==================== ivs_cfg_seq
ivs_cfg_seq, wiring heat map:
Scale: 2 px per um. The die is cut into 31 by 31 equal tiles; dark blue is low, red is high, scaled to the fullest tile. Values are wire area over tile area, all layers added.
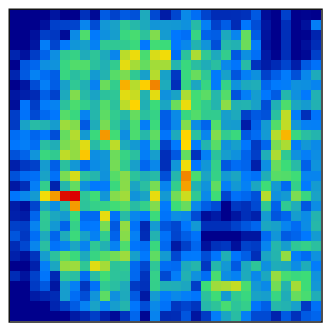
ivs_cfg_seq, wiring by layer:
Scale: 2 px per um. Only two layers are drawn.
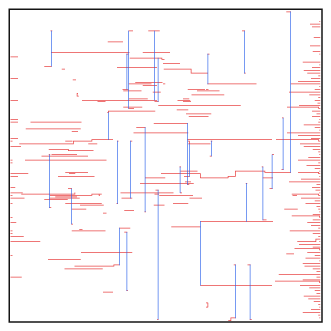
## src/rtl/ivs_cfg_seq.sv

```systemverilog
// ivs_cfg_seq
// Command-driven AHB-lite master that programs the IVS register slave.
// Host commands are buffered in a small FIFO and then issued one at a time
// as single-word, non-overlapped AHB transfers (IDLE -> ADDR -> DATA -> RESP).
// Each finished transfer produces a one-cycle response pulse.
//
// Ports
//   hclk, hrst_n        clock, asynchronous active-low reset
//   cmd_valid/ready     command handshake (ready = FIFO not full)
//   cmd_write/addr/wdata  command payload (addr is a 12-bit byte offset)
//   rsp_valid/rdata/err   one-cycle response per completed transfer
//   busy                FIFO non-empty or a transfer in progress
//   err_sticky/err_clr  latched error flag and its clear
//   done_cnt            wrapping completed-transfer counter
//   hsel..hprot         AHB-lite master outputs
//   hready/hresp/hrdata AHB-lite slave returns
module ivs_cfg_seq #(
  parameter int unsigned FIFO_DEPTH = 4,
  parameter logic [31:0] BASE_ADDR  = 32'h0
) (
  input  logic        hclk,
  input  logic        hrst_n,
  input  logic        cmd_valid,
  output logic        cmd_ready,
  input  logic        cmd_write,
  input  logic [11:0] cmd_addr,
  input  logic [31:0] cmd_wdata,
  output logic        rsp_valid,
  output logic [31:0] rsp_rdata,
  output logic        rsp_err,
  output logic        busy,
  output logic        err_sticky,
  input  logic        err_clr,
  output logic [15:0] done_cnt,
  output logic        hsel,
  output logic [1:0]  htrans,
  output logic        hwrite,
  output logic [31:0] haddr,
  output logic [31:0] hwdata,
  output logic [2:0]  hsize,
  output logic [2:0]  hburst,
  output logic [3:0]  hprot,
  input  logic        hready,
  input  logic [1:0]  hresp,
  input  logic [31:0] hrdata
);

  localparam int unsigned PTR_W = $clog2(FIFO_DEPTH);
  localparam int unsigned CNT_W = PTR_W + 1;
  localparam logic [1:0] HTRANS_IDLE   = 2'b00;
  localparam logic [1:0] HTRANS_NONSEQ = 2'b10;

  typedef enum logic [1:0] {ST_IDLE, ST_ADDR, ST_DATA, ST_RESP} state_t;

  state_t             state;
  logic               fifo_wr    [FIFO_DEPTH];
  logic [11:0]        fifo_addr  [FIFO_DEPTH];
  logic [31:0]        fifo_wdata [FIFO_DEPTH];
  logic [PTR_W-1:0]   wr_ptr;
  logic [PTR_W-1:0]   rd_ptr;
  logic [CNT_W-1:0]   count;
  logic               full;
  logic               empty;
  logic               push;
  logic               pop;
  logic [31:0]        wdata_p0;

  assign hsize  = 3'b010;
  assign hburst = 3'b000;
  assign hprot  = 4'b0011;

  // Full/empty come from the registered count only, so a pop in the same
  // cycle never frees a slot early.
  assign full      = (count == CNT_W'(FIFO_DEPTH));
  assign empty     = (count == '0);
  assign cmd_ready = ~full;
  assign push      = cmd_valid & ~full;
  assign pop       = (state == ST_IDLE) & ~empty;
  assign busy      = ~empty | (state != ST_IDLE);

  // Command storage: payload only, no reset needed.
  always_ff @(posedge hclk) begin
    if (push) begin
      fifo_wr[wr_ptr]    <= cmd_write;
      fifo_addr[wr_ptr]  <= cmd_addr;
      fifo_wdata[wr_ptr] <= cmd_wdata;
    end
  end

  always_ff @(posedge hclk or negedge hrst_n) begin
    if (!hrst_n) begin
      wr_ptr <= '0;
      rd_ptr <= '0;
      count  <= '0;
    end else begin
      if (push) wr_ptr <= wr_ptr + PTR_W'(1);
      if (pop)  rd_ptr <= rd_ptr + PTR_W'(1);
      count <= count + CNT_W'(push) - CNT_W'(pop);
    end
  end

  always_ff @(posedge hclk or negedge hrst_n) begin
    if (!hrst_n) begin
      state      <= ST_IDLE;
      hsel       <= 1'b0;
      htrans     <= HTRANS_IDLE;
      hwrite     <= 1'b0;
      haddr      <= '0;
      hwdata     <= '0;
      wdata_p0   <= '0;
      rsp_valid  <= 1'b0;
      rsp_rdata  <= '0;
      rsp_err    <= 1'b0;
      done_cnt   <= '0;
      err_sticky <= 1'b0;
    end else begin
      rsp_valid <= 1'b0;
      // A new error outranks a simultaneous clear.
      if (rsp_valid && rsp_err) err_sticky <= 1'b1;
      else if (err_clr)         err_sticky <= 1'b0;

      case (state)
        // Stage boundary: FIFO head -> address phase
        ST_IDLE: begin
          if (pop) begin
            hsel     <= 1'b1;
            htrans   <= HTRANS_NONSEQ;
            hwrite   <= fifo_wr[rd_ptr];
            haddr    <= BASE_ADDR + {20'h0, fifo_addr[rd_ptr]};
            wdata_p0 <= fifo_wdata[rd_ptr];
            state    <= ST_ADDR;
          end
        end
        // Stage boundary: address phase -> data phase
        ST_ADDR: begin
          if (hready) begin
            hsel   <= 1'b0;
            htrans <= HTRANS_IDLE;
            hwdata <= wdata_p0;
            state  <= ST_DATA;
          end
        end
        // Stage boundary: data phase -> response
        ST_DATA: begin
          if (hready) begin
            rsp_rdata <= hwrite ? 32'h0 : hrdata;
            rsp_err   <= (hresp != 2'b00);
            rsp_valid <= 1'b1;
            done_cnt  <= done_cnt + 16'd1;
            state     <= ST_RESP;
          end
        end
        ST_RESP: state <= ST_IDLE;
        default: state <= ST_IDLE;
      endcase
    end
  end

endmodule

```

## config.mk

```make
export PLATFORM = sky130hd
export DESIGN_NAME = ivs_cfg_seq
export DESIGN_NICKNAME = d
export VERILOG_FILES = /design/src/rtl/ivs_cfg_seq.sv
export SDC_FILE = /design/constraint.sdc
export NUM_CORES = 1
export LEC_CHECK = 0
export ABC_AREA = 1
export CAP_MARGIN = 20
export CORE_MARGIN = 2
export CORE_UTILIZATION = 55
export DETAILED_ROUTE_END_ITERATION = 8
export GPL_TIMING_DRIVEN = 0
export HOLD_SLACK_MARGIN = 0.12
export PLACE_DENSITY = 0.82
export SYNTH_ARGS = -nofsm -noshare
export SYNTH_HDL_FRONTEND = slang
export SYNTH_SLANG_ARGS = --single-unit
```

## constraint.sdc

```tcl
create_clock -name hclk -period 5.8 [get_ports hclk]
set_clock_uncertainty 0.05 [all_clocks]
set_input_delay 1.16 -clock hclk [delete_from_list [all_inputs] [get_ports hclk]]
set_output_delay 1.16 -clock hclk [all_outputs]
set_load 0.05 [all_outputs]
```

==> flow_metrics.tcl <==
# flow metrics
set metrics [dict create \
    seq_area_sq_um 8860 \
    area_growth_pct 27.7 \
    setup_ws_ns 2.35 \
    yosysChipArea_sq_um 12600 \
    drt-met1-wl_um 11200 \
    critPathRequiredTime_ns 4.59 \
    antenna_cells 1 \
    yosys-stat-cells 1136 \
    final_nets 1482 \
    pre_cts_slack_ns 2.46 \
    drive_gt1_frac 0.0914 \
    seq_share 0.549 \
    cp_max_fo 3 \
    most_common_cell "nand2_1" \
    drt_iter0_drc 712 \
    reg2reg_from "state[0]" \
    largest_class "flip-flops and latches" \
    met2_wirelength_um 14600 \
    cts_buffers 31 \
    dp.cells 1638 \
    fin_cells 1697 \
    hold_path.class "register to register" \
    grt_max_degree 78 \
    dieArea_sq_um 24200 \
    slew_viol_final 0 \
    netlist_area_sq_um 12600 \
    clockNetworkAreaShare 0.0657 \
    ys_sh_xor 0.00969 \
    p_leak_nw 6.67 \
    top_cells_by_count "nand2_1 (234), edfxtp_1 (180), nor2_1 (174)" \
    yosys-top-cells-area "edfxtp_1 (43%), dfrtp_1 (27%), nand2_1 (6.9%)" \
    cts_tree "yes" \
    critPathLaunch "state[0]" \
    setup_tns_ns 0 \
    ys_top_logic_family "simple AND/OR/NAND/NOR gates" \
    mi_logic_area_sq_um 3160 \
    rows 55 \
    max-cap-violations 0 \
    outcome "finished, final reports clean" \
    n_sequential_cell 318 \
    cts.clk_slew.worst_paths_ns 0.06 \
    worstSetupStartpointType "register" \
    clockBufferDepth 3 \
    max_stage_delay_ns 0.82 \
    cts_resized 0 \
]
Notes on 'wiring heat map' of ivs_cfg_seq above:
tiles over half the peak: 16%
fullest tile: 0.61
mean over tiles: 0.19
nearly empty tiles: 5.5%
GRT Overall Usage: 0.234
drt total wl: 28,600 um
via count: 8,888
WL per Instance: 16.9 um

Notes on 'wiring by layer' of ivs_cfg_seq above:
[met4] blue | wire length: 760 um
[met3] red | wire length: 1,990 um

power by group:
group | switching [mW] | total (mW) | internal, mW
registers | 0.261 | 3.34 | 3.08
logic | 2.60 | 3.78 | 1.18
clock network | 0.828 | 2.06 | 1.23
per-layer routing:
metal  up-vias  global-route usage
met5         -                   0
met4         0              0.0909
met3        63              0.0394
met2       352               0.420
met1      4267               0.285
li1       4206                   -
critical path: cells and delay by family, from the launching register on:
family        cells  cell delay (ns)
fa+ha+maj         1             0.25
buf+inv           2             0.91
flops             1             0.37
simple gates      1             0.15
path summary, 6_finish.rpt:
check | to | cells after the start | slack [ns]
min in group asynchronous | done_cnt[10] | 1 | 0.52
min | haddr[7] | 2 | 0.43
max reg2reg | count[2] | 10 | 3.27
max in group asynchronous | haddr[7] | 2 | 4.39
max | busy | 4 | 2.35
min reg2reg | haddr[7] | 2 | 0.43
flip-flops by register name (all words and copies together) (netlist names), 2 cells and up:
name        cells
wdata_p0       32
rsp_rdata      32
haddr          12
done_cnt       16
count           3
rd_ptr          2
fifo_addr      48
wr_ptr          2
fifo_wr         4
state           2
fifo_wdata    128
hwdata         32

==================== reg_dump_streamer_flat
reg_dump_streamer_flat, where the registers sit:
Scale: 4 px per um. Other sequential cells in the stronger gray, the rest of the logic in the fainter gray.
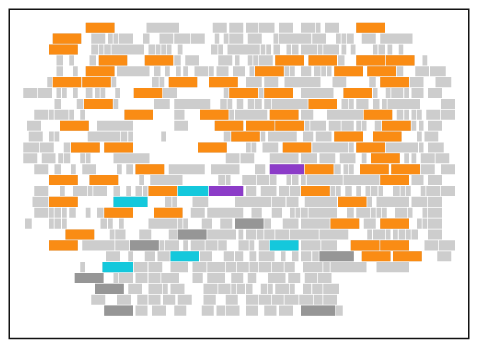
reg_dump_streamer_flat, I/O nets highlighted:
Scale: 4 px per um.
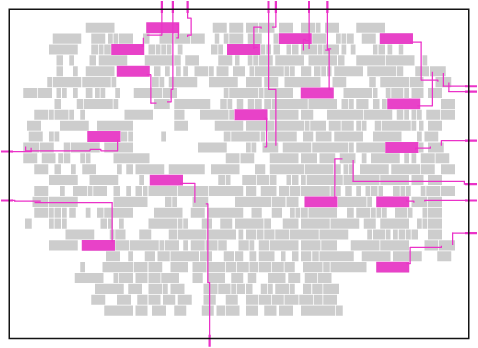
reg_dump_streamer_flat, placement view:
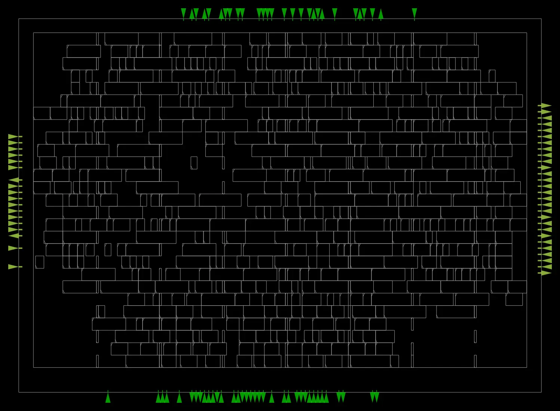
===== src/rtl/reg_dump_streamer_pkg.sv =====
// Shared constants and types for the register-bank debug dump path.
// Used by reg_dump_streamer, the register bank and their benches.
package reg_dump_streamer_pkg;

    typedef enum logic [1:0] {
        IDLE  = 2'd0,
        FETCH = 2'd1,
        SEND  = 2'd2,
        DONE  = 2'd3
    } dump_state_t;

    localparam int          REG_COUNT = 32;
    localparam logic [4:0]  SP_INDEX  = 5'd28;
    localparam logic [63:0] SP_RESET  = 64'h7fffeffc;
    localparam logic [4:0]  XZR_INDEX = 5'd31;

    // Width of a beat counter for a given beat count (at least 1 bit).
    function automatic int idx_width(input int beats);
        return (beats > 1) ? $clog2(beats) : 1;
    endfunction

    localparam int DEF_DATA_WIDTH = 64;
    localparam int DEF_BEAT_WIDTH = 16;
    localparam int DEF_ADDR_WIDTH = 5;
    localparam int DEF_BEAT_IDX_W =
        idx_width(DEF_DATA_WIDTH / DEF_BEAT_WIDTH);

endpackage


===== src/rtl/reg_dump_streamer_if.sv =====
// Beat stream from the dump streamer to the debug/display path.
// master: oData/oValid/oRegIndex/oBeat/oLast out, iReady in; slave mirrors it.
interface reg_dump_streamer_if
    import reg_dump_streamer_pkg::*;
#(
    parameter int BEAT_WIDTH = DEF_BEAT_WIDTH,
    parameter int ADDR_WIDTH = DEF_ADDR_WIDTH,
    parameter int BEAT_IDX_W = DEF_BEAT_IDX_W
);
    logic [BEAT_WIDTH-1:0] oData;
    logic                  oValid;
    logic                  iReady;
    logic [ADDR_WIDTH-1:0] oRegIndex;
    logic [BEAT_IDX_W-1:0] oBeat;
    logic                  oLast;

    modport master (
        output oData, oValid, oRegIndex, oBeat, oLast,
        input  iReady
    );

    modport slave (
        input  oData, oValid, oRegIndex, oBeat, oLast,
        output iReady
    );
endinterface


===== src/rtl/reg_dump_streamer_beat_serializer.sv =====
// Captures one wide word into a shadow register and emits it as narrow
// beats, LSB first, over valid/ready.
// Ports: clk, rst (sync, active high), load (capture din), din, ready in;
// data, valid, beat, last_beat, done (handshake on the final beat) out.
module beat_serializer #(
    parameter int DATA_WIDTH = 64,
    parameter int BEAT_WIDTH = 16,
    parameter int BEAT_IDX_W = 2
) (
    input  logic                  clk,
    input  logic                  rst,
    input  logic                  load,
    input  logic [DATA_WIDTH-1:0] din,
    input  logic                  ready,
    output logic [BEAT_WIDTH-1:0] data,
    output logic                  valid,
    output logic [BEAT_IDX_W-1:0] beat,
    output logic                  last_beat,
    output logic                  done
);
    localparam int BEATS = DATA_WIDTH / BEAT_WIDTH;
    localparam logic [BEAT_IDX_W-1:0] BEAT_MAX = BEAT_IDX_W'(BEATS - 1);

    logic [DATA_WIDTH-1:0] shadow;

    assign last_beat = (beat == BEAT_MAX);
    assign done      = valid && ready && last_beat;

    always_comb begin
        data = shadow[int'(beat) * BEAT_WIDTH +: BEAT_WIDTH];
    end

    // The shadow is written only on load, so the word being streamed is
    // immune to bank writes after its capture.
    always_ff @(posedge clk) begin
        if (rst) begin
            shadow <= '0;
            beat   <= '0;
            valid  <= 1'b0;
        end else if (load) begin
            shadow <= din;
            beat   <= '0;
            valid  <= 1'b1;
        end else if (valid && ready) begin
            if (last_beat) begin
                valid <= 1'b0;
            end else begin
                beat <= beat + 1'b1;
            end
        end
    end

endmodule


===== src/rtl/reg_dump_streamer.sv =====
// Walks a register range on the bank's show port and streams each value.
// Ports: iCLK, iReset, iStart, iFirstReg, iLastReg, iShowData in; oShowAddr,
// oBusy, oDone out; dump (master) carries the beat stream.
module reg_dump_streamer
    import reg_dump_streamer_pkg::*;
#(
    parameter int DATA_WIDTH = DEF_DATA_WIDTH,
    parameter int BEAT_WIDTH = DEF_BEAT_WIDTH,
    parameter int ADDR_WIDTH = DEF_ADDR_WIDTH
) (
    input  logic                  iCLK,
    input  logic                  iReset,
    input  logic                  iStart,
    input  logic [ADDR_WIDTH-1:0] iFirstReg,
    input  logic [ADDR_WIDTH-1:0] iLastReg,
    output logic [ADDR_WIDTH-1:0] oShowAddr,
    input  logic [DATA_WIDTH-1:0] iShowData,
    output logic                  oBusy,
    output logic                  oDone,
    reg_dump_streamer_if.master   dump
);
    localparam int BEATS      = DATA_WIDTH / BEAT_WIDTH;
    localparam int BEAT_IDX_W = idx_width(BEATS);

    dump_state_t           state_q;
    dump_state_t           state_d;
    logic [ADDR_WIDTH-1:0] addr_q;
    logic [ADDR_WIDTH-1:0] last_q;
    logic                  load;
    logic                  reg_done;
    logic                  last_beat;
    logic                  at_last;

    assign at_last = (addr_q == last_q);

    always_comb begin
        state_d = state_q;
        load    = 1'b0;
        unique case (state_q)
            IDLE: begin
                if (iStart) begin
                    state_d = FETCH;
                end
            end
            FETCH: begin
                load    = 1'b1;
                state_d = SEND;
            end
            SEND: begin
                if (reg_done) begin
                    state_d = at_last ? DONE : FETCH;
                end
            end
            DONE: begin
                state_d = IDLE;
            end
            default: begin
                state_d = IDLE;
            end
        endcase
    end

    // Address advances on the final handshake of a register; the
    // ADDR_WIDTH-bit counter wraps 31 -> 0 on its own.
    always_ff @(posedge iCLK) begin
        if (iReset) begin
            state_q <= IDLE;
            addr_q  <= '0;
            last_q  <= '0;
        end else begin
            state_q <= state_d;
            if (state_q == IDLE && iStart) begin
                addr_q <= iFirstReg;
                last_q <= iLastReg;
            end else if (state_q == SEND && reg_done && !at_last) begin
                addr_q <= addr_q + 1'b1;
            end
        end
    end

    beat_serializer #(
        .DATA_WIDTH (DATA_WIDTH),
        .BEAT_WIDTH (BEAT_WIDTH),
        .BEAT_IDX_W (BEAT_IDX_W)
    ) u_ser (
        .clk       (iCLK),
        .rst       (iReset),
        .load      (load),
        .din       (iShowData),
        .ready     (dump.iReady),
        .data      (dump.oData),
        .valid     (dump.oValid),
        .beat      (dump.oBeat),
        .last_beat (last_beat),
        .done      (reg_done)
    );

    assign oShowAddr      = addr_q;
    assign dump.oRegIndex = addr_q;
    assign dump.oLast     = dump.oValid && last_beat && at_last;
    assign oBusy          = (state_q != IDLE);
    assign oDone          = (state_q == DONE);

endmodule

===== src/flat_wrapper.sv =====
// flat-port wrapper written by rule: the top's interface ports become plain ports
module reg_dump_streamer_flat import reg_dump_streamer_pkg::*;
#(
    parameter int DATA_WIDTH = DEF_DATA_WIDTH,
    parameter int BEAT_WIDTH = DEF_BEAT_WIDTH,
    parameter int ADDR_WIDTH = DEF_ADDR_WIDTH
)
  (iCLK, iReset, iStart, iFirstReg, iLastReg, oShowAddr, iShowData, oBusy, oDone, dump_oData, dump_oValid, dump_oRegIndex, dump_oBeat, dump_oLast, dump_iReady);
  reg_dump_streamer_if #(.BEAT_WIDTH(BEAT_WIDTH), .ADDR_WIDTH(ADDR_WIDTH)) dump_i ();
  input  logic iCLK;
  input  logic iReset;
  input  logic iStart;
  input  logic [ADDR_WIDTH-1:0] iFirstReg;
  input  logic [ADDR_WIDTH-1:0] iLastReg;
  output logic [ADDR_WIDTH-1:0] oShowAddr;
  input  logic [DATA_WIDTH-1:0] iShowData;
  output logic oBusy;
  output logic oDone;
  output wire logic [$bits(dump_i.oData)-1:0] dump_oData;
  output wire logic [$bits(dump_i.oValid)-1:0] dump_oValid;
  output wire logic [$bits(dump_i.oRegIndex)-1:0] dump_oRegIndex;
  output wire logic [$bits(dump_i.oBeat)-1:0] dump_oBeat;
  output wire logic [$bits(dump_i.oLast)-1:0] dump_oLast;
  input wire logic [$bits(dump_i.iReady)-1:0] dump_iReady;
  assign dump_oData = dump_i.oData;
  assign dump_oValid = dump_i.oValid;
  assign dump_oRegIndex = dump_i.oRegIndex;
  assign dump_oBeat = dump_i.oBeat;
  assign dump_oLast = dump_i.oLast;
  assign dump_i.iReady = dump_iReady;
  reg_dump_streamer #(.DATA_WIDTH(DATA_WIDTH), .BEAT_WIDTH(BEAT_WIDTH), .ADDR_WIDTH(ADDR_WIDTH)) u_core (.iCLK(iCLK), .iReset(iReset), .iStart(iStart), .iFirstReg(iFirstReg), .iLastReg(iLastReg), .oShowAddr(oShowAddr), .iShowData(iShowData), .oBusy(oBusy), .oDone(oDone), .dump(dump_i));
endmodule

===== config.mk =====
export PLATFORM = sky130hd
export DESIGN_NAME = reg_dump_streamer_flat
export DESIGN_NICKNAME = d
export VERILOG_FILES = /design/src/rtl/reg_dump_streamer_pkg.sv /design/src/rtl/reg_dump_streamer_if.sv /design/src/rtl/reg_dump_streamer_beat_serializer.sv /design/src/rtl/reg_dump_streamer.sv /design/src/flat_wrapper.sv
export SDC_FILE = /design/constraint.sdc
export NUM_CORES = 1
export LEC_CHECK = 0
export CORE_ASPECT_RATIO = 0.7
export CORE_MARGIN = 3
export CORE_UTILIZATION = 41
export DETAILED_ROUTE_END_ITERATION = 6
export PLACE_DENSITY = 0.85
export SYNTH_ARGS = -nofsm -noshare
export SYNTH_HDL_FRONTEND = slang
export SYNTH_SLANG_ARGS = --single-unit

===== constraint.sdc =====
create_clock -name iCLK -period 1.3 [get_ports iCLK]
set_input_delay 0.13 -clock iCLK [delete_from_list [all_inputs] [get_ports iCLK]]
set_output_delay 0.13 -clock iCLK [all_outputs]
set_load 0.01 [all_outputs]

==> flow_metrics.tcl <==
# flow metrics
set metrics [dict create \
    outcome "finished with violations" \
    failed_checks "setup timing" \
    mux_share 0.130 \
    inv_count 1 \
    ys_sh_xor 0.0259 \
    warning_count 29 \
    dieArea_sq_um 9390 \
    grt_setup_unrepaired "true" \
    antenna_cells 0 \
    p_per_area_nw_per_um2 1140 \
    whs_ns 0.169 \
    clockBufferDepth 2 \
    max_stage_delay_ns 0.51 \
    grt_pass1_vias 3045 \
    reg2reg_from "u_core.u_ser.beat[1]" \
    nNonClkBuffers 147 \
    netlist_area_sq_um 3380 \
    cts.clk_slew.worst_paths_ns 0.06 \
    setup_ws_ns -0.345 \
    ys_seq_share 0.468 \
    critPathTopFamily "multiplexers" \
    hold_path.class "primary input to register" \
    synth_top_area_share 0.468 \
    end_kind "primary output" \
    buffer_area_frac 0.293 \
    dr.pass1.iters 4 \
    hold_start "iReset" \
    pre_cts_slack_ns -0.379 \
    critPathLaunch "u_core.u_ser.beat[1]" \
    setup_violations 32 \
    clockNetworkAreaShare 0.0502 \
    routed_via_density 5.15 \
    hold_depth 2 \
    slowest_stage "mux4_2" \
    ant_nets 0 \
    comb.multi_input.count 273 \
    r2r_slack_ns -0.25 \
    max-cap-violations 0 \
    dieWidth_um 115 \
    simple_gate_area_frac 0.194 \
    clk_latency_ns 0.33 \
    dp.cells 590 \
    async_reset_ff_frac 0 \
    yosys-top-cells-area "dfxtp_1 (47%), nand2_1 (14%), mux4_2 (11%)" \
    ys_top_logic_family "simple AND/OR/NAND/NOR gates" \
    worst-path-stages 3 \
    grt_max_degree 50 \
    cts_tree "yes" \
    top_cells_by_count "nand2_1 (129), dfxtp_1 (79), a21oi_1 (69)" \
    cp_max_fo 7 \
    grt_usage 0.199 \
    p_leak_nw 2.03 \
    coreArea_sq_um 7940 \
    area_growth_pct 56.4 \
    drt_iter0_drc 224 \
    dp_hpwl_um 6890 \
    clock_buffers 10 \
    drc 0 \
    finClkSkew_ns 0.00476 \
]
Notes on 'where the registers sit' of reg_dump_streamer_flat above:
[`u_core.dump.oRegIndex`] cyan | sequential cells: 5
[`u_core.u_ser.beat`] purple | sequential cells: 2
[`u_core.u_ser.shadow`] orange | sequential cells: 64
not colored: 8
Seq. cell area: 1600 sq um
Seq/total area: 0.303
Layout Utilization: 0.666
sequential power: 2.64 mW

Notes on 'I/O nets highlighted' of reg_dump_streamer_flat above:
[`dump_oData`] magenta | bits: 16 | direction: output | end cells: 16 | buffers: 16 | wire: 398 um
IO Count: 110
Port Buffer Count: 109

Notes on 'placement view' of reg_dump_streamer_flat above:
row count: 27
# fillers: 629
post-route insts no fill: 617
flip-flops: 79

sequential cells by signal (all words and copies together) (netlist names):
register               count
u_core.u_ser.shadow       64
u_core.dump.oRegIndex      5
u_core.last_q              5
u_core.state_q             2
u_core.u_ser.beat          2
u_core.u_ser.valid         1
where the power goes:
group / internal [mW] / leakage [nW] / switching [mW] / total [mW]
Clock: 1.28 / 0.129 / 0.959 / 2.24
Combinational: 0.627 / 1.26 / 0.496 / 1.12
Sequential: 2.55 / 0.649 / 0.0838 / 2.64
metal layers:
layer,GRT usage,share of wire
met4,0.0534,0.011
met3,0.0508,0.066
met5,0,0
met2,0.352,0.51
met1,0.244,0.41
what timing repair did:
item                                    in CTS  in global routing
gates cloned                                 0                  4
pin swaps                                    2                  1
setup buffers                                5                  2
endpoints found under the setup margin      37                 45
hold buffers                                 0                  0
resized                                    112                 34
metrics by stage:
stage,setup TNS [ns],instance area (sq um)
2_1_floorplan,-0.130,3430
3_3_place_gp,-6.61,4750
3_5_place_dp,-7.09,4750
4_1_cts,-6.89,5050
5_1_grt,-9.01,5290
6_report,-6.78,5290

==================== seq_mag_comparator
seq_mag_comparator, placement view:
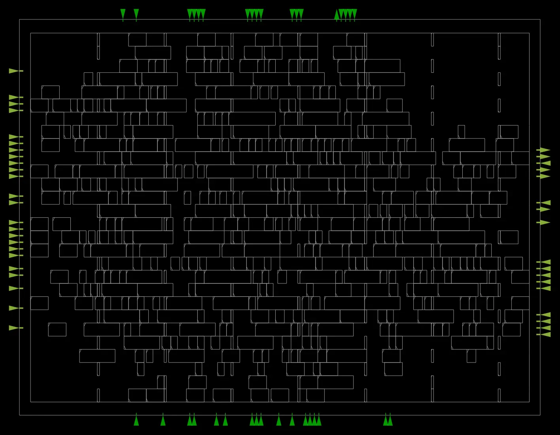
## src/rtl/cmp_pkg.sv

```systemverilog
// Shared definitions for the sequential magnitude comparator: FSM state
// encoding and the elaboration-time helpers that size the slice index.
package cmp_pkg;

  // State encodings, kept as plain constants so checkers can match on them.
  localparam logic [1:0] ST_IDLE = 2'd0;
  localparam logic [1:0] ST_CMP  = 2'd1;
  localparam logic [1:0] ST_DONE = 2'd2;

  typedef enum logic [1:0] {
    IDLE = ST_IDLE,
    CMP  = ST_CMP,
    DONE = ST_DONE
  } state_e;

  // Result bundle as it appears on the output side.
  typedef struct packed {
    logic lt;
    logic gt;
    logic eq;
  } cmp_res_t;

  // Number of slices the operand splits into.
  function automatic int nslices(input int width, input int slice);
    return width / slice;
  endfunction

  // Ceiling log2; returns 0 for n <= 1.
  function automatic int clog2(input int n);
    int r;
    r = 0;
    while ((1 << r) < n) r++;
    return r;
  endfunction

  // Index register width; never narrower than one bit so a single-slice
  // configuration still has a legal vector.
  function automatic int idx_width(input int n);
    return (n > 1) ? clog2(n) : 1;
  endfunction

endpackage : cmp_pkg

```

## src/rtl/cmp_slice.sv

```systemverilog
// Combinational SLICE-bit comparator. When msb_signed is set the top bit of
// the slice is treated as the two's-complement sign of the whole operand.
module cmp_slice
  import cmp_pkg::*;
#(
  parameter int SLICE = 8
) (
  input  logic [SLICE-1:0] a_i,
  input  logic [SLICE-1:0] b_i,
  input  logic             msb_signed_i,
  output logic             lt_o,
  output logic             gt_o,
  output logic             eq_o
);

  logic sign_differs;

  assign sign_differs = a_i[SLICE-1] ^ b_i[SLICE-1];

  // Sign rule first (negative operand is smaller), otherwise unsigned compare.
  always_comb begin
    lt_o = 1'b0;
    gt_o = 1'b0;
    eq_o = 1'b0;
    if (msb_signed_i && sign_differs) begin
      lt_o = a_i[SLICE-1];
      gt_o = b_i[SLICE-1];
    end else begin
      lt_o = (a_i <  b_i);
      gt_o = (a_i >  b_i);
      eq_o = (a_i == b_i);
    end
  end

endmodule : cmp_slice

```

## src/rtl/seq_mag_comparator.sv

```systemverilog
// Multi-cycle magnitude comparator: walks the operands one slice per cycle,
// MSB slice first, and stops at the first slice that differs.
//
// Handshake: a transfer happens on a rising edge where valid && ready are
// both high; valid, once raised, holds its payload until that edge, and
// ready may depend on state only. On the input side in_ready is high only in
// IDLE; on the output side out_valid is high only in DONE and the result
// holds until out_ready is seen.
module seq_mag_comparator
  import cmp_pkg::*;
#(
  parameter int WIDTH     = 32,
  parameter int SLICE     = 8,
  parameter bit SIGNED_EN = 1'b1
) (
  input  logic             clk,
  input  logic             rst,
  input  logic             in_valid,
  output logic             in_ready,
  input  logic [WIDTH-1:0] a,
  input  logic [WIDTH-1:0] b,
  input  logic             is_signed,
  output logic             out_valid,
  input  logic             out_ready,
  output logic             lt,
  output logic             gt,
  output logic             eq,
  output logic [1:0]       dbg_state_o
);

  localparam int NSLICES = nslices(WIDTH, SLICE);
  localparam int IDXW    = idx_width(NSLICES);
  localparam logic [IDXW-1:0] LAST_IDX = IDXW'(NSLICES - 1);

  // Reject configurations the slice walk cannot handle.
  if (SLICE < 1 || WIDTH < SLICE || (WIDTH % SLICE) != 0) begin : g_bad_cfg
    $error("seq_mag_comparator: WIDTH must be a non-zero multiple of SLICE");
  end

  state_e                              state_q;
  logic   [IDXW-1:0]                   idx_q;
  logic   [NSLICES-1:0][SLICE-1:0]     a_q;
  logic   [NSLICES-1:0][SLICE-1:0]     b_q;
  logic                                signed_q;
  logic                                out_valid_q;
  cmp_res_t                            res_q;

  logic   [IDXW-1:0]                   sel_d;
  logic   [SLICE-1:0]                  a_sl_d;
  logic   [SLICE-1:0]                  b_sl_d;
  logic                                msb_signed_d;
  logic                                sl_lt;
  logic                                sl_gt;
  logic                                sl_eq;

  // Select the slice under comparison: idx 0 is the most significant slice.
  always_comb begin
    sel_d        = LAST_IDX - idx_q;
    a_sl_d       = a_q[sel_d];
    b_sl_d       = b_q[sel_d];
    msb_signed_d = signed_q && (idx_q == '0);
  end

  cmp_slice #(
    .SLICE (SLICE)
  ) u_slice (
    .a_i          (a_sl_d),
    .b_i          (b_sl_d),
    .msb_signed_i (msb_signed_d),
    .lt_o         (sl_lt),
    .gt_o         (sl_gt),
    .eq_o         (sl_eq)
  );

  // FSM, operand capture, slice index and registered result in one process.
  always_ff @(posedge clk) begin
    if (rst) begin
      state_q     <= IDLE;
      idx_q       <= '0;
      a_q         <= '0;
      b_q         <= '0;
      signed_q    <= 1'b0;
      out_valid_q <= 1'b0;
      res_q       <= '0;
    end else begin
      case (state_q)
        IDLE: begin
          if (in_valid) begin
            a_q      <= a;
            b_q      <= b;
            signed_q <= SIGNED_EN ? is_signed : 1'b0;
            res_q    <= '0;
            idx_q    <= '0;
            state_q  <= CMP;
          end
        end
        CMP: begin
          if (!sl_eq) begin
            res_q       <= '{lt: sl_lt, gt: sl_gt, eq: 1'b0};
            out_valid_q <= 1'b1;
            state_q     <= DONE;
          end else if (idx_q == LAST_IDX) begin
            res_q       <= '{lt: 1'b0, gt: 1'b0, eq: 1'b1};
            out_valid_q <= 1'b1;
            state_q     <= DONE;
          end else begin
            idx_q <= idx_q + 1'b1;
          end
        end
        DONE: begin
          // Result stays up for as long as the consumer stalls.
          if (out_ready) begin
            out_valid_q <= 1'b0;
            state_q     <= IDLE;
          end
        end
        default: begin
          state_q     <= IDLE;
          out_valid_q <= 1'b0;
        end
      endcase
    end
  end

  // in_ready is the only output decoded straight from state.
  assign in_ready    = (state_q == IDLE);
  assign out_valid   = out_valid_q;
  assign lt          = res_q.lt;
  assign gt          = res_q.gt;
  assign eq          = res_q.eq;
  assign dbg_state_o = state_q;

endmodule : seq_mag_comparator
```

## config.mk

```make
export PLATFORM = sky130hd
export DESIGN_NAME = seq_mag_comparator
export DESIGN_NICKNAME = d
export VERILOG_FILES = /design/src/rtl/cmp_pkg.sv /design/src/rtl/cmp_slice.sv /design/src/rtl/seq_mag_comparator.sv
export SDC_FILE = /design/constraint.sdc
export NUM_CORES = 1
export LEC_CHECK = 0
export ABC_CLOCK_PERIOD_IN_PS = 3600
export CORE_ASPECT_RATIO = 0.75
export CORE_MARGIN = 2
export CORE_UTILIZATION = 40
export DETAILED_ROUTE_END_ITERATION = 16
export GPL_TIMING_DRIVEN = 0
export PLACE_DENSITY_LB_ADDON = 0.3
export SLEW_MARGIN = 10
export SYNTH_ARGS = -nofsm -noshare
export SYNTH_HDL_FRONTEND = slang
export SYNTH_SLANG_ARGS = --single-unit
```

## constraint.sdc

```tcl
create_clock -name clk -period 3.6 [get_ports clk]
set_clock_uncertainty 0.15 [all_clocks]
set_input_delay 0.72 -clock clk [delete_from_list [all_inputs] [get_ports clk]]
set_output_delay 0.72 -clock clk [all_outputs]
set_load 0.1 [all_outputs]
```

==> flow_metrics.tcl <==
# flow metrics
set metrics [dict create \
    warning_count 27 \
    synth_top_area_share 0.454 \
    syn-num-nets 457 \
    met2_usage 0.336 \
    finish.utilization 0.549 \
    yosysTopAreaCell "dfxtp_1" \
    dieWidth_um 108 \
    grt_pass1_wl_um 13700 \
    fmax_mhz 309 \
    cts_sinks 73 \
    top_cells_by_count "nand2_1 (135), dfxtp_1 (73), a21oi_1 (72)" \
    grt_max_degree 14 \
    synth_cells 378 \
    wl_per_cell_um 14.8 \
    hold_buffers 0 \
    slowest_stage "buf_1" \
    die_y_um 81.7 \
    avgSynthCellArea_sq_um 8.52 \
    ys_seq_share 0.454 \
    ant_nets 0 \
    end_kind "register" \
    p_leak_nw 1.59 \
    gp_congestion 0.867 \
    critPathRequiredTime_ns 3.67 \
    cts_buffers 9 \
    cts_tree "yes" \
    min_period_ns 3.24 \
    grt_usage 0.207 \
    clockBufferDepth 2 \
    critPathTopFamily "simple AND/OR/NAND/NOR gates" \
    final_nets 543 \
    cp_max_fo 10 \
    drt_wl_total_um 8490 \
    clk_latency_ns 0.35 \
    outcome "finished, final reports clean" \
    dieArea_sq_um 8790 \
    slew_headroom 0.346 \
    pre_cts_slack_ns 0.437 \
]
Notes on 'placement view' of seq_mag_comparator above:
row count: 28
Seq/total area: 0.339

[routing by layer]
metal | wire length (um) | vias up
li1 | - | 1444
met1 | 3780 | 1380
met2 | 3990 | 107
met3 | 671 | 4
met4 | 48 | 0
met5 | 0 | -
[logic make-up after synthesis]
group | Yosys count | synth area share
simple gates | 159 | 0.201
compound gates | 82 | 0.138
flops | 73 | 0.454
buf+inv | 37 | 0.0474
mux | 17 | 0.121
fa+ha+maj | 10 | 0.0389
[registers in the layout (all words and copies together), names as in the netlist]
name	flops
out_valid	1
dbg_state_o	2
eq	1
idx_q	2
lt	1
a_q	32
gt	1
signed_q	1
b_q	32
[cell type report]
class | count | area [sq um]
Tap cell | 105 | 131
Clock buffer | 10 | 138
Clock inverter | 6 | 67.6
Buffer | 26 | 111
Inverter | 11 | 41.3
Timing Repair Buffer | 75 | 751
Fill cell | 729 | 3540
Multi-Input combinational cell | 268 | 1610
Sequential cell | 73 | 1460
[power groups by stage]
stage                     logic (mW)  clock network [mW]  registers (mW)
after floorplan                0.230                   0           0.953
after global placement         0.420                   0           0.917
after detailed placement       0.429                   0           0.919
after CTS                      0.431               0.661           0.901
after global routing           0.474               0.701           0.907
final                          0.432               0.650           0.901

==================== fifo_parity_reader
fifo_parity_reader, placement view:
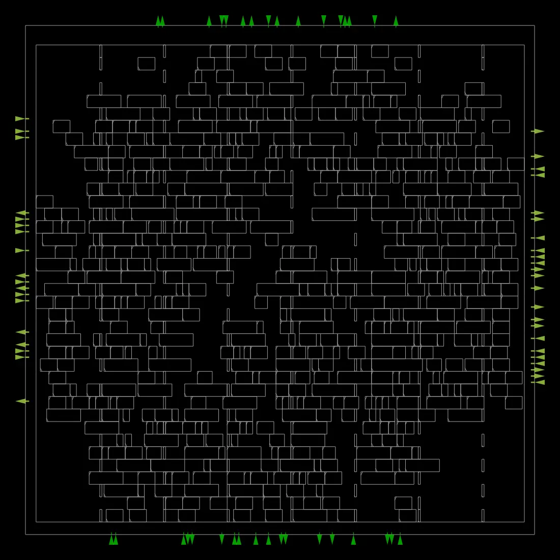
fifo_parity_reader, where the registers sit:
Scale: 4 px per um. Other sequential cells in the stronger gray, the rest of the logic in the fainter gray.
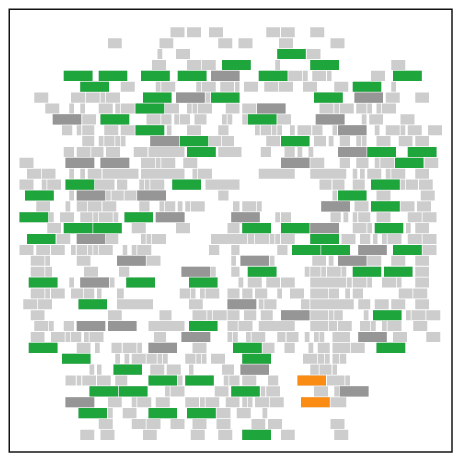
## config.mk

```make
export PLATFORM = sky130hd
export DESIGN_NAME = fifo_parity_reader
export DESIGN_NICKNAME = d
export VERILOG_FILES = /design/src/rtl/fifo_package.sv /design/src/rtl/fifo_parity_chk.sv /design/src/rtl/fifo_parity_reader.sv
export SDC_FILE = /design/constraint.sdc
export NUM_CORES = 1
export LEC_CHECK = 0
export CAP_MARGIN = 20
export CORE_MARGIN = 2
export CORE_UTILIZATION = 45
export CTS_BUF_LIST = sky130_fd_sc_hd__clkbuf_8 sky130_fd_sc_hd__clkbuf_16
export CTS_CLUSTER_SIZE = 12
export DETAILED_ROUTE_END_ITERATION = 16
export PLACE_DENSITY = 0.79
export SYNTH_ARGS = -nofsm -noshare
export SYNTH_HDL_FRONTEND = slang
export SYNTH_SLANG_ARGS = --single-unit
```

## constraint.sdc

```tcl
create_clock -name clk -period 4.8 [get_ports clk]
set_input_delay 0.48 -clock clk [delete_from_list [all_inputs] [get_ports clk]]
set_output_delay 0.48 -clock clk [all_outputs]
set_load 0.1 [all_outputs]
```

## src/rtl/fifo_package.sv

```systemverilog
// Shared definitions for the parity-protected FIFO: reader buffer depth, reader FSM
// states and the parity predicate used by both writer self-check and reader.
package fifo_package;

    localparam int BUF_DEPTH = 3;

    typedef enum logic {RUN, HALT} rd_state_t;

    // word_xor is the XOR-reduction of the full stored word; odd_type selects ODD parity.
    function automatic logic parity_ok(input logic word_xor, input logic odd_type);
        return word_xor == odd_type;
    endfunction

endpackage

```

## src/rtl/fifo_parity_chk.sv

```systemverilog
// Combinational parity check and payload extraction for one stored FIFO word.
module fifo_parity_chk
    import fifo_package::*;
#(
    parameter int    WIDTH       = 32,
    parameter int    DATA_WIDTH  = WIDTH + 1,
    parameter string PARITY_BIT  = "MSB",
    parameter string PARITY_TYPE = "EVEN"
) (
    input  logic [DATA_WIDTH-1:0] word_i,
    output logic [WIDTH-1:0]      data_o,
    output logic                  perr_o
);

    localparam logic ODD_TYPE = (PARITY_TYPE == "ODD");
    localparam int   P_SHIFT  = (PARITY_BIT == "LSB") ? 1 : 0;

    assign perr_o = !parity_ok(^word_i, ODD_TYPE);
    // LSB parity sits at bit 0, so the payload is the word shifted down by one.
    assign data_o = WIDTH'(word_i >> P_SHIFT);

endmodule

```

## src/rtl/fifo_parity_reader.sv

```systemverilog
// Read-side consumer of the parity FIFO: pops words, checks/strips parity, streams them out.
// Optional error counter (err_cnt port/register) is built when PARITY_ERR_CNT_EN is defined.
module fifo_parity_reader
    import fifo_package::*;
#(
    parameter int    WIDTH       = 32,
    parameter int    DATA_WIDTH  = WIDTH + 1,
    parameter string PARITY_BIT  = "MSB",
    parameter string PARITY_TYPE = "EVEN",
    parameter int    HALT_ON_ERR = 1
`ifdef PARITY_ERR_CNT_EN
    , parameter int  CNT_WIDTH   = 8
`endif
) (
    input  logic                  clk,
    input  logic                  rst_n,
    input  logic                  fifo_empty,
    output logic                  fifo_rd_en,
    input  logic [DATA_WIDTH-1:0] fifo_rdata,
    output logic                  m_valid,
    input  logic                  m_ready,
    output logic [WIDTH-1:0]      m_data,
    output logic                  m_perr,
    output logic                  err_sticky,
    output logic                  halted,
    input  logic                  err_clr
`ifdef PARITY_ERR_CNT_EN
    , output logic [CNT_WIDTH-1:0] err_cnt
`endif
);

    rd_state_t        state_q, state_d;
    logic [WIDTH:0]   buf_q [BUF_DEPTH];
    logic [WIDTH:0]   buf_d [BUF_DEPTH];
    logic [1:0]       cnt_q, cnt_d;
    logic             rd_pend_q;
    logic             sticky_q, sticky_d;
    logic [WIDTH-1:0] cap_data;
    logic             cap_perr;
    logic             cap_err;
    logic             pop;

    fifo_parity_chk #(
        .WIDTH       (WIDTH),
        .DATA_WIDTH  (DATA_WIDTH),
        .PARITY_BIT  (PARITY_BIT),
        .PARITY_TYPE (PARITY_TYPE)
    ) u_chk (
        .word_i (fifo_rdata),
        .data_o (cap_data),
        .perr_o (cap_perr)
    );

    // Stream handshake: a word transfers on a cycle where m_valid && m_ready; m_valid,
    // m_data and m_perr stay stable until then, and m_valid never depends on m_ready.
    assign pop     = (cnt_q != 2'd0) && m_ready;
    assign cap_err = rd_pend_q && cap_perr;

    // Reads are reserved against buffer space including the one in flight, so the
    // buffer cannot overflow and m_ready never reaches fifo_rd_en.
    assign fifo_rd_en = rst_n && (state_q == RUN) && !fifo_empty
                        && ((3'(cnt_q) + 3'(rd_pend_q)) < 3'(BUF_DEPTH));

    assign m_valid    = (cnt_q != 2'd0);
    assign m_data     = buf_q[0][WIDTH-1:0];
    assign m_perr     = buf_q[0][WIDTH];
    assign halted     = (state_q == HALT);
    assign err_sticky = sticky_q;

    always_comb begin
        for (int i = 0; i < BUF_DEPTH; i++) buf_d[i] = buf_q[i];
        cnt_d = cnt_q;
        if (pop) begin
            for (int i = 0; i < BUF_DEPTH - 1; i++) buf_d[i] = buf_q[i+1];
            cnt_d = cnt_q - 2'd1;
        end
        if (rd_pend_q) begin
            buf_d[cnt_d] = {cap_perr, cap_data};
            cnt_d        = cnt_d + 2'd1;
        end
    end

    // A captured error overrides a simultaneous clear.
    always_comb begin
        state_d  = state_q;
        sticky_d = sticky_q;
        if (err_clr) begin
            sticky_d = 1'b0;
            if (state_q == HALT) state_d = RUN;
        end
        if (cap_err) begin
            sticky_d = 1'b1;
            if (HALT_ON_ERR != 0) state_d = HALT;
        end
    end

    always_ff @(posedge clk) begin
        if (!rst_n) begin
            state_q   <= RUN;
            cnt_q     <= 2'd0;
            rd_pend_q <= 1'b0;
            sticky_q  <= 1'b0;
            for (int i = 0; i < BUF_DEPTH; i++) buf_q[i] <= '0;
        end else begin
            state_q   <= state_d;
            cnt_q     <= cnt_d;
            rd_pend_q <= fifo_rd_en;
            sticky_q  <= sticky_d;
            for (int i = 0; i < BUF_DEPTH; i++) buf_q[i] <= buf_d[i];
        end
    end

`ifdef PARITY_ERR_CNT_EN
    logic [CNT_WIDTH-1:0] err_cnt_q, err_cnt_d;

    always_comb begin
        err_cnt_d = err_clr ? '0 : err_cnt_q;
        if (cap_err && !(&err_cnt_d)) err_cnt_d = err_cnt_d + CNT_WIDTH'(1);
    end

    always_ff @(posedge clk) begin
        if (!rst_n) err_cnt_q <= '0;
        else        err_cnt_q <= err_cnt_d;
    end

    assign err_cnt = err_cnt_q;
`endif

endmodule

```

==> flow_metrics.tcl <==
# flow metrics
set metrics [dict create \
    clockNetworkAreaShare 0.0553 \
    drt-met1-wl_um 4610 \
    synthAdderAreaFrac 0.0148 \
    htree_levels 3 \
    clock_buffers 10 \
    dr.pass1.iters 4 \
    peakVddDrop_mv 0.342 \
    lay_top_count "nand2_1" \
    grt_pass1_vias 3562 \
    die_y_um 110 \
    setup_ws_ns 1.22 \
    dieWidth_um 110 \
    sequentialPowerShare 0.304 \
    max-cap-violations 0 \
    slew_headroom 0.337 \
    ios 75 \
    grt_max_degree 107 \
    fillers 996 \
    ant_nets 0 \
    critPathLaunch "rd_pend_q" \
    reg2reg_to "buf_q[0][48]" \
    route.met3.wl_um 376 \
    p_sw_frac 0.444 \
    design_area_sq_um 5950 \
    grt.met3_usage 0.0459 \
    pre_cts_slack_ns 1.35 \
    cts_resized 0 \
    mi_logic_area_sq_um 2580 \
    outcome "finished, final reports clean" \
    reg2reg_from "cnt_q[0]" \
    p_leak_nw 3.28 \
    lay_top_cells "nand2_1 (136), dfxtp_1 (103), clkdlybuf4s50_1 (73)" \
    met2_wirelength_um 5060 \
    ys_top_logic_family "AND-OR/OR-AND gates" \
    top_usage_layer "met2" \
    met1_usage 0.214 \
    total_power_mw 3.76 \
    cpMostUsedCell "ha_1" \
    ys_warn_count 0 \
    inv_count 5 \
    async_reset_ff_frac 0 \
    dp.cells 686 \
    cts_buffers 9 \
    n_sequential_cell 103 \
    placed_area_sq_um 5620 \
    ys_sh_xor 0.0613 \
    comb_area_frac 0.434 \
    path_cells "ha_1, ha_1, or4b_2, a21oi_1, clkdlybuf4s50_1" \
    io_buffers 74 \
    vias 3686 \
    area_growth_pct 17.0 \
    worstSetupStartpointType "register" \
    warning_count 30 \
    hold_path.class "register to register" \
    switchingPower_mw 1.67 \
    end_kind "primary output" \
    ys_seq_share 0.406 \
    netlist_area_sq_um 5080 \
    p_per_area_nw_per_um2 632 \
    gp_congestion 0.742 \
    clockBufferDepth 2 \
    min_period_ns 3.58 \
]
## Picture notes: 'placement view' of fifo_parity_reader
Layout Utilization: 0.544
Seq/total area: 0.347
row count: 38
post-route insts no fill: 702

## Picture notes: 'where the registers sit' of fifo_parity_reader
[`cnt_q`] orange | sequential cells: 2
[`buf_q`] green | sequential cells: 66 | where: widely spread
not colored: 35
sequential power: 1.15 mW
Seq. cell area: 2060 sq um

## critical path: cells and delay by family (launching register included)
| family | cells | cell delay [ns] |
|---|---|---|
| AND-OR/OR-AND | 1 | 0.16 |
| adder cells (fa/ha/maj) | 2 | 0.41 |
| buffers and inverters | 1 | 1.16 |
| flip-flops | 1 | 0.42 |
| AND/OR/NAND/NOR | 1 | 0.62 |
## power by group through the flow
stage	Clock, mW	Sequential [mW]	Combinational (mW)
6_report	0.787	1.15	1.83
5_1_grt	0.846	1.17	1.95
3_5_place_dp	0	1.17	1.83
4_1_cts	0.810	1.15	1.84
2_1_floorplan	0	1.17	1.56
3_3_place_gp	0	1.16	1.79
## cell usage after synthesis (all sizes together), types with 2 or more instances
cell      n  area, sq um
a21boi   32          240
a21oi     2         10.0
nand2   139          522
xor2      4         35.0
o211a    66          661
clkbuf   24         90.1
dfxtp   103         2060
inv       5         18.8
buf      49          334
and2      2         12.5
xnor2    28          253
mux2i    66          661
nand3     2         10.0
ha        6         75.1
nand4     2         12.5
## cell families after synthesis
group	Yosys count
and+or+nand+nor	150
xor gates and xnor gates	33
buffers and inverters	79
muxes	66
DFF	103
adders and majority gates	6
AOI/OAI and AO/OA	103

==================== lsu_rmw_sequencer
lsu_rmw_sequencer, I/O nets highlighted:
Scale: 4 px per um.
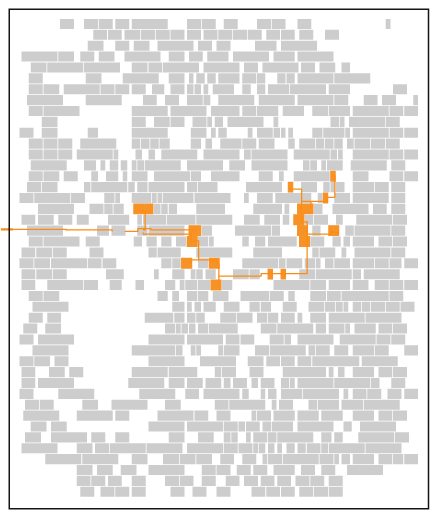
lsu_rmw_sequencer, placement view:
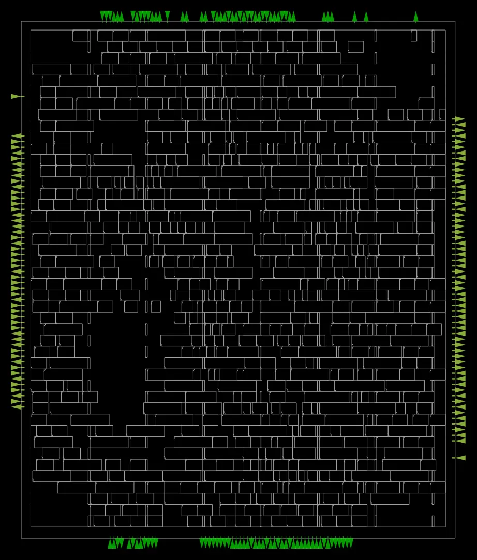
lsu_rmw_sequencer, wiring by layer:
Scale: 3 px per um. Only two layers are drawn.
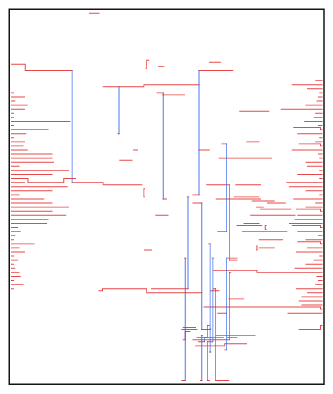
[src/rtl/lsu_rmw_sequencer.sv]
// LSU data-memory sequencer: loads and word stores pass through, byte/half stores become read-modify-write.
// Optional feature macro RMW_ERR_ABORT_EN: a read-phase bus error aborts the RMW before its write.
module lsu_rmw_sequencer #(
  parameter int ADD_WIDTH = 32,
  parameter int DAT_WIDTH = 32
) (
  input  logic                 s_clk_i,
  input  logic                 s_resetn_i,
  input  logic                 s_req_val_i,
  output logic                 s_req_rdy_o,
  input  logic [ADD_WIDTH-1:0] s_req_add_i,
  input  logic                 s_req_we_i,
  input  logic [1:0]           s_req_size_i,
  input  logic [DAT_WIDTH-1:0] s_req_wdata_i,
  output logic                 s_rsp_val_o,
  output logic [DAT_WIDTH-1:0] s_rsp_rdata_o,
  output logic                 s_rsp_err_o,
  output logic                 s_mem_req_o,
  input  logic                 s_mem_gnt_i,
  output logic [ADD_WIDTH-1:0] s_mem_add_o,
  output logic                 s_mem_we_o,
  output logic [DAT_WIDTH-1:0] s_mem_wdata_o,
  input  logic                 s_mem_rvalid_i,
  input  logic [DAT_WIDTH-1:0] s_mem_rdata_i,
  input  logic                 s_mem_err_i,
  output logic [1:0]           s_rmw_state_o
);

  // Encoding matches the LSU_RMW_* state values so word-ECC memories never see partial writes.
  typedef enum logic [1:0] {
    LSU_RMW_IDLE  = 2'b00,
    LSU_RMW_READ  = 2'b01,
    LSU_RMW_WRITE = 2'b10,
    LSU_RMW_PASS  = 2'b11
  } rmw_state_e;

  function automatic logic [3:0] f_lane_mask(input logic [1:0] size, input logic [1:0] off);
    case (size)
      2'd0:    f_lane_mask = 4'b0001 << off;
      2'd1:    f_lane_mask = off[1] ? 4'b1100 : 4'b0011;
      default: f_lane_mask = 4'b1111;
    endcase
  endfunction

  function automatic logic [DAT_WIDTH-1:0] f_align_wdata(input logic [1:0] size,
                                                         input logic [DAT_WIDTH-1:0] wdata);
    case (size)
      2'd0:    f_align_wdata = {4{wdata[7:0]}};
      2'd1:    f_align_wdata = {2{wdata[15:0]}};
      default: f_align_wdata = wdata;
    endcase
  endfunction

  function automatic logic [DAT_WIDTH-1:0] f_merge(input logic [DAT_WIDTH-1:0] old_w,
                                                   input logic [DAT_WIDTH-1:0] new_w,
                                                   input logic [3:0]           mask);
    for (int i = 0; i < 4; i++) begin
      f_merge[i*8 +: 8] = mask[i] ? new_w[i*8 +: 8] : old_w[i*8 +: 8];
    end
  endfunction

  rmw_state_e           r_state, w_state_nxt;
  logic                 r_mem_req, w_mem_req_nxt;
  logic                 r_mem_we, w_mem_we_nxt;
  logic [ADD_WIDTH-1:0] r_mem_add, w_mem_add_nxt;
  logic [DAT_WIDTH-1:0] r_mem_wdata, w_mem_wdata_nxt;
  logic [3:0]           r_mask, w_mask_nxt;
  logic                 r_wait, w_wait_nxt;
  logic                 r_rd_err, w_rd_err_nxt;
  logic                 r_rsp_val, w_rsp_val_nxt;
  logic [DAT_WIDTH-1:0] r_rsp_rdata, w_rsp_rdata_nxt;
  logic                 r_rsp_err, w_rsp_err_nxt;

  logic                 w_accept;
  logic                 w_misal;
  logic                 w_rmw;
  logic                 w_gnt;
  logic                 w_done;
  logic [DAT_WIDTH-1:0] w_merged;

  assign s_req_rdy_o = (r_state == LSU_RMW_IDLE) & ~r_rsp_val;
  assign w_accept    = s_req_val_i & s_req_rdy_o;
  assign w_misal     = ((s_req_size_i == 2'd1) & s_req_add_i[0]) |
                       (s_req_size_i[1] & (s_req_add_i[1:0] != 2'b00));
  assign w_rmw       = s_req_we_i & ~s_req_size_i[1];
  // A grant only counts while requesting, and rvalid only after a grant.
  assign w_gnt       = r_mem_req & s_mem_gnt_i;
  assign w_done      = r_wait & s_mem_rvalid_i;
  assign w_merged    = f_merge(s_mem_rdata_i, r_mem_wdata, r_mask);

  always_comb begin
    w_state_nxt     = r_state;
    w_mem_req_nxt   = r_mem_req;
    w_mem_we_nxt    = r_mem_we;
    w_mem_add_nxt   = r_mem_add;
    w_mem_wdata_nxt = r_mem_wdata;
    w_mask_nxt      = r_mask;
    w_wait_nxt      = r_wait;
    w_rd_err_nxt    = r_rd_err;
    w_rsp_val_nxt   = 1'b0;
    w_rsp_rdata_nxt = r_rsp_rdata;
    w_rsp_err_nxt   = r_rsp_err;
    case (r_state)
      LSU_RMW_IDLE: begin
        if (w_accept) begin
          if (w_misal) begin
            w_rsp_val_nxt   = 1'b1;
            w_rsp_err_nxt   = 1'b1;
            w_rsp_rdata_nxt = {DAT_WIDTH{1'b0}};
          end else begin
            w_mem_req_nxt = 1'b1;
            w_mem_add_nxt = {s_req_add_i[ADD_WIDTH-1:2], 2'b00};
            w_mask_nxt    = f_lane_mask(s_req_size_i, s_req_add_i[1:0]);
            w_rd_err_nxt  = 1'b0;
            w_wait_nxt    = 1'b0;
            if (w_rmw) begin
              w_state_nxt     = LSU_RMW_READ;
              w_mem_we_nxt    = 1'b0;
              w_mem_wdata_nxt = f_align_wdata(s_req_size_i, s_req_wdata_i);
            end else begin
              w_state_nxt     = LSU_RMW_PASS;
              w_mem_we_nxt    = s_req_we_i;
              w_mem_wdata_nxt = s_req_we_i ? s_req_wdata_i : {DAT_WIDTH{1'b0}};
            end
          end
        end else begin
          w_wait_nxt = 1'b0;
        end
      end
      LSU_RMW_PASS: begin
        if (w_gnt) begin
          w_mem_req_nxt = 1'b0;
          w_wait_nxt    = 1'b1;
        end else if (w_done) begin
          w_wait_nxt      = 1'b0;
          w_mem_we_nxt    = 1'b0;
          w_state_nxt     = LSU_RMW_IDLE;
          w_rsp_val_nxt   = 1'b1;
          w_rsp_rdata_nxt = s_mem_rdata_i;
          w_rsp_err_nxt   = s_mem_err_i;
        end else begin
          w_state_nxt = LSU_RMW_PASS;
        end
      end
      LSU_RMW_READ: begin
        if (w_gnt) begin
          w_mem_req_nxt = 1'b0;
          w_wait_nxt    = 1'b1;
        end else if (w_done) begin
          w_wait_nxt   = 1'b0;
          w_rd_err_nxt = s_mem_err_i;
`ifdef RMW_ERR_ABORT_EN
          if (s_mem_err_i) begin
            w_state_nxt     = LSU_RMW_IDLE;
            w_rsp_val_nxt   = 1'b1;
            w_rsp_err_nxt   = 1'b1;
            w_rsp_rdata_nxt = {DAT_WIDTH{1'b0}};
          end else begin
            w_state_nxt     = LSU_RMW_WRITE;
            w_mem_req_nxt   = 1'b1;
            w_mem_we_nxt    = 1'b1;
            w_mem_wdata_nxt = w_merged;
          end
`else
          w_state_nxt     = LSU_RMW_WRITE;
          w_mem_req_nxt   = 1'b1;
          w_mem_we_nxt    = 1'b1;
          w_mem_wdata_nxt = w_merged;
`endif
        end else begin
          w_state_nxt = LSU_RMW_READ;
        end
      end
      LSU_RMW_WRITE: begin
        if (w_gnt) begin
          w_mem_req_nxt = 1'b0;
          w_wait_nxt    = 1'b1;
        end else if (w_done) begin
          w_wait_nxt      = 1'b0;
          w_mem_we_nxt    = 1'b0;
          w_state_nxt     = LSU_RMW_IDLE;
          w_rsp_val_nxt   = 1'b1;
          w_rsp_rdata_nxt = {DAT_WIDTH{1'b0}};
          w_rsp_err_nxt   = s_mem_err_i | r_rd_err;
        end else begin
          w_state_nxt = LSU_RMW_WRITE;
        end
      end
      default: begin
        w_state_nxt   = LSU_RMW_IDLE;
        w_mem_req_nxt = 1'b0;
        w_wait_nxt    = 1'b0;
      end
    endcase
  end

  always_ff @(posedge s_clk_i or negedge s_resetn_i) begin
    if (!s_resetn_i) begin
      r_state     <= LSU_RMW_IDLE;
      r_mem_req   <= 1'b0;
      r_mem_we    <= 1'b0;
      r_mem_add   <= {ADD_WIDTH{1'b0}};
      r_mem_wdata <= {DAT_WIDTH{1'b0}};
      r_mask      <= 4'b0000;
      r_wait      <= 1'b0;
      r_rd_err    <= 1'b0;
      r_rsp_val   <= 1'b0;
      r_rsp_rdata <= {DAT_WIDTH{1'b0}};
      r_rsp_err   <= 1'b0;
    end else begin
      r_state     <= w_state_nxt;
      r_mem_req   <= w_mem_req_nxt;
      r_mem_we    <= w_mem_we_nxt;
      r_mem_add   <= w_mem_add_nxt;
      r_mem_wdata <= w_mem_wdata_nxt;
      r_mask      <= w_mask_nxt;
      r_wait      <= w_wait_nxt;
      r_rd_err    <= w_rd_err_nxt;
      r_rsp_val   <= w_rsp_val_nxt;
      r_rsp_rdata <= w_rsp_rdata_nxt;
      r_rsp_err   <= w_rsp_err_nxt;
    end
  end

  assign s_rsp_val_o   = r_rsp_val;
  assign s_rsp_rdata_o = r_rsp_rdata;
  assign s_rsp_err_o   = r_rsp_err;
  assign s_mem_req_o   = r_mem_req;
  assign s_mem_add_o   = r_mem_add;
  assign s_mem_we_o    = r_mem_we;
  assign s_mem_wdata_o = r_mem_wdata;
  assign s_rmw_state_o = r_state;

endmodule

[config.mk]
export PLATFORM = sky130hd
export DESIGN_NAME = lsu_rmw_sequencer
export DESIGN_NICKNAME = d
export VERILOG_FILES = /design/src/rtl/lsu_rmw_sequencer.sv
export SDC_FILE = /design/constraint.sdc
export NUM_CORES = 1
export LEC_CHECK = 0
export CAP_MARGIN = 30
export CORE_ASPECT_RATIO = 1.2
export CORE_MARGIN = 2
export CORE_UTILIZATION = 44
export CTS_CLUSTER_DIAMETER = 80
export DETAILED_ROUTE_END_ITERATION = 10
export GPL_ROUTABILITY_DRIVEN = 0
export PLACE_DENSITY = 0.84
export SETUP_SLACK_MARGIN = 0.2
export SYNTH_ARGS = -nofsm -noshare
export SYNTH_HDL_FRONTEND = slang
export SYNTH_SLANG_ARGS = --single-unit
[constraint.sdc]
create_clock -name s_clk_i -period 2.5 [get_ports s_clk_i]
set_input_delay 0.75 -clock s_clk_i [delete_from_list [all_inputs] [get_ports s_clk_i]]
set_output_delay 0.75 -clock s_clk_i [all_outputs]
set_load 0.02 [all_outputs]
==> flow_metrics.tcl <==
# flow metrics
set metrics [dict create \
    r2r_slack_ns 0.31 \
    coreArea_sq_um 11900 \
    clock_buffers 12 \
    pre_cts_slack_ns -0.317 \
    setup_tns_ns 0 \
    dr.pass1.iters 5 \
    ant_nets 0 \
    critPathRequiredTime_ns 2.73 \
    yosysTopAreaCell "dfrtp_1" \
    cp_max_fo 4 \
    worstSetupStartpointType "primary input" \
    final_nets 774 \
    grt_setup_unrepaired "false" \
    htree_levels 3 \
    outcome "finished, final reports clean" \
    synth_cell_types 41 \
    ctsRootBufferMaster "clkbuf_16" \
    worst-path-stages 7 \
    r2r_cells 6 \
    avgSynthCellArea_sq_um 11.9 \
    ys_warn_count 0 \
    clockNetworkAreaShare 0.0367 \
    max-cap-violations 0 \
    worst_pin_slew_ns 0.515 \
    largest_class "flip-flops and latches" \
    setup_ws_ns 0.260 \
    yosysChipArea_sq_um 5330 \
    warning_count 26 \
    grt_pass1_vias 4880 \
    fillers 891 \
    hold_path.class "primary input to asynchronous set/reset pin" \
    fp_util 0.446 \
    cts_setup_buffers 4 \
    finClkSkew_ns 0.00774 \
    wl_per_cell_um 19.3 \
    antenna_cells 0 \
    reg2reg_from "s_rmw_state_o[0]" \
    yosys-top-cells-area "dfrtp_1 (50%), mux2_2 (16%), mux2_4 (8.2%)" \
    ys_top_logic_family "multiplexers" \
    mux_share 0.268 \
    drc 0 \
    ys_sh_xor 0.00164 \
    synthAdderAreaFrac 0 \
    die_y_um 125 \
    clk_latency_ns 0.35 \
    design_area_sq_um 8210 \
    slowest_stage "clkdlybuf4s50_1" \
    grt.overflow.total 0 \
    top_cells_by_count "dfrtp_1 (106), mux2_2 (74), nand2_1 (51)" \
    slew_viol_final 0 \
    p_leak_nw 3.63 \
    worstSetupPathType "primary input to register" \
    most_common_cell "dfrtp_1" \
    total_power_mw 9.73 \
    drt_iter0_drc 209 \
    dieWidth_um 104 \
    whs_ns 0.365 \
    critPathLaunch "s_req_add_i[1]" \
    fin_crit_sh 0.896 \
    simple_gate_area_frac 0.118 \
    synth_top_area_share 0.498 \
    dp.cells 813 \
    drive_gt1_frac 0.247 \
    fmax_mhz 446 \
    cts_resized 10 \
    clockBufferDepth 2 \
    antenna_found_initial 0 \
]
Notes on 'I/O nets highlighted' of lsu_rmw_sequencer above:
[`s_req_we_i`] orange | bits: 1 | direction: input | end cells: 19 | buffers: 2 | wire: 163 um
IO Count: 208
Port Buffer Count: 205

Notes on 'placement view' of lsu_rmw_sequencer above:
tapcells inserted: 161
Seq/total area: 0.323
post-route insts no fill: 834

Notes on 'wiring by layer' of lsu_rmw_sequencer above:
[met4] blue | wire length: 480 um
[met3] red | wire length: 1,190 um
GRT Overall Usage: 0.253
via count: 4,497

## placed cells by master, fill, tap and decap left out, drive strengths merged, types with 4 or more instances in the layout
cell	n
clkdlybuf4s50	197
dfrtp	106
mux2	103
nand2	51
o21ai	43
buf	40
and3	32
mux2i	16
clkbuf	12
nand2b	11
o211ai	9
dlygate4sd2	6
nor2	5
o21a	4
## layer usage
metal,up-vias,part of all wire,GRT usage
li1,2032,-,-
met1,2208,0.38,0.291
met2,219,0.52,0.446
met3,38,0.074,0.0717
met4,0,0.030,0.0906
met5,-,0,0
## power breakdown
| part | switching (mW) | internal (mW) |
|---|---|---|
| Sequential | 0.533 | 2.53 |
| Clock | 0.605 | 0.872 |
| Combinational | 2.40 | 2.78 |
| Total | 3.54 | 6.18 |
## flip-flops by register name (all words and copies together), names as in the netlist
signal	flops
r_rd_err	1
s_rsp_err_o	1
s_mem_wdata_o	32
s_rmw_state_o	2
r_wait	1
s_rsp_val_o	1
r_mask	4
s_mem_add_o	30
s_mem_req_o	1
s_rsp_rdata_o	32
s_mem_we_o	1

==================== cmp_pipe
cmp_pipe, wiring heat map:
Scale: 2 px per um. The die is cut into 29 by 29 equal tiles; dark blue is low, red is high, scaled to the fullest tile. Values are wire area over tile area, all layers added.
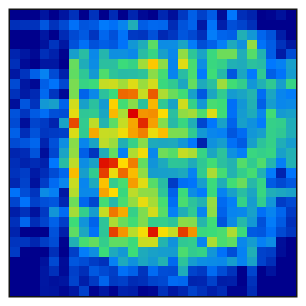
cmp_pipe, wiring by layer:
Scale: 2 px per um. Only two layers are drawn.
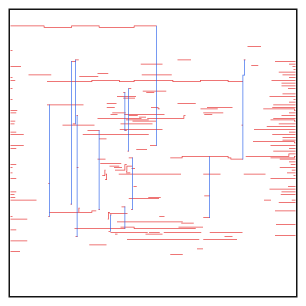
File: config.mk
export PLATFORM = sky130hd
export DESIGN_NAME = cmp_pipe
export DESIGN_NICKNAME = d
export VERILOG_FILES = /design/src/rtl/alu_pkg.sv /design/src/rtl/cond_eval.sv /design/src/rtl/cmp_pipe.sv
export SDC_FILE = /design/constraint.sdc
export NUM_CORES = 1
export LEC_CHECK = 0
export ABC_CLOCK_PERIOD_IN_PS = 6400
export CAP_MARGIN = 40
export CORE_MARGIN = 1.5
export CORE_UTILIZATION = 40
export CTS_BUF_LIST = sky130_fd_sc_hd__clkbuf_8 sky130_fd_sc_hd__clkbuf_16
export DETAILED_ROUTE_END_ITERATION = 7
export GPL_ROUTABILITY_DRIVEN = 0
export GPL_TIMING_DRIVEN = 0
export PLACE_DENSITY_LB_ADDON = 0.1
export SYNTH_ARGS = -nofsm -noshare
export SYNTH_HDL_FRONTEND = slang
export SYNTH_SLANG_ARGS = --single-unit
File: constraint.sdc
create_clock -name clk -period 6.4 [get_ports clk]
set_input_delay 1.28 -clock clk [delete_from_list [all_inputs] [get_ports clk]]
set_output_delay 1.28 -clock clk [all_outputs]
set_load 0.05 [all_outputs]
File: src/rtl/alu_pkg.sv
// Shared ALU encodings: operation modes, condition codes and flag bit positions.
package alu_pkg;

  localparam logic [1:0] MODE_CMP = 2'b00;
  localparam logic [1:0] MODE_CMN = 2'b01;
  localparam logic [1:0] MODE_TST = 2'b10;
  localparam logic [1:0] MODE_TEQ = 2'b11;

  localparam logic [3:0] COND_EQ = 4'd0;
  localparam logic [3:0] COND_NE = 4'd1;
  localparam logic [3:0] COND_CS = 4'd2;
  localparam logic [3:0] COND_CC = 4'd3;
  localparam logic [3:0] COND_MI = 4'd4;
  localparam logic [3:0] COND_PL = 4'd5;
  localparam logic [3:0] COND_VS = 4'd6;
  localparam logic [3:0] COND_VC = 4'd7;
  localparam logic [3:0] COND_HI = 4'd8;
  localparam logic [3:0] COND_LS = 4'd9;
  localparam logic [3:0] COND_GE = 4'd10;
  localparam logic [3:0] COND_LT = 4'd11;
  localparam logic [3:0] COND_GT = 4'd12;
  localparam logic [3:0] COND_LE = 4'd13;
  localparam logic [3:0] COND_AL = 4'd14;

  localparam int FLAG_N = 3;
  localparam int FLAG_Z = 2;
  localparam int FLAG_C = 1;
  localparam int FLAG_V = 0;

endpackage

File: src/rtl/cond_eval.sv
// Combinational condition-code check of a 4-bit cond against the [N,Z,C,V] flags.
module cond_eval
  import alu_pkg::*;
(
  input  logic [3:0] cond,
  input  logic [3:0] flags,
  output logic       pass
);

  logic n, z, c, v;

  assign n = flags[FLAG_N];
  assign z = flags[FLAG_Z];
  assign c = flags[FLAG_C];
  assign v = flags[FLAG_V];

  always_comb begin
    pass = 1'b1;
    case (cond)
      COND_EQ: pass = z;
      COND_NE: pass = ~z;
      COND_CS: pass = c;
      COND_CC: pass = ~c;
      COND_MI: pass = n;
      COND_PL: pass = ~n;
      COND_VS: pass = v;
      COND_VC: pass = ~v;
      COND_HI: pass = c & ~z;
      COND_LS: pass = ~c | z;
      COND_GE: pass = (n == v);
      COND_LT: pass = (n != v);
      COND_GT: pass = ~z & (n == v);
      COND_LE: pass = z | (n != v);
      COND_AL: pass = 1'b1;
      default: pass = 1'b1;
    endcase
  end

endmodule

File: src/rtl/cmp_pipe.sv
// Two-stage CMP/CMN/TST/TEQ unit owning the [N,Z,C,V] flag register.
// Predication is built only when CMP_PIPE_COND_EN is defined.
module cmp_pipe
  import alu_pkg::*;
#(
  parameter int WIDTH = 32,
  parameter int TAG_W = 4
) (
  input  logic             clk,
  input  logic             rst_n,
  input  logic             in_valid,
  output logic             in_ready,
  input  logic [WIDTH-1:0] in_a,
  input  logic [WIDTH-1:0] in_b,
  input  logic [1:0]       in_mode,
  input  logic             in_s,
  input  logic [3:0]       in_cond,
  input  logic [TAG_W-1:0] in_tag,
  output logic             out_valid,
  input  logic             out_ready,
  output logic [WIDTH-1:0] out_result,
  output logic [3:0]       out_flags,
  output logic             out_exec,
  output logic [TAG_W-1:0] out_tag,
  output logic [3:0]       flags,
  input  logic             flag_load,
  input  logic [3:0]       flag_din
);

  logic                    s1_valid_q, s1_valid_d;
  logic signed [WIDTH-1:0] a_q, b_q;
  logic [1:0]              mode_q;
  logic                    s_q;
  logic [TAG_W-1:0]        tag_q;

  logic                    out_valid_q, out_valid_d;
  logic [WIDTH-1:0]        out_result_q;
  logic [3:0]              out_flags_q;
  logic [TAG_W-1:0]        out_tag_q;
  logic [3:0]              flags_q, flags_d;

  logic                    adv2, accept, exec;
  logic [WIDTH:0]          res_w;
  logic [WIDTH-1:0]        res;
  logic [3:0]              fl_c;

  assign adv2     = s1_valid_q & (~out_valid_q | out_ready);
  assign in_ready = ~s1_valid_q | adv2;
  assign accept   = in_valid & in_ready;

`ifdef CMP_PIPE_COND_EN
  logic [3:0] cond_q;
  logic       out_exec_q;

  always_ff @(posedge clk) begin
    if (accept) cond_q <= in_cond;
  end

  // Condition sees the flags as they stand before this op commits.
  cond_eval u_cond_eval (
    .cond  (cond_q),
    .flags (flags_q),
    .pass  (exec)
  );

  always_ff @(posedge clk) begin
    if (!rst_n)    out_exec_q <= 1'b0;
    else if (adv2) out_exec_q <= exec;
  end

  assign out_exec = out_exec_q;
`else
  logic unused_cond;

  assign unused_cond = ^in_cond;
  assign exec        = 1'b1;
  assign out_exec    = 1'b1;
`endif

  // Stage 1: capture the offered op.
  always_ff @(posedge clk) begin
    if (accept) begin
      a_q    <= in_a;
      b_q    <= in_b;
      mode_q <= in_mode;
      s_q    <= in_s;
      tag_q  <= in_tag;
    end
  end

  // Extra top bit of res_w is the carry (CMN) or borrow (CMP).
  always_comb begin
    res_w = '0;
    case (mode_q)
      MODE_CMP: res_w = {1'b0, a_q} - {1'b0, b_q};
      MODE_CMN: res_w = {1'b0, a_q} + {1'b0, b_q};
      MODE_TST: res_w = {1'b0, a_q & b_q};
      MODE_TEQ: res_w = {1'b0, a_q ^ b_q};
      default:  res_w = '0;
    endcase
    res = res_w[WIDTH-1:0];

    fl_c         = '0;
    fl_c[FLAG_N] = res[WIDTH-1];
    fl_c[FLAG_Z] = ~|res;
    case (mode_q)
      MODE_CMP: begin
        fl_c[FLAG_C] = ~res_w[WIDTH];
        fl_c[FLAG_V] = (a_q[WIDTH-1] ^ b_q[WIDTH-1]) & (res[WIDTH-1] ^ a_q[WIDTH-1]);
      end
      MODE_CMN: begin
        fl_c[FLAG_C] = res_w[WIDTH];
        fl_c[FLAG_V] = ~(a_q[WIDTH-1] ^ b_q[WIDTH-1]) & (res[WIDTH-1] ^ a_q[WIDTH-1]);
      end
      default: begin
        fl_c[FLAG_C] = flags_q[FLAG_C];
        fl_c[FLAG_V] = flags_q[FLAG_V];
      end
    endcase
  end

  always_comb begin
    s1_valid_d = s1_valid_q;
    if (adv2)   s1_valid_d = 1'b0;
    if (accept) s1_valid_d = 1'b1;

    out_valid_d = out_valid_q;
    if (out_ready) out_valid_d = 1'b0;
    if (adv2)      out_valid_d = 1'b1;

    // An explicit load wins over a same-cycle commit.
    flags_d = flags_q;
    if (adv2 & exec & s_q) flags_d = fl_c;
    if (flag_load)         flags_d = flag_din;
  end

  // Stage 2: register the evaluated op.
  always_ff @(posedge clk) begin
    if (!rst_n) begin
      s1_valid_q   <= 1'b0;
      out_valid_q  <= 1'b0;
      out_result_q <= '0;
      out_flags_q  <= '0;
      out_tag_q    <= '0;
      flags_q      <= '0;
    end else begin
      s1_valid_q  <= s1_valid_d;
      out_valid_q <= out_valid_d;
      flags_q     <= flags_d;
      if (adv2) begin
        out_result_q <= res;
        out_flags_q  <= fl_c;
        out_tag_q    <= tag_q;
      end
    end
  end

  assign out_valid  = out_valid_q;
  assign out_result = out_result_q;
  assign out_flags  = out_flags_q;
  assign out_tag    = out_tag_q;
  assign flags      = flags_q;

endmodule

==> flow_metrics.tcl <==
# flow metrics
set metrics [dict create \
    cts.clk_slew.worst_paths_ns 0.06 \
    area_growth_pct 28.0 \
    syn-num-nets 999 \
    failed_checks "DRC" \
    edf_count 71 \
    dp_hpwl_um 18100 \
    slowest_stage "a2111oi_0" \
    warning_count 34 \
    max-cap-violations 0 \
    reg2reg_from "mode_q[0]" \
    ios 131 \
    final_nets 1143 \
    min_period_ns 6.03 \
    dr.pass1.iters 8 \
    drc 2 \
    r2r_slack_ns 0.37 \
    worst_pin_slew_ns 0.825 \
    outcome "finished with violations" \
]
About 'wiring heat map' of cmp_pipe:
tiles over half the peak: 20%
fullest tile: 0.59
emptiest ninth of the die: bottom left
nearly empty tiles: 8.7%
GRT Overall Usage: 0.232
drt total wl: 23,200 um

About 'wiring by layer' of cmp_pipe:
[met4] blue | wire length: 495 um
[met3] red | wire length: 1,530 um
via count: 7,103
WL per Instance: 18.3 um

## area by class of cell
type	instances	area, sq um
Buffer	43	185
Clock buffer	22	528
Clock inverter	10	63.8
Fill cell	1840	9310
Inverter	15	56.3
Multi-Input combinational cell	672	4570
Sequential cell	116	3030
Tap cell	265	332
Timing Repair Buffer	125	1260
## cell families (layout without fill, tap and decap cells)
family | count (synthesis) | in the layout | share of synthesized area
and+or+nand+nor | 285 | 285 | 0.177
adders and majority gates | 69 | 69 | 0.111
muxes | 32 | 32 | 0.0414
buffers and inverters | 58 | 215 | 0.0300
xor gates and xnor gates | 41 | 41 | 0.0458
AOI/OAI and AO/OA | 244 | 244 | 0.207
DFF | 116 | 116 | 0.387
other | 1 | 1 | 0.000479
## per-layer routing
| layer | track usage | up-vias | wire length [um] |
|---|---|---|---|
| met5 | 0 | - | 0 |
| met4 | 0.0765 | 0 | 495 |
| met3 | 0.0510 | 33 | 1530 |
| met2 | 0.357 | 262 | 10100 |
| met1 | 0.323 | 3319 | 11100 |
| li1 | - | 3489 | - |
## power breakdown
group	internal, mW	total, mW	switching [mW]	leakage [nW]
combinational	0.282	0.741	0.459	2.48
clock	0.583	0.937	0.353	0.302
sequential	0.845	0.881	0.0356	1.06

==================== regfile_scoreboard
`src/rtl/cpu_pkg.sv`:
```
// Shared CPU-core constants and helpers: default data/address widths, register count, packed-port slicing.
// Latency: none (types and functions only); backpressure: none.
package cpu_pkg;

    localparam int DW_DEF = 32;
    localparam int AW_DEF = 5;

    function automatic int nreg(input int aw);
        return 1 << aw;
    endfunction

    // Low bit of lane k in a packed bus of lanes each w bits wide.
    function automatic int lo(input int k, input int w);
        return k * w;
    endfunction

endpackage

```
`src/rtl/regfile_busy_tracker.sv`:
```
// Per-register pending-producer bits: a reserve sets a bit and a write clears it; same-cycle writes are bypassed onto rbusy.
// Latency: rbusy is combinational from raddr; bits update on the rising edge. Backpressure: none.
module regfile_busy_tracker
    import cpu_pkg::*;
#(
    parameter int AW = AW_DEF,
    parameter int NR = 2
) (
    input  logic            clock,
    input  logic            reset,
    input  logic            we0,
    input  logic [AW-1:0]   waddr0,
    input  logic            we1,
    input  logic [AW-1:0]   waddr1,
    input  logic            rsv_valid,
    input  logic [AW-1:0]   rsv_addr,
    input  logic [NR*AW-1:0] raddr,
    output logic [NR-1:0]   rbusy
);
    localparam int NREG = nreg(AW);

    logic [NREG-1:0] busy;

    // A reserve beats a clear: the write retires the old producer while a new one issues.
    always_ff @(posedge clock or posedge reset) begin
        if (reset) begin
            busy <= '0;
        end else begin
            busy[0] <= 1'b0;
            for (int i = 1; i < NREG; i++) begin
                if (rsv_valid && rsv_addr == AW'(i))
                    busy[i] <= 1'b1;
                else if ((we0 && waddr0 == AW'(i)) || (we1 && waddr1 == AW'(i)))
                    busy[i] <= 1'b0;
            end
        end
    end

    for (genvar k = 0; k < NR; k++) begin : g_rbusy
        logic [AW-1:0] a;
        logic          wr_hit;
        logic          rsv_hit;
        assign a       = raddr[lo(k, AW) +: AW];
        assign wr_hit  = (we0 && waddr0 == a) || (we1 && waddr1 == a);
        assign rsv_hit = rsv_valid && rsv_addr == a;
        assign rbusy[k] = !reset && (a != '0) && (wr_hit ? rsv_hit : busy[a]);
    end

endmodule

```
`src/rtl/regfile_scoreboard.sv`:
```
// Two-write, NR-read register file with zero register, write-to-read bypass and a per-register busy scoreboard.
// Latency: reads are combinational (same-cycle bypass); writes land on the rising edge. Backpressure: none.
module regfile_scoreboard
    import cpu_pkg::*;
#(
    parameter int DW       = DW_DEF,
    parameter int AW       = AW_DEF,
    parameter int NR       = 2,
    parameter int TEST_REG = 3
) (
    input  logic             clock,
    input  logic             reset,
    input  logic [NR*AW-1:0] raddr,
    output logic [NR*DW-1:0] rdata,
    output logic [NR-1:0]    rbusy,
    input  logic             we0,
    input  logic             we1,
    input  logic [AW-1:0]    waddr0,
    input  logic [AW-1:0]    waddr1,
    input  logic [DW-1:0]    wdata0,
    input  logic [DW-1:0]    wdata1,
    input  logic             rsv_valid,
    input  logic [AW-1:0]    rsv_addr,
    output logic [DW-1:0]    test_data
);
    localparam int NREG = nreg(AW);

    logic [DW-1:0] regs [NREG];

    // Register 0 is cleared by reset and never written afterwards; port 1 wins a same-address collision.
    always_ff @(posedge clock or posedge reset) begin
        if (reset) begin
            for (int i = 0; i < NREG; i++)
                regs[i] <= '0;
        end else begin
            for (int i = 1; i < NREG; i++) begin
                if (we1 && waddr1 == AW'(i))
                    regs[i] <= wdata1;
                else if (we0 && waddr0 == AW'(i))
                    regs[i] <= wdata0;
            end
        end
    end

    for (genvar k = 0; k < NR; k++) begin : g_read
        logic [AW-1:0] a;
        assign a = raddr[lo(k, AW) +: AW];
        assign rdata[lo(k, DW) +: DW] =
            (reset || a == '0)       ? '0     :
            (we1 && waddr1 == a)     ? wdata1 :
            (we0 && waddr0 == a)     ? wdata0 :
                                       regs[a];
    end

    assign test_data = regs[AW'(TEST_REG)];

    regfile_busy_tracker #(
        .AW (AW),
        .NR (NR)
    ) u_busy (
        .clock     (clock),
        .reset     (reset),
        .we0       (we0),
        .waddr0    (waddr0),
        .we1       (we1),
        .waddr1    (waddr1),
        .rsv_valid (rsv_valid),
        .rsv_addr  (rsv_addr),
        .raddr     (raddr),
        .rbusy     (rbusy)
    );

endmodule

```
`config.mk`:
```
export PLATFORM = sky130hd
export DESIGN_NAME = regfile_scoreboard
export DESIGN_NICKNAME = d
export VERILOG_FILES = /design/src/rtl/cpu_pkg.sv /design/src/rtl/regfile_busy_tracker.sv /design/src/rtl/regfile_scoreboard.sv
export SDC_FILE = /design/constraint.sdc
export NUM_CORES = 2
export LEC_CHECK = 0
export CELL_PAD_IN_SITES_DETAIL_PLACEMENT = 1
export CELL_PAD_IN_SITES_GLOBAL_PLACEMENT = 1
export CORE_UTILIZATION = 45
export DETAILED_ROUTE_END_ITERATION = 10
export PLACE_DENSITY_LB_ADDON = 0.1
export SLEW_MARGIN = 20
export SYNTH_ARGS = -nofsm -noshare
export SYNTH_HDL_FRONTEND = slang
export SYNTH_SLANG_ARGS = --single-unit
```
`constraint.sdc`:
```
create_clock -name clock -period 59.4 [get_ports clock]
set_input_delay 11.88 -clock clock [delete_from_list [all_inputs] [get_ports clock]]
set_output_delay 11.88 -clock clock [all_outputs]
set_load 0.005 [all_outputs]
```
regfile_scoreboard, placement view:
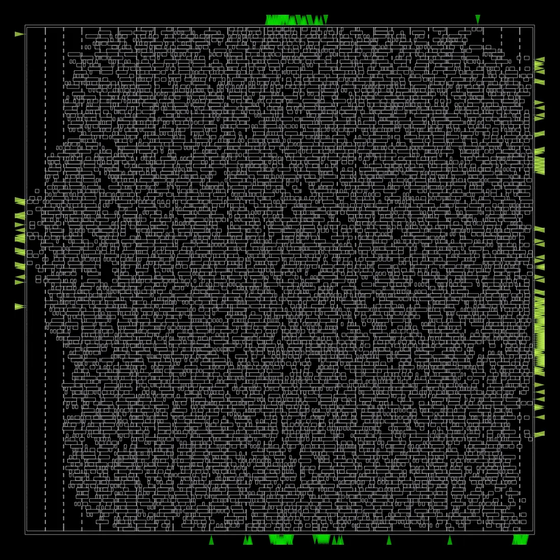
Seq/total area: 0.351
tapcells inserted: 1,917
Core Box Area: 146,000 sq um
row count: 140

==> flow_metrics.tcl <==
# flow metrics
set metrics [dict create \
    outcome "finished, final reports clean" \
    antenna_cells 3 \
    final_nets 6334 \
    drt-met1-wl_um 122000 \
    lay_top_cells "mux2i_1 (1,221), dfrtp_1 (1,023), nand2_1 (633)" \
    nNonClkBuffers 390 \
    fillers 15800 \
    gp_congestion 0.917 \
    comb_area_frac 0.505 \
    fmax_mhz 34.5 \
    critPathLaunch "raddr[4]" \
    fin_cells 8260 \
    drt_iter0_drc 6518 \
    comb.multi_input.count 4685 \
    yosysTopAreaCell "dfrtp_1" \
    crit_buf_inv 4 \
    pre_cts_slack_ns 30.72 \
    setup_ws_ns 30.43 \
    met1_usage 0.547 \
    ant_nets 0 \
    largest_reg_flops 960 \
    cts_setup_buffers 0 \
    buffer_area_frac 0.0487 \
    reg2reg_from "test_data[28]" \
    clock_buffers 202 \
    drive_gt1_frac 0.146 \
    avgSynthCellArea_sq_um 10.1 \
    cts_resized 0 \
    grt.met3_usage 0.112 \
    ios 192 \
    p_per_area_nw_per_um2 34.7 \
    mi_logic_area_sq_um 36800 \
    finish.utilization 0.500 \
    peakVddDrop_mv 0.0303 \
    critPathTopFamily "buffers and inverters" \
    ys_top_logic_family "multiplexers" \
    ys_seq_share 0.387 \
    ys.flops 1023 \
    yosys-top-cells-area "dfrtp_1 (39%), mux2i_1 (18%), mux4_2 (12%)" \
    worst_pin_slew_ns 1.18 \
    hold_buffers 0 \
    arrival_ns 17.09 \
    end_kind "primary output" \
    max-cap-violations 0 \
    worstSetupStartpointType "primary input" \
    netlist_area_sq_um 66100 \
]
[where the power goes]
part           switching, mW  leakage, nW  internal, mW
Clock                  0.334         2.21         0.511
Sequential             0.165         12.5         0.883
Combinational          0.321         16.6         0.317
[synthesized netlist by cell type (11+ instances only)]
cell type	number
a21oi_1	613
a221o_1	30
a221oi_1	64
a22o_1	35
a22oi_1	52
a32o_1	36
and2_1	12
buf_1	76
buf_2	167
buf_4	107
buf_6	37
clkbuf_1	458
dfrtp_1	1023
mux2_2	69
mux2i_1	1221
mux4_2	353
nand2_1	659
nand2b_1	17
nand3_1	41
nand4_1	26
nor2_1	581
nor2_2	11
nor2b_1	24
nor3_1	12
o21ai_0	493
o21ai_1	47
o221ai_1	58
o22a_1	21
o22ai_1	83
o31ai_1	18
xnor2_1	18
xor2_1	12
[worst paths after layout]
| kind | to | slack [ns] | cells after the start |
|---|---|---|---|
| worst max-delay path | rdata[18] | 30.43 | 9 |
| worst min-delay path | u_busy.busy[26] | 0.54 | 1 |
| worst max register to register | test_data[28] | 58.43 | 2 |
| worst min register to register | u_busy.busy[26] | 0.54 | 1 |
| max in group asynchronous | regs[348] | 42.87 | 9 |
| min in group asynchronous | test_data[30] | 11.79 | 3 |

==================== fp16_to_fixed
fp16_to_fixed, where the registers sit:
Scale: 6 px per um. Other sequential cells in the stronger gray, the rest of the logic in the fainter gray.
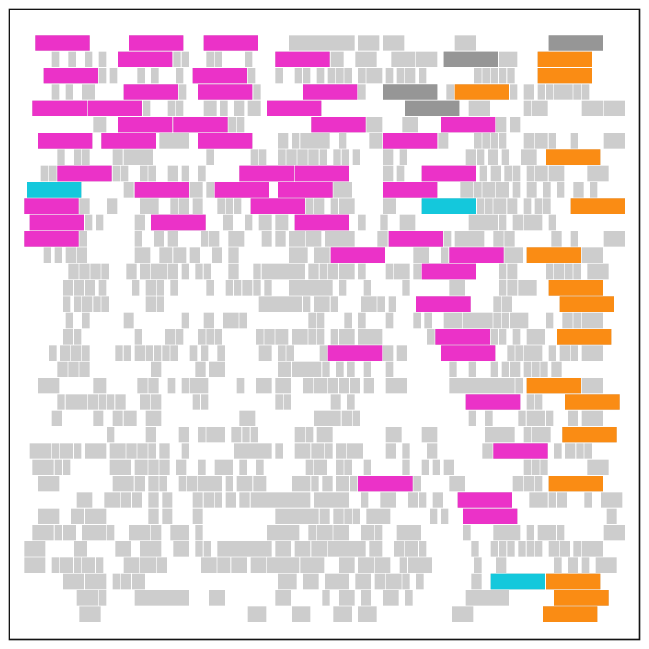
fp16_to_fixed, I/O nets highlighted:
Scale: 4 px per um.
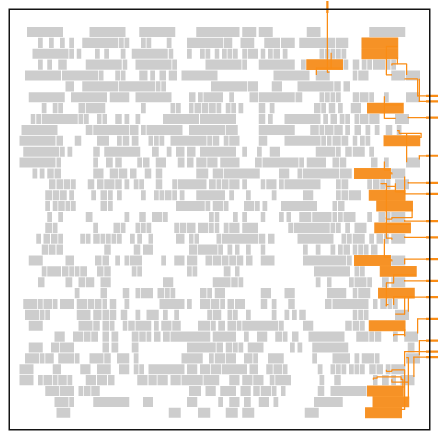
<file path="src/rtl/fp16_to_fixed.sv">
// IEEE-754 half to signed fixed-point converter, 2-stage pipeline with ready/valid flow control.
// Define FP16_ROUND_NEAREST_EN for round-to-nearest-even; otherwise the magnitude is truncated.
module fp16_to_fixed #(
    parameter int OUT_W     = 16,
    parameter int FRAC_BITS = 8
) (
    input  logic             clk,
    input  logic             rst_n,
    input  logic             in_valid,
    output logic             in_ready,
    input  logic [15:0]      in_data,
    output logic             out_valid,
    input  logic             out_ready,
    output logic [OUT_W-1:0] out_data,
    output logic             out_sat,
    output logic             out_nan
);

    localparam int STAGES = 2;
    // Wide enough for the largest left shift: 11-bit mantissa << (5 + 30).
    localparam int MAG_W  = 48;
    localparam logic signed [7:0] S_OFS   = 8'(FRAC_BITS - 25);
    localparam logic [MAG_W-1:0]  NEG_LIM = MAG_W'(1) << (OUT_W - 1);
    localparam logic [MAG_W-1:0]  POS_LIM = NEG_LIM - MAG_W'(1);

    typedef struct packed {
        logic             sign;
        logic             nan;
        logic             inf;
        logic [MAG_W-1:0] mag;
`ifdef FP16_ROUND_NEAREST_EN
        logic             grd;
        logic             stk;
`endif
    } s1_t;

    logic              advance;
    logic [STAGES:1]   vld_pipe_d, vld_pipe_q;
    s1_t               s1_d, s1_q;
    logic [OUT_W-1:0]  out_data_d, out_data_q;
    logic              out_sat_d, out_sat_q;
    logic              out_nan_d, out_nan_q;

    logic [4:0]        exp_f, e_eff, rsh;
    logic [9:0]        frac_f;
    logic [10:0]       mant;
    logic signed [7:0] sh;
`ifdef FP16_ROUND_NEAREST_EN
    logic [36:0]       aligned;
    logic              round_up;
`endif
    logic [MAG_W-1:0]  mag_r;
    logic              over;

    assign advance   = ~vld_pipe_q[STAGES] | out_ready;
    assign in_ready  = advance;
    assign out_valid = vld_pipe_q[STAGES];
    assign out_data  = out_data_q;
    assign out_sat   = out_sat_q;
    assign out_nan   = out_nan_q;

    always_comb begin
        vld_pipe_d = {vld_pipe_q[STAGES-1:1], in_valid};
    end

    // S1: decode and align the significand to the output binary point.
    always_comb begin
        exp_f  = in_data[14:10];
        frac_f = in_data[9:0];
        mant   = {exp_f != 5'd0, frac_f};
        e_eff  = (exp_f == 5'd0) ? 5'd1 : exp_f;
        sh     = $signed({3'b000, e_eff}) + S_OFS;
        rsh    = 5'(-sh);
        s1_d      = '0;
        s1_d.sign = in_data[15];
        s1_d.nan  = (exp_f == 5'h1f) && (frac_f != 10'd0);
        s1_d.inf  = (exp_f == 5'h1f) && (frac_f == 10'd0);
`ifdef FP16_ROUND_NEAREST_EN
        aligned = {mant, 26'd0} >> rsh;
`endif
        if (exp_f == 5'h1f) begin
            s1_d.mag = '0;
        end else if (!sh[7]) begin
            s1_d.mag = MAG_W'(mant) << sh[5:0];
        end else begin
`ifdef FP16_ROUND_NEAREST_EN
            s1_d.mag = MAG_W'(aligned[36:26]);
            s1_d.grd = aligned[25];
            s1_d.stk = |aligned[24:0];
`else
            s1_d.mag = MAG_W'(mant >> rsh);
`endif
        end
    end

    // S2: round the magnitude, saturate, then negate so rounding is symmetric about zero.
    always_comb begin
`ifdef FP16_ROUND_NEAREST_EN
        round_up = s1_q.grd & (s1_q.stk | s1_q.mag[0]);
        mag_r    = s1_q.mag + MAG_W'(round_up);
`else
        mag_r    = s1_q.mag;
`endif
        over       = s1_q.sign ? (mag_r > NEG_LIM) : (mag_r > POS_LIM);
        out_data_d = '0;
        out_sat_d  = 1'b0;
        out_nan_d  = 1'b0;
        if (s1_q.nan) begin
            out_nan_d = 1'b1;
        end else if (s1_q.inf || over) begin
            out_sat_d  = 1'b1;
            out_data_d = s1_q.sign ? {1'b1, {(OUT_W-1){1'b0}}} : {1'b0, {(OUT_W-1){1'b1}}};
        end else begin
            out_data_d = s1_q.sign ? -mag_r[OUT_W-1:0] : mag_r[OUT_W-1:0];
        end
    end

    always_ff @(posedge clk or negedge rst_n) begin
        if (!rst_n) begin
            vld_pipe_q <= '0;
            s1_q       <= '0;
            out_data_q <= '0;
            out_sat_q  <= 1'b0;
            out_nan_q  <= 1'b0;
        end else if (advance) begin
            vld_pipe_q <= vld_pipe_d;
            s1_q       <= s1_d;
            out_data_q <= out_data_d;
            out_sat_q  <= out_sat_d;
            out_nan_q  <= out_nan_d;
        end
    end

endmodule

</file>
<file path="config.mk">
export PLATFORM = sky130hd
export DESIGN_NAME = fp16_to_fixed
export DESIGN_NICKNAME = d
export VERILOG_FILES = /design/src/rtl/fp16_to_fixed.sv
export SDC_FILE = /design/constraint.sdc
export NUM_CORES = 1
export LEC_CHECK = 0
export ABC_AREA = 1
export CAP_MARGIN = 20
export CORE_MARGIN = 2
export CORE_UTILIZATION = 45
export DETAILED_ROUTE_END_ITERATION = 16
export MAX_ROUTING_LAYER = met4
export PLACE_DENSITY_LB_ADDON = 0.1
export SLEW_MARGIN = 20
export SYNTH_ARGS = -nofsm -noshare
export SYNTH_HDL_FRONTEND = slang
export SYNTH_SLANG_ARGS = --single-unit
</file>
<file path="constraint.sdc">
create_clock -name clk -period 2.3 [get_ports clk]
set_input_delay 0.46 -clock clk [delete_from_list [all_inputs] [get_ports clk]]
set_output_delay 0.46 -clock clk [all_outputs]
set_load 0.02 [all_outputs]
</file>
==> flow_metrics.tcl <==
# flow metrics
set metrics [dict create \
    route.met3.wl_um 550 \
    top_cells_by_count "nand2_1 (197), nand3_1 (82), dfrtp_1 (71)" \
    synth_cells 647 \
    met1_usage 0.325 \
    dp.cells 849 \
    antenna_found_initial 0 \
    most_common_cell "nand2_1" \
    largest_reg_flops 48 \
    edf_count 0 \
    outcome "finished, final reports clean" \
    reg2reg_from "mag_r[0]" \
    slowest_stage "or2_4" \
    hold_buffers 0 \
    p_clk_mw 1.09 \
    worst-path-stages 15 \
    cts_tree "yes" \
    wl_per_cell_um 14.2 \
    fin_crit_sh 0.960 \
    synth_top_area_share 0.389 \
    ant_nets 0 \
    internal_power_mw 2.58 \
]
Notes on 'where the registers sit' of fp16_to_fixed above:
[`mag_r`] magenta | sequential cells: 48
[`out_data`] orange | sequential cells: 16
[`s1_q`] cyan | sequential cells: 3
Seq. cell area: 1780 sq um
sequential power: 1.50 mW

Notes on 'I/O nets highlighted' of fp16_to_fixed above:
[`out_data`] orange | bits: 16 | direction: output | end cells: 16 | buffers: 16 | wire: 306 um
Port Buffer Count: 39
IO Count: 40

cells in the final DEF, fill, tap and decap left out, types with 3 or more instances in the layout:
cell / instances
xor2_1: 7
nor2_1: 53
nand4_1: 14
o21ai_2: 3
nand3_2: 10
nor2_4: 4
nor3_1: 4
inv_1: 47
clkinv_4: 3
buf_4: 55
o21ai_1: 33
clkdlybuf4s50_1: 33
dfrtp_1: 71
dlygate4sd2_1: 4
a21oi_1: 10
xnor2_1: 4
o211ai_1: 3
nand2_1: 196
clkbuf_8: 9
nor4_1: 5
nand2_4: 3
buf_12: 4
nand2_2: 11
o21ai_0: 19
nand3_1: 81
a31oi_1: 3
inv_2: 10
how the worst min path moves through the flow:
stage | end | slack [ns] | cells after the start
3_5_place_dp | vld_pipe_q[2] | 0.44 | 2
6_report | out_data[13] | 0.08 | 1
5_1_grt | out_data[0] | 0.08 | 1
2_1_floorplan | mag_r[0] | 0.16 | 0
4_1_cts | out_data[1] | 0.07 | 1
3_3_place_gp | vld_pipe_q[2] | 0.43 | 2
area by class of cell:
class,count,area [sq um]
timing repair buffer,100,891
fill,971,4030
multi-input combinational,486,2490
inverter,62,248
tap,133,166
sequential,71,1780
clock buffer,11,131
clock inverter,5,82.6

==================== cnn_window_ctrl
cnn_window_ctrl, where the registers sit:
Scale: 10 px per um. Other sequential cells in the stronger gray, the rest of the logic in the fainter gray.
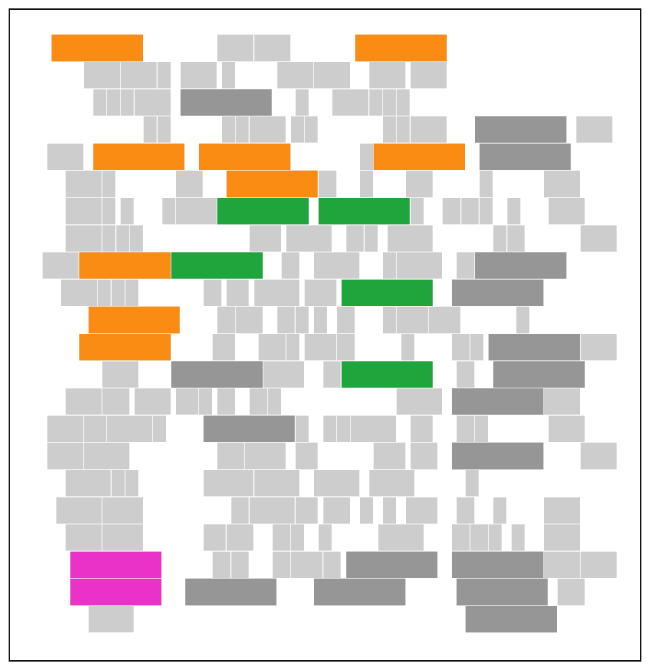
cnn_window_ctrl, wiring heat map:
Scale: 6 px per um. The die is cut into 13 by 13 equal tiles; dark blue is low, red is high, scaled to the fullest tile. Values are wire area over tile area, all layers added.
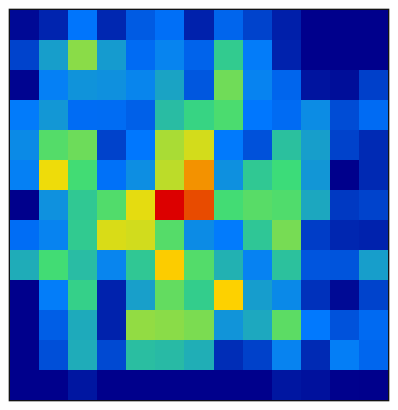
File: config.mk
export PLATFORM = sky130hd
export DESIGN_NAME = cnn_window_ctrl
export DESIGN_NICKNAME = d
export VERILOG_FILES = /design/src/rtl/cnn_window_ctrl.sv
export SDC_FILE = /design/constraint.sdc
export NUM_CORES = 1
export LEC_CHECK = 0
export CAP_MARGIN = 20
export CORE_AREA = 2 2 61 63
export CTS_CLUSTER_DIAMETER = 80
export CTS_CLUSTER_SIZE = 8
export DETAILED_ROUTE_END_ITERATION = 10
export DIE_AREA = 0 0 63 65
export HOLD_SLACK_MARGIN = 0.02
export PLACE_DENSITY_LB_ADDON = 0.15
export SLEW_MARGIN = 20
export SYNTH_ARGS = -nofsm -noshare
export SYNTH_HDL_FRONTEND = slang
export SYNTH_SLANG_ARGS = --single-unit
File: constraint.sdc
create_clock -name clk -period 3.4 [get_ports clk]
set_input_delay 0.85 -clock clk [delete_from_list [all_inputs] [get_ports clk]]
set_output_delay 0.85 -clock clk [all_outputs]
set_load 0.02 [all_outputs]
File: src/rtl/cnn_window_ctrl.sv
// cnn_window_ctrl: sequences a raster pixel stream into a K-tap line buffer and flags complete KxK windows.
// Latency: shift_en/shiftin/win_valid are registered, one cycle after each accepted pixel.
// Backpressure: in_ready is high only in RUN; in_valid low simply stalls the counters and outputs.
// Optional feature: define CNN_WIN_STRIDE2_EN to flag only windows whose top-left row and column are both even.
module cnn_window_ctrl #(
  parameter int IMG_W = 28,
  parameter int IMG_H = 28,
  parameter int K     = 5,
  parameter int DW    = 9
) (
  input  logic                       clk,
  input  logic                       rstn,
  input  logic                       start,
  input  logic                       in_valid,
  output logic                       in_ready,
  input  logic signed [DW-1:0]       in_data,
  output logic                       shift_en,
  output logic signed [DW-1:0]       shiftin,
  output logic                       win_valid,
  output logic [$clog2(IMG_H)-1:0]   win_row,
  output logic [$clog2(IMG_W)-1:0]   win_col,
  output logic                       busy,
  output logic                       frame_done
);

  localparam int RW = $clog2(IMG_H);
  localparam int CW = $clog2(IMG_W);

  typedef enum logic [1:0] {
    S_IDLE = 2'd0,
    S_RUN  = 2'd1,
    S_DONE = 2'd2
  } state_e;

  state_e               state_q, state_d;
  logic [RW-1:0]        row_q, row_d;
  logic [CW-1:0]        col_q, col_d;
  logic                 shift_en_q;
  logic signed [DW-1:0] shiftin_q;
  logic                 win_valid_q;
  logic [RW-1:0]        win_row_q;
  logic [CW-1:0]        win_col_q;

  logic          accept;
  logic          col_last;
  logic          row_last;
  logic          last_px;
  logic          win_hit;
  logic          win_hit_s;
  logic [RW-1:0] row_off;
  logic [CW-1:0] col_off;

  // Pixel position decode: window-complete test and top-left offset of the window.
  assign accept   = in_valid & in_ready;
  assign col_last = (col_q == CW'(IMG_W - 1));
  assign row_last = (row_q == RW'(IMG_H - 1));
  assign last_px  = col_last & row_last;
  assign win_hit  = (row_q >= RW'(K - 1)) & (col_q >= CW'(K - 1));
  assign row_off  = row_q - RW'(K - 1);
  assign col_off  = col_q - CW'(K - 1);

`ifdef CNN_WIN_STRIDE2_EN
  assign win_hit_s = win_hit & ~row_off[0] & ~col_off[0];
`else
  assign win_hit_s = win_hit;
`endif

  // State register.
  always_ff @(posedge clk or negedge rstn) begin
    if (!rstn) begin
      state_q <= S_IDLE;
    end else begin
      state_q <= state_d;
    end
  end

  // Next-state: start only counts in IDLE; the final pixel's acceptance ends the frame.
  always_comb begin
    state_d = state_q;
    unique case (state_q)
      S_IDLE:  if (start) state_d = S_RUN;
      S_RUN:   if (accept && last_px) state_d = S_DONE;
      S_DONE:  state_d = S_IDLE;
      default: state_d = S_IDLE;
    endcase
  end

  // Outputs decoded from state: ready only in RUN, DONE doubles as the frame_done cycle.
  always_comb begin
    in_ready   = 1'b0;
    busy       = 1'b0;
    frame_done = 1'b0;
    unique case (state_q)
      S_IDLE:  ;
      S_RUN:   begin in_ready = 1'b1; busy = 1'b1; end
      S_DONE:  begin busy = 1'b1; frame_done = 1'b1; end
      default: ;
    endcase
  end

  // Raster position: cleared by a start seen in IDLE, advanced once per accepted pixel.
  always_comb begin
    row_d = row_q;
    col_d = col_q;
    if (state_q == S_IDLE && start) begin
      row_d = '0;
      col_d = '0;
    end else if (accept) begin
      if (col_last) begin
        col_d = '0;
        row_d = row_last ? '0 : row_q + 1'b1;
      end else begin
        col_d = col_q + 1'b1;
      end
    end
  end

  // Position counter registers.
  always_ff @(posedge clk or negedge rstn) begin
    if (!rstn) begin
      row_q <= '0;
      col_q <= '0;
    end else begin
      row_q <= row_d;
      col_q <= col_d;
    end
  end

  // Line-buffer feed and window flag, both one cycle behind the acceptance; values hold when idle.
  always_ff @(posedge clk or negedge rstn) begin
    if (!rstn) begin
      shift_en_q  <= 1'b0;
      shiftin_q   <= '0;
      win_valid_q <= 1'b0;
      win_row_q   <= '0;
      win_col_q   <= '0;
    end else begin
      shift_en_q  <= accept;
      win_valid_q <= accept & win_hit_s;
      if (accept) begin
        shiftin_q <= in_data;
      end
      if (accept && win_hit_s) begin
        win_row_q <= row_off;
        win_col_q <= col_off;
      end
    end
  end

  assign shift_en  = shift_en_q;
  assign shiftin   = shiftin_q;
  assign win_valid = win_valid_q;
  assign win_row   = win_row_q;
  assign win_col   = win_col_q;

endmodule

==> flow_metrics.tcl <==
# flow metrics
set metrics [dict create \
    outcome "finished, final reports clean" \
    final_nets 236 \
    ys_top_logic_family "simple AND/OR/NAND/NOR gates" \
    synthAdderAreaFrac 0.130 \
    total_power_mw 1.37 \
    drt_iter0_drc 48 \
    hold_buffers 0 \
    gp_congestion 0.757 \
    routed_via_density 4.94 \
    warning_count 38 \
    slew_viol_final 0 \
    edf_count 0 \
    netlist_area_sq_um 1630 \
    met2_wirelength_um 1380 \
    cts_buffers 5 \
    coreArea_sq_um 3500 \
    mi_logic_area_sq_um 729 \
    lay_top_count "nand2_1" \
    clk_latency_ns 0.32 \
    ant_nets 0 \
    end_kind "primary output" \
    hold_path.class "register to register" \
    crit_buf_inv 2 \
    clockBufferDepth 2 \
    fp_util 0.467 \
    finClkSkew_ns 0.00483 \
    critPathLaunch "state_q[1]" \
    highest_layer "met4" \
    yosys-stat-cells 167 \
    cts_sinks 33 \
    synth_cells 167 \
    io_buffers 36 \
    reg2reg_from "state_q[1]" \
    fillers 314 \
    rows 22 \
    mux_share 0.0138 \
    route.met3.wl_um 152 \
    grt_setup_unrepaired "false" \
    pre_cts_slack_ns 0.731 \
    setup_ws_ns 0.832 \
    critPathRequiredTime_ns 2.55 \
    min_period_ns 2.57 \
    grt_max_degree 34 \
    cts.clk_slew.worst_paths_ns 0.10 \
    dp_hpwl_um 2190 \
    lay_top_cells "nand2_1 (42), clkdlybuf4s50_1 (36), dfrtp_1 (33)" \
    drt-met1-wl_um 1350 \
    arrival_ns 1.72 \
    async_reset_ff_frac 1.00 \
    reg2reg_to "win_col[4]" \
    yosysChipArea_sq_um 1630 \
    dieArea_sq_um 4100 \
    cp_max_fo 4 \
    die_y_um 65 \
    grt.overflow.total 0 \
    critPathTopFamily "buffers and inverters" \
    critical_path.endpoint "in_ready" \
    worst-path-stages 3 \
    path_cells "inv_1, ha_1, clkdlybuf4s50_1" \
    r2r_slack_ns 1.33 \
    peakVddDrop_mv 0.386 \
    fin_crit_sh 0.755 \
    hold_depth 2 \
    syn-num-nets 197 \
    hold_start "shiftin[1]" \
    synth_top_area_share 0.506 \
]
Notes on 'where the registers sit' of cnn_window_ctrl above:
[`shiftin`] orange | sequential cells: 9
[`state_q`] magenta | sequential cells: 2
[`col_q`] green | sequential cells: 5 | where: middle
not colored: 17
Seq/total area: 0.394
sequential power: 0.555 mW
Seq. cell area: 826 sq um
Layout Utilization: 0.599

Notes on 'wiring heat map' of cnn_window_ctrl above:
fullest tile: 0.40
emptiest ninth of the die: top right
mean over tiles: 0.12
tiles over half the peak: 18%
drt total wl: 2940 um
via count: 1,256
GRT Overall Usage: 0.161
WL per Instance: 11.6 um

sequential cells by signal (all words and copies together), names as in the netlist:
| register | cells |
|---|---|
| col_q | 5 |
| row_q | 5 |
| win_col | 5 |
| win_row | 5 |
| shiftin | 9 |
| win_valid | 1 |
| state_q | 2 |
| shift_en | 1 |
final cells by class:
| class | count | area share |
|---|---|---|
| repair buffers | 37 | 0.176 |
| clock buffers | 7 | 0.0263 |
| well taps | 48 | 0.0287 |
| multi-input cells | 116 | 0.348 |
| inverters | 13 | 0.0269 |
| flip-flops and latches | 33 | 0.394 |
layer usage:
| layer | global-route usage | up-vias |
|---|---|---|
| met2 | 0.269 | 33 |
| li1 | - | 635 |
| met3 | 0.0503 | 7 |
| met5 | 0 | - |
| met1 | 0.186 | 581 |
| met4 | 0.0861 | 0 |
per-stage QoR:
step / cell area, sq um / std cells
finish: 2090 / 254
global route: 2090 / 254
CTS: 2090 / 254
detailed placement: 2040 / 247
global placement: 2040 / 247
floorplan: 1630 / 167
report_power, final:
group	total, mW	switching (mW)	internal [mW]
combinational	0.597	0.321	0.276
sequential	0.555	0.0622	0.493
clock	0.219	0.121	0.0976

==================== kmeans_centroid_update
File: src/rtl/kmeans_centroid_update.sv
// K-means centroid update unit.
// Accumulates classified points into per-cluster sums and counts, then on an
// epoch-end pulse divides each sum by its count (two restoring dividers in
// parallel, one quotient bit per cycle) and emits one centroid per cluster.
// Handshake: there is no back-pressure. A point is taken on any cycle where
// pt_valid is high while busy is low; cent_valid and update_done are one-cycle
// pulses that the consumer must capture when they are high.
module kmeans_centroid_update #(
   parameter int K     = 4,
   parameter int DW    = 16,
   parameter int CNT_W = 16
) (
   input  logic          clk,
   input  logic          rst,
   input  logic [DW-1:0] pt_x,
   input  logic [DW-1:0] pt_y,
   input  logic [1:0]    pt_cluster,
   input  logic          pt_valid,
   input  logic          epoch_done,
   output logic          busy,
   output logic          cent_valid,
   output logic [1:0]    cent_idx,
   output logic [DW-1:0] cent_x,
   output logic [DW-1:0] cent_y,
   output logic          cent_empty,
   output logic          update_done,
   output logic          overflow
);

   localparam int SW = DW + CNT_W;          // sum width, also divider iterations
   localparam int IW = $clog2(SW + 1);
   localparam logic [2:0] K_LIM    = 3'(K);
   localparam logic [1:0] LAST_IDX = 2'(K - 1);

   typedef enum logic [2:0] {ST_ACCUM, ST_LOAD, ST_DIV, ST_EMIT, ST_DONE} state_t;

   state_t             state_q, state_d;
   logic [1:0]         idx_q, idx_d;
   logic [SW-1:0]      sum_x_q [K];
   logic [SW-1:0]      sum_x_d [K];
   logic [SW-1:0]      sum_y_q [K];
   logic [SW-1:0]      sum_y_d [K];
   logic [CNT_W-1:0]   cnt_q [K];
   logic [CNT_W-1:0]   cnt_d [K];
   // Dividend registers shift left and fill with quotient bits from the right.
   logic [SW-1:0]      dvd_x_q, dvd_x_d, dvd_y_q, dvd_y_d;
   logic [CNT_W-1:0]   rem_x_q, rem_x_d, rem_y_q, rem_y_d;
   logic [CNT_W-1:0]   dvs_q, dvs_d;
   logic [IW-1:0]      iter_q, iter_d;
   logic               busy_q, busy_d;
   logic               cent_valid_q, cent_valid_d;
   logic [1:0]         cent_idx_q, cent_idx_d;
   logic [DW-1:0]      cent_x_q, cent_x_d, cent_y_q, cent_y_d;
   logic               cent_empty_q, cent_empty_d;
   logic               update_done_q, update_done_d;
   logic               overflow_q, overflow_d;
   logic [SW-1:0]      sel_sx, sel_sy;
   logic [CNT_W-1:0]   sel_cnt;

   // One restoring-division step: returns {new remainder, shifted dividend}.
   // The remainder stays below the divisor, so the trial value fits CNT_W+1 bits.
   function automatic logic [CNT_W+SW-1:0] div_step(input logic [SW-1:0]    dvd,
                                                    input logic [CNT_W-1:0] rem,
                                                    input logic [CNT_W-1:0] dvs);
      logic [CNT_W:0] trial;
      logic           qbit;
      trial = {rem, dvd[SW-1]};
      qbit  = 1'b0;
      if (trial >= {1'b0, dvs}) begin
         trial = trial - {1'b0, dvs};
         qbit  = 1'b1;
      end
      return {trial[CNT_W-1:0], dvd[SW-2:0], qbit};
   endfunction

   // Select the accumulators of the cluster currently being processed.
   always_comb begin
      sel_sx  = '0;
      sel_sy  = '0;
      sel_cnt = '0;
      for (int k = 0; k < K; k++) begin
         if (idx_q == 2'(k)) begin
            sel_sx  = sum_x_q[k];
            sel_sy  = sum_y_q[k];
            sel_cnt = cnt_q[k];
         end
      end
   end

   // Next-state, accumulator, divider and output computation.
   always_comb begin
      state_d       = state_q;
      idx_d         = idx_q;
      sum_x_d       = sum_x_q;
      sum_y_d       = sum_y_q;
      cnt_d         = cnt_q;
      dvd_x_d       = dvd_x_q;
      dvd_y_d       = dvd_y_q;
      rem_x_d       = rem_x_q;
      rem_y_d       = rem_y_q;
      dvs_d         = dvs_q;
      iter_d        = iter_q;
      cent_valid_d  = 1'b0;
      cent_idx_d    = cent_idx_q;
      cent_x_d      = cent_x_q;
      cent_y_d      = cent_y_q;
      cent_empty_d  = cent_empty_q;
      update_done_d = 1'b0;
      overflow_d    = overflow_q;
      case (state_q)
         ST_ACCUM: begin
            // A point arriving with epoch_done still belongs to this epoch.
            if (pt_valid && ({1'b0, pt_cluster} < K_LIM)) begin
               for (int k = 0; k < K; k++) begin
                  if (pt_cluster == 2'(k)) begin
                     if (&cnt_q[k]) begin
                        overflow_d = 1'b1;
                     end else begin
                        sum_x_d[k] = sum_x_q[k] + {{CNT_W{1'b0}}, pt_x};
                        sum_y_d[k] = sum_y_q[k] + {{CNT_W{1'b0}}, pt_y};
                        cnt_d[k]   = cnt_q[k] + {{(CNT_W-1){1'b0}}, 1'b1};
                     end
                  end
               end
            end
            if (epoch_done) begin
               state_d = ST_LOAD;
               idx_d   = 2'd0;
            end
         end
         ST_LOAD: begin
            dvd_x_d = sel_sx;
            dvd_y_d = sel_sy;
            dvs_d   = sel_cnt;
            rem_x_d = '0;
            rem_y_d = '0;
            iter_d  = '0;
            if (sel_cnt == '0) begin
               state_d      = ST_EMIT;
               cent_valid_d = 1'b1;
               cent_idx_d   = idx_q;
               cent_empty_d = 1'b1;
               cent_x_d     = '0;
               cent_y_d     = '0;
            end else begin
               state_d = ST_DIV;
            end
         end
         ST_DIV: begin
            {rem_x_d, dvd_x_d} = div_step(dvd_x_q, rem_x_q, dvs_q);
            {rem_y_d, dvd_y_d} = div_step(dvd_y_q, rem_y_q, dvs_q);
            iter_d = iter_q + 1'b1;
            if (iter_q == IW'(SW - 1)) begin
               state_d      = ST_EMIT;
               cent_valid_d = 1'b1;
               cent_idx_d   = idx_q;
               cent_empty_d = 1'b0;
               cent_x_d     = dvd_x_d[DW-1:0];
               cent_y_d     = dvd_y_d[DW-1:0];
            end
         end
         ST_EMIT: begin
            if (idx_q == LAST_IDX) begin
               state_d       = ST_DONE;
               update_done_d = 1'b1;
            end else begin
               idx_d   = idx_q + 2'd1;
               state_d = ST_LOAD;
            end
         end
         ST_DONE: begin
            sum_x_d = '{default: '0};
            sum_y_d = '{default: '0};
            cnt_d   = '{default: '0};
            state_d = ST_ACCUM;
         end
         default: state_d = ST_ACCUM;
      endcase
      busy_d = (state_d != ST_ACCUM);
   end

   // State and datapath registers with synchronous reset.
   always_ff @(posedge clk) begin
      if (rst) begin
         state_q       <= ST_ACCUM;
         idx_q         <= '0;
         sum_x_q       <= '{default: '0};
         sum_y_q       <= '{default: '0};
         cnt_q         <= '{default: '0};
         dvd_x_q       <= '0;
         dvd_y_q       <= '0;
         rem_x_q       <= '0;
         rem_y_q       <= '0;
         dvs_q         <= '0;
         iter_q        <= '0;
         busy_q        <= 1'b0;
         cent_valid_q  <= 1'b0;
         cent_idx_q    <= '0;
         cent_x_q      <= '0;
         cent_y_q      <= '0;
         cent_empty_q  <= 1'b0;
         update_done_q <= 1'b0;
         overflow_q    <= 1'b0;
      end else begin
         state_q       <= state_d;
         idx_q         <= idx_d;
         sum_x_q       <= sum_x_d;
         sum_y_q       <= sum_y_d;
         cnt_q         <= cnt_d;
         dvd_x_q       <= dvd_x_d;
         dvd_y_q       <= dvd_y_d;
         rem_x_q       <= rem_x_d;
         rem_y_q       <= rem_y_d;
         dvs_q         <= dvs_d;
         iter_q        <= iter_d;
         busy_q        <= busy_d;
         cent_valid_q  <= cent_valid_d;
         cent_idx_q    <= cent_idx_d;
         cent_x_q      <= cent_x_d;
         cent_y_q      <= cent_y_d;
         cent_empty_q  <= cent_empty_d;
         update_done_q <= update_done_d;
         overflow_q    <= overflow_d;
      end
   end

   assign busy        = busy_q;
   assign cent_valid  = cent_valid_q;
   assign cent_idx    = cent_idx_q;
   assign cent_x      = cent_x_q;
   assign cent_y      = cent_y_q;
   assign cent_empty  = cent_empty_q;
   assign update_done = update_done_q;
   assign overflow    = overflow_q;

endmodule

File: config.mk
export PLATFORM = sky130hd
export DESIGN_NAME = kmeans_centroid_update
export DESIGN_NICKNAME = d
export VERILOG_FILES = /design/src/rtl/kmeans_centroid_update.sv
export SDC_FILE = /design/constraint.sdc
export NUM_CORES = 2
export LEC_CHECK = 0
export CAP_MARGIN = 20
export CORE_ASPECT_RATIO = 0.5
export CORE_MARGIN = 2
export CORE_UTILIZATION = 25
export CTS_CLUSTER_SIZE = 16
export DETAILED_ROUTE_END_ITERATION = 16
export GPL_ROUTABILITY_DRIVEN = 0
export SLEW_MARGIN = 20
export SYNTH_ARGS = -nofsm -noshare
export SYNTH_HDL_FRONTEND = slang
export SYNTH_SLANG_ARGS = --single-unit
export TNS_END_PERCENT = 50
File: constraint.sdc
create_clock -name clk -period 5.81 [get_ports clk]
set_input_delay 0.581 -clock clk [delete_from_list [all_inputs] [get_ports clk]]
set_output_delay 0.581 -clock clk [all_outputs]
set_load 0.05 [all_outputs]
kmeans_centroid_update, where the registers sit:
Scale: 1.5 px per um. Other sequential cells in the stronger gray, the rest of the logic in the fainter gray.
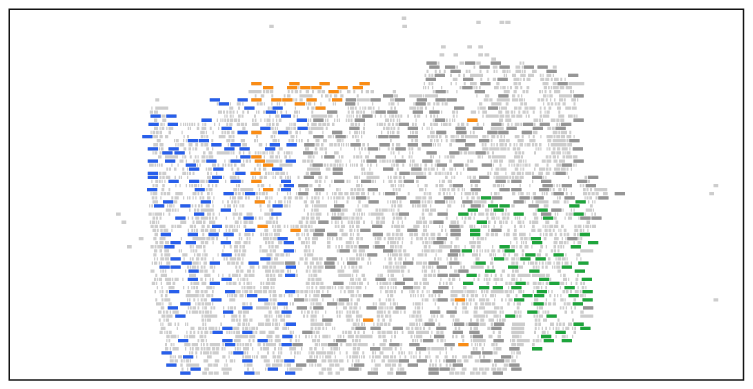
[`sum_x_q`] blue | sequential cells: 128
[`dvd_x_q`] orange | sequential cells: 32
[`cnt_q`] green | sequential cells: 64
not colored: 258
Layout Utilization: 0.288
Seq. cell area: 9650 sq um
Seq/total area: 0.289

kmeans_centroid_update, placement view:
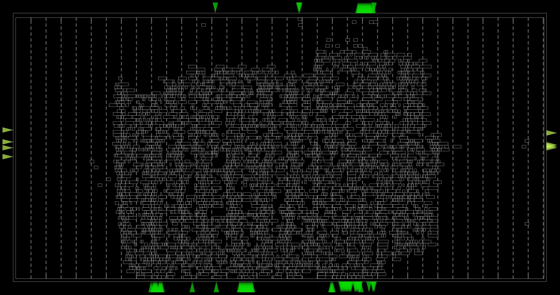
tapcells inserted: 1,575
row count: 88

==> flow_metrics.tcl <==
# flow metrics
set metrics [dict create \
    outcome "finished, final reports clean" \
    worstSetupStartpointType "register" \
    grt_pass1_vias 25900 \
    r2r_slack_ns 2.08 \
    grt_usage 0.144 \
    hold_path_end "cent_x[0]" \
    lay_top_count "nand2_1" \
    cts.clk_slew.worst_paths_ns 0.06 \
    synth_top_area_share 0.329 \
    arrival_ns 4.28 \
    design_area_sq_um 33400 \
    edf_count 0 \
    cts_buffers 52 \
    netlist_area_sq_um 29300 \
    highest_layer "met4" \
    fillers 12400 \
    cts_setup_buffers 0 \
    antenna_found_initial 1 \
    slew_headroom 0.244 \
    max-cap-violations 0 \
    n_sequential_cell 482 \
    drt_iter0_drc 1786 \
    lay_top_cells "nand2_1 (501), dfxtp_1 (482), nor2_1 (431)" \
    met1_usage 0.195 \
    dieArea_sq_um 120000 \
]
[report_power, final]
| group | leakage [nW] | internal [mW] | total (mW) | switching, mW |
|---|---|---|---|---|
| clock network | 0.889 | 2.05 | 3.52 | 1.46 |
| logic | 7.65 | 1.59 | 3.88 | 2.29 |
| registers | 3.89 | 3.46 | 3.61 | 0.145 |
| total | 12.4 | 7.11 | 11.0 | 3.89 |
[critical path, delay by kind of cell (launching register included)]
family | cells | cell delay (ns)
compound gates | 4 | 0.88
buf+inv | 3 | 0.85
fa+ha+maj | 1 | 0.27
simple gates | 4 | 1.14
flops | 1 | 0.51
[cells in the mapped netlist (40+ instances only)]
library cell / n
clkbuf_1: 139
o21ai_0: 190
nor3_1: 46
nand3_1: 145
and3_1: 50
a21oi_1: 423
xor2_1: 85
ha_1: 169
dfxtp_1: 482
nand4_1: 59
a21o_1: 62
mux2i_1: 63
nand2_1: 502
xnor2_1: 132
inv_1: 76
buf_1: 40
nor2_1: 435
or3_1: 73
a22oi_1: 97
[sequential cells by signal (all words and copies together) (netlist names), 32 cells and up]
name,count
dvd_y_q,32
sum_y_q,128
sum_x_q,128
dvd_x_q,32
cnt_q,64


==> screenshots <==
Placement view.
(a)
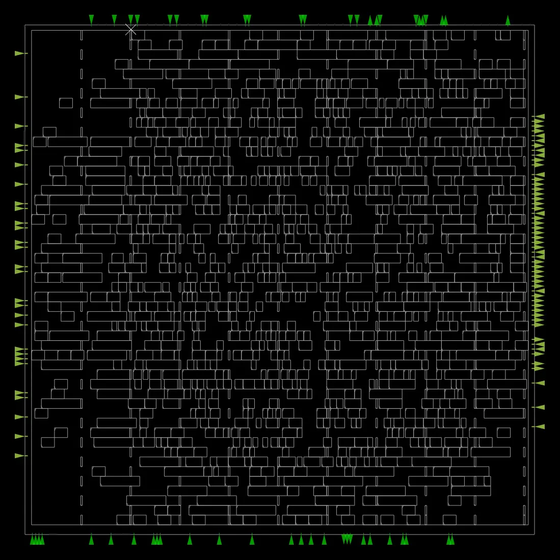
(b)
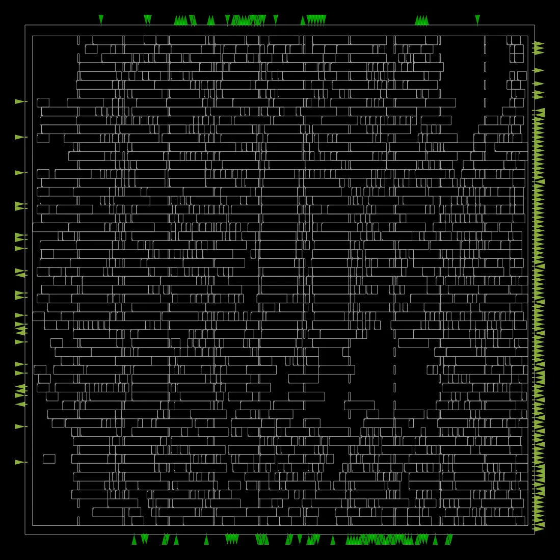
(c)
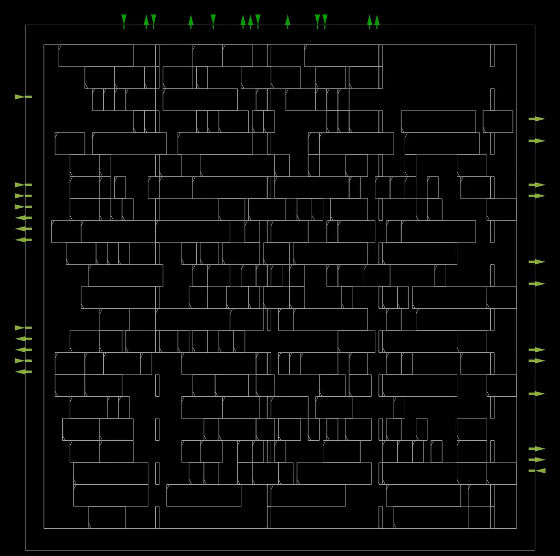
(d)
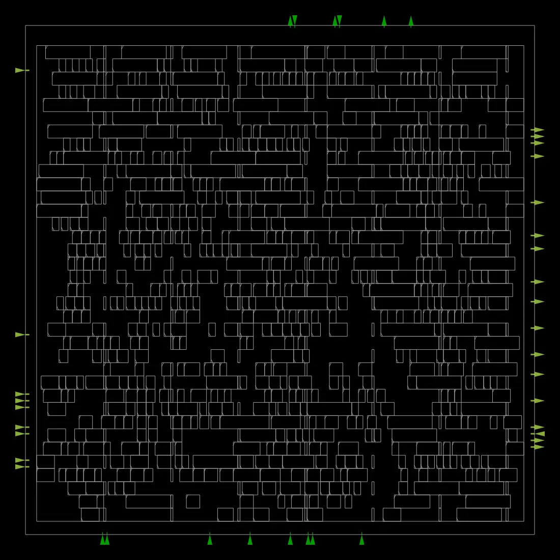
- fewest cells: (c)
- highest utilization: (b)
- cnn_window_ctrl = (c)
- ivs_cfg_seq = (b)
- cmp_pipe = (a)
- fp16_to_fixed = (d)


==> gallery <==
Wiring heat map.
image #1
Scale: 4 px per um. The die is cut into 21 by 21 equal tiles; dark blue is low, red is high, scaled to the fullest tile. Values are wire area over tile area, all layers added.
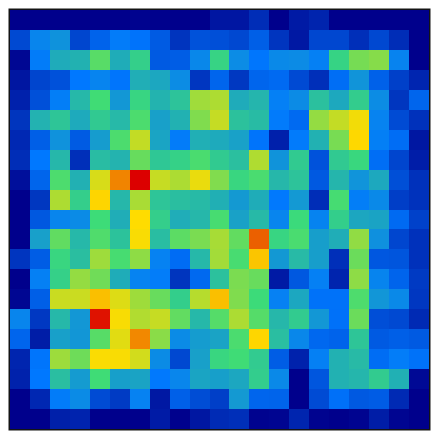
image #2
Scale: 3 px per um. The die is cut into 22 by 16 equal tiles; dark blue is low, red is high, scaled to the fullest tile. Values are wire area over tile area, all layers added.
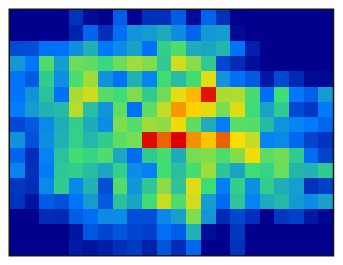
image #3
Scale: 3 px per um. The die is cut into 23 by 16 equal tiles; dark blue is low, red is high, scaled to the fullest tile. Values are wire area over tile area, all layers added.
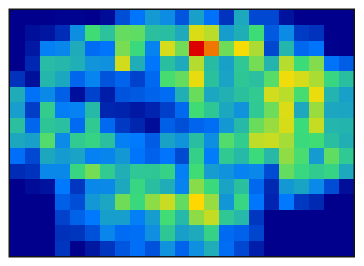
image #4
Scale: 3 px per um. The die is cut into 22 by 22 equal tiles; dark blue is low, red is high, scaled to the fullest tile. Values are wire area over tile area, all layers added.
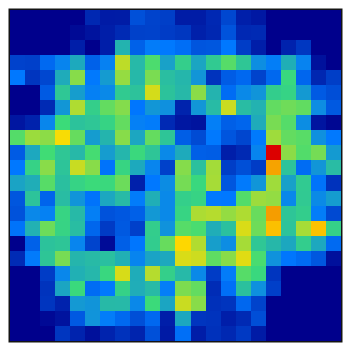
image #5
Scale: 3 px per um. The die is cut into 21 by 25 equal tiles; dark blue is low, red is high, scaled to the fullest tile. Values are wire area over tile area, all layers added.
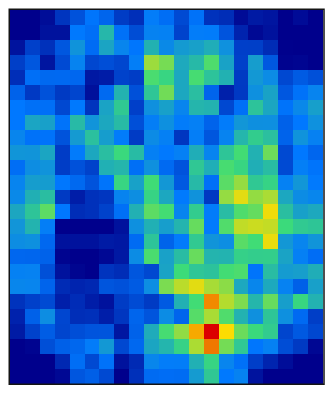
image #6
Scale: 1 px per um. The die is cut into 39 by 39 equal tiles; dark blue is low, red is high, scaled to the fullest tile. Values are wire area over tile area, all layers added.
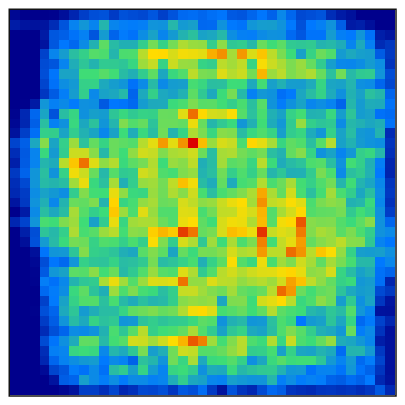
- fifo_parity_reader = image #4
- seq_mag_comparator = image #2
- reg_dump_streamer_flat = image #3
- fp16_to_fixed = image #1
- lsu_rmw_sequencer = image #5
- regfile_scoreboard = image #6
The one with the largest die is image #6.

Power figures rest on the tool's default switching activity, not on a simulated workload.
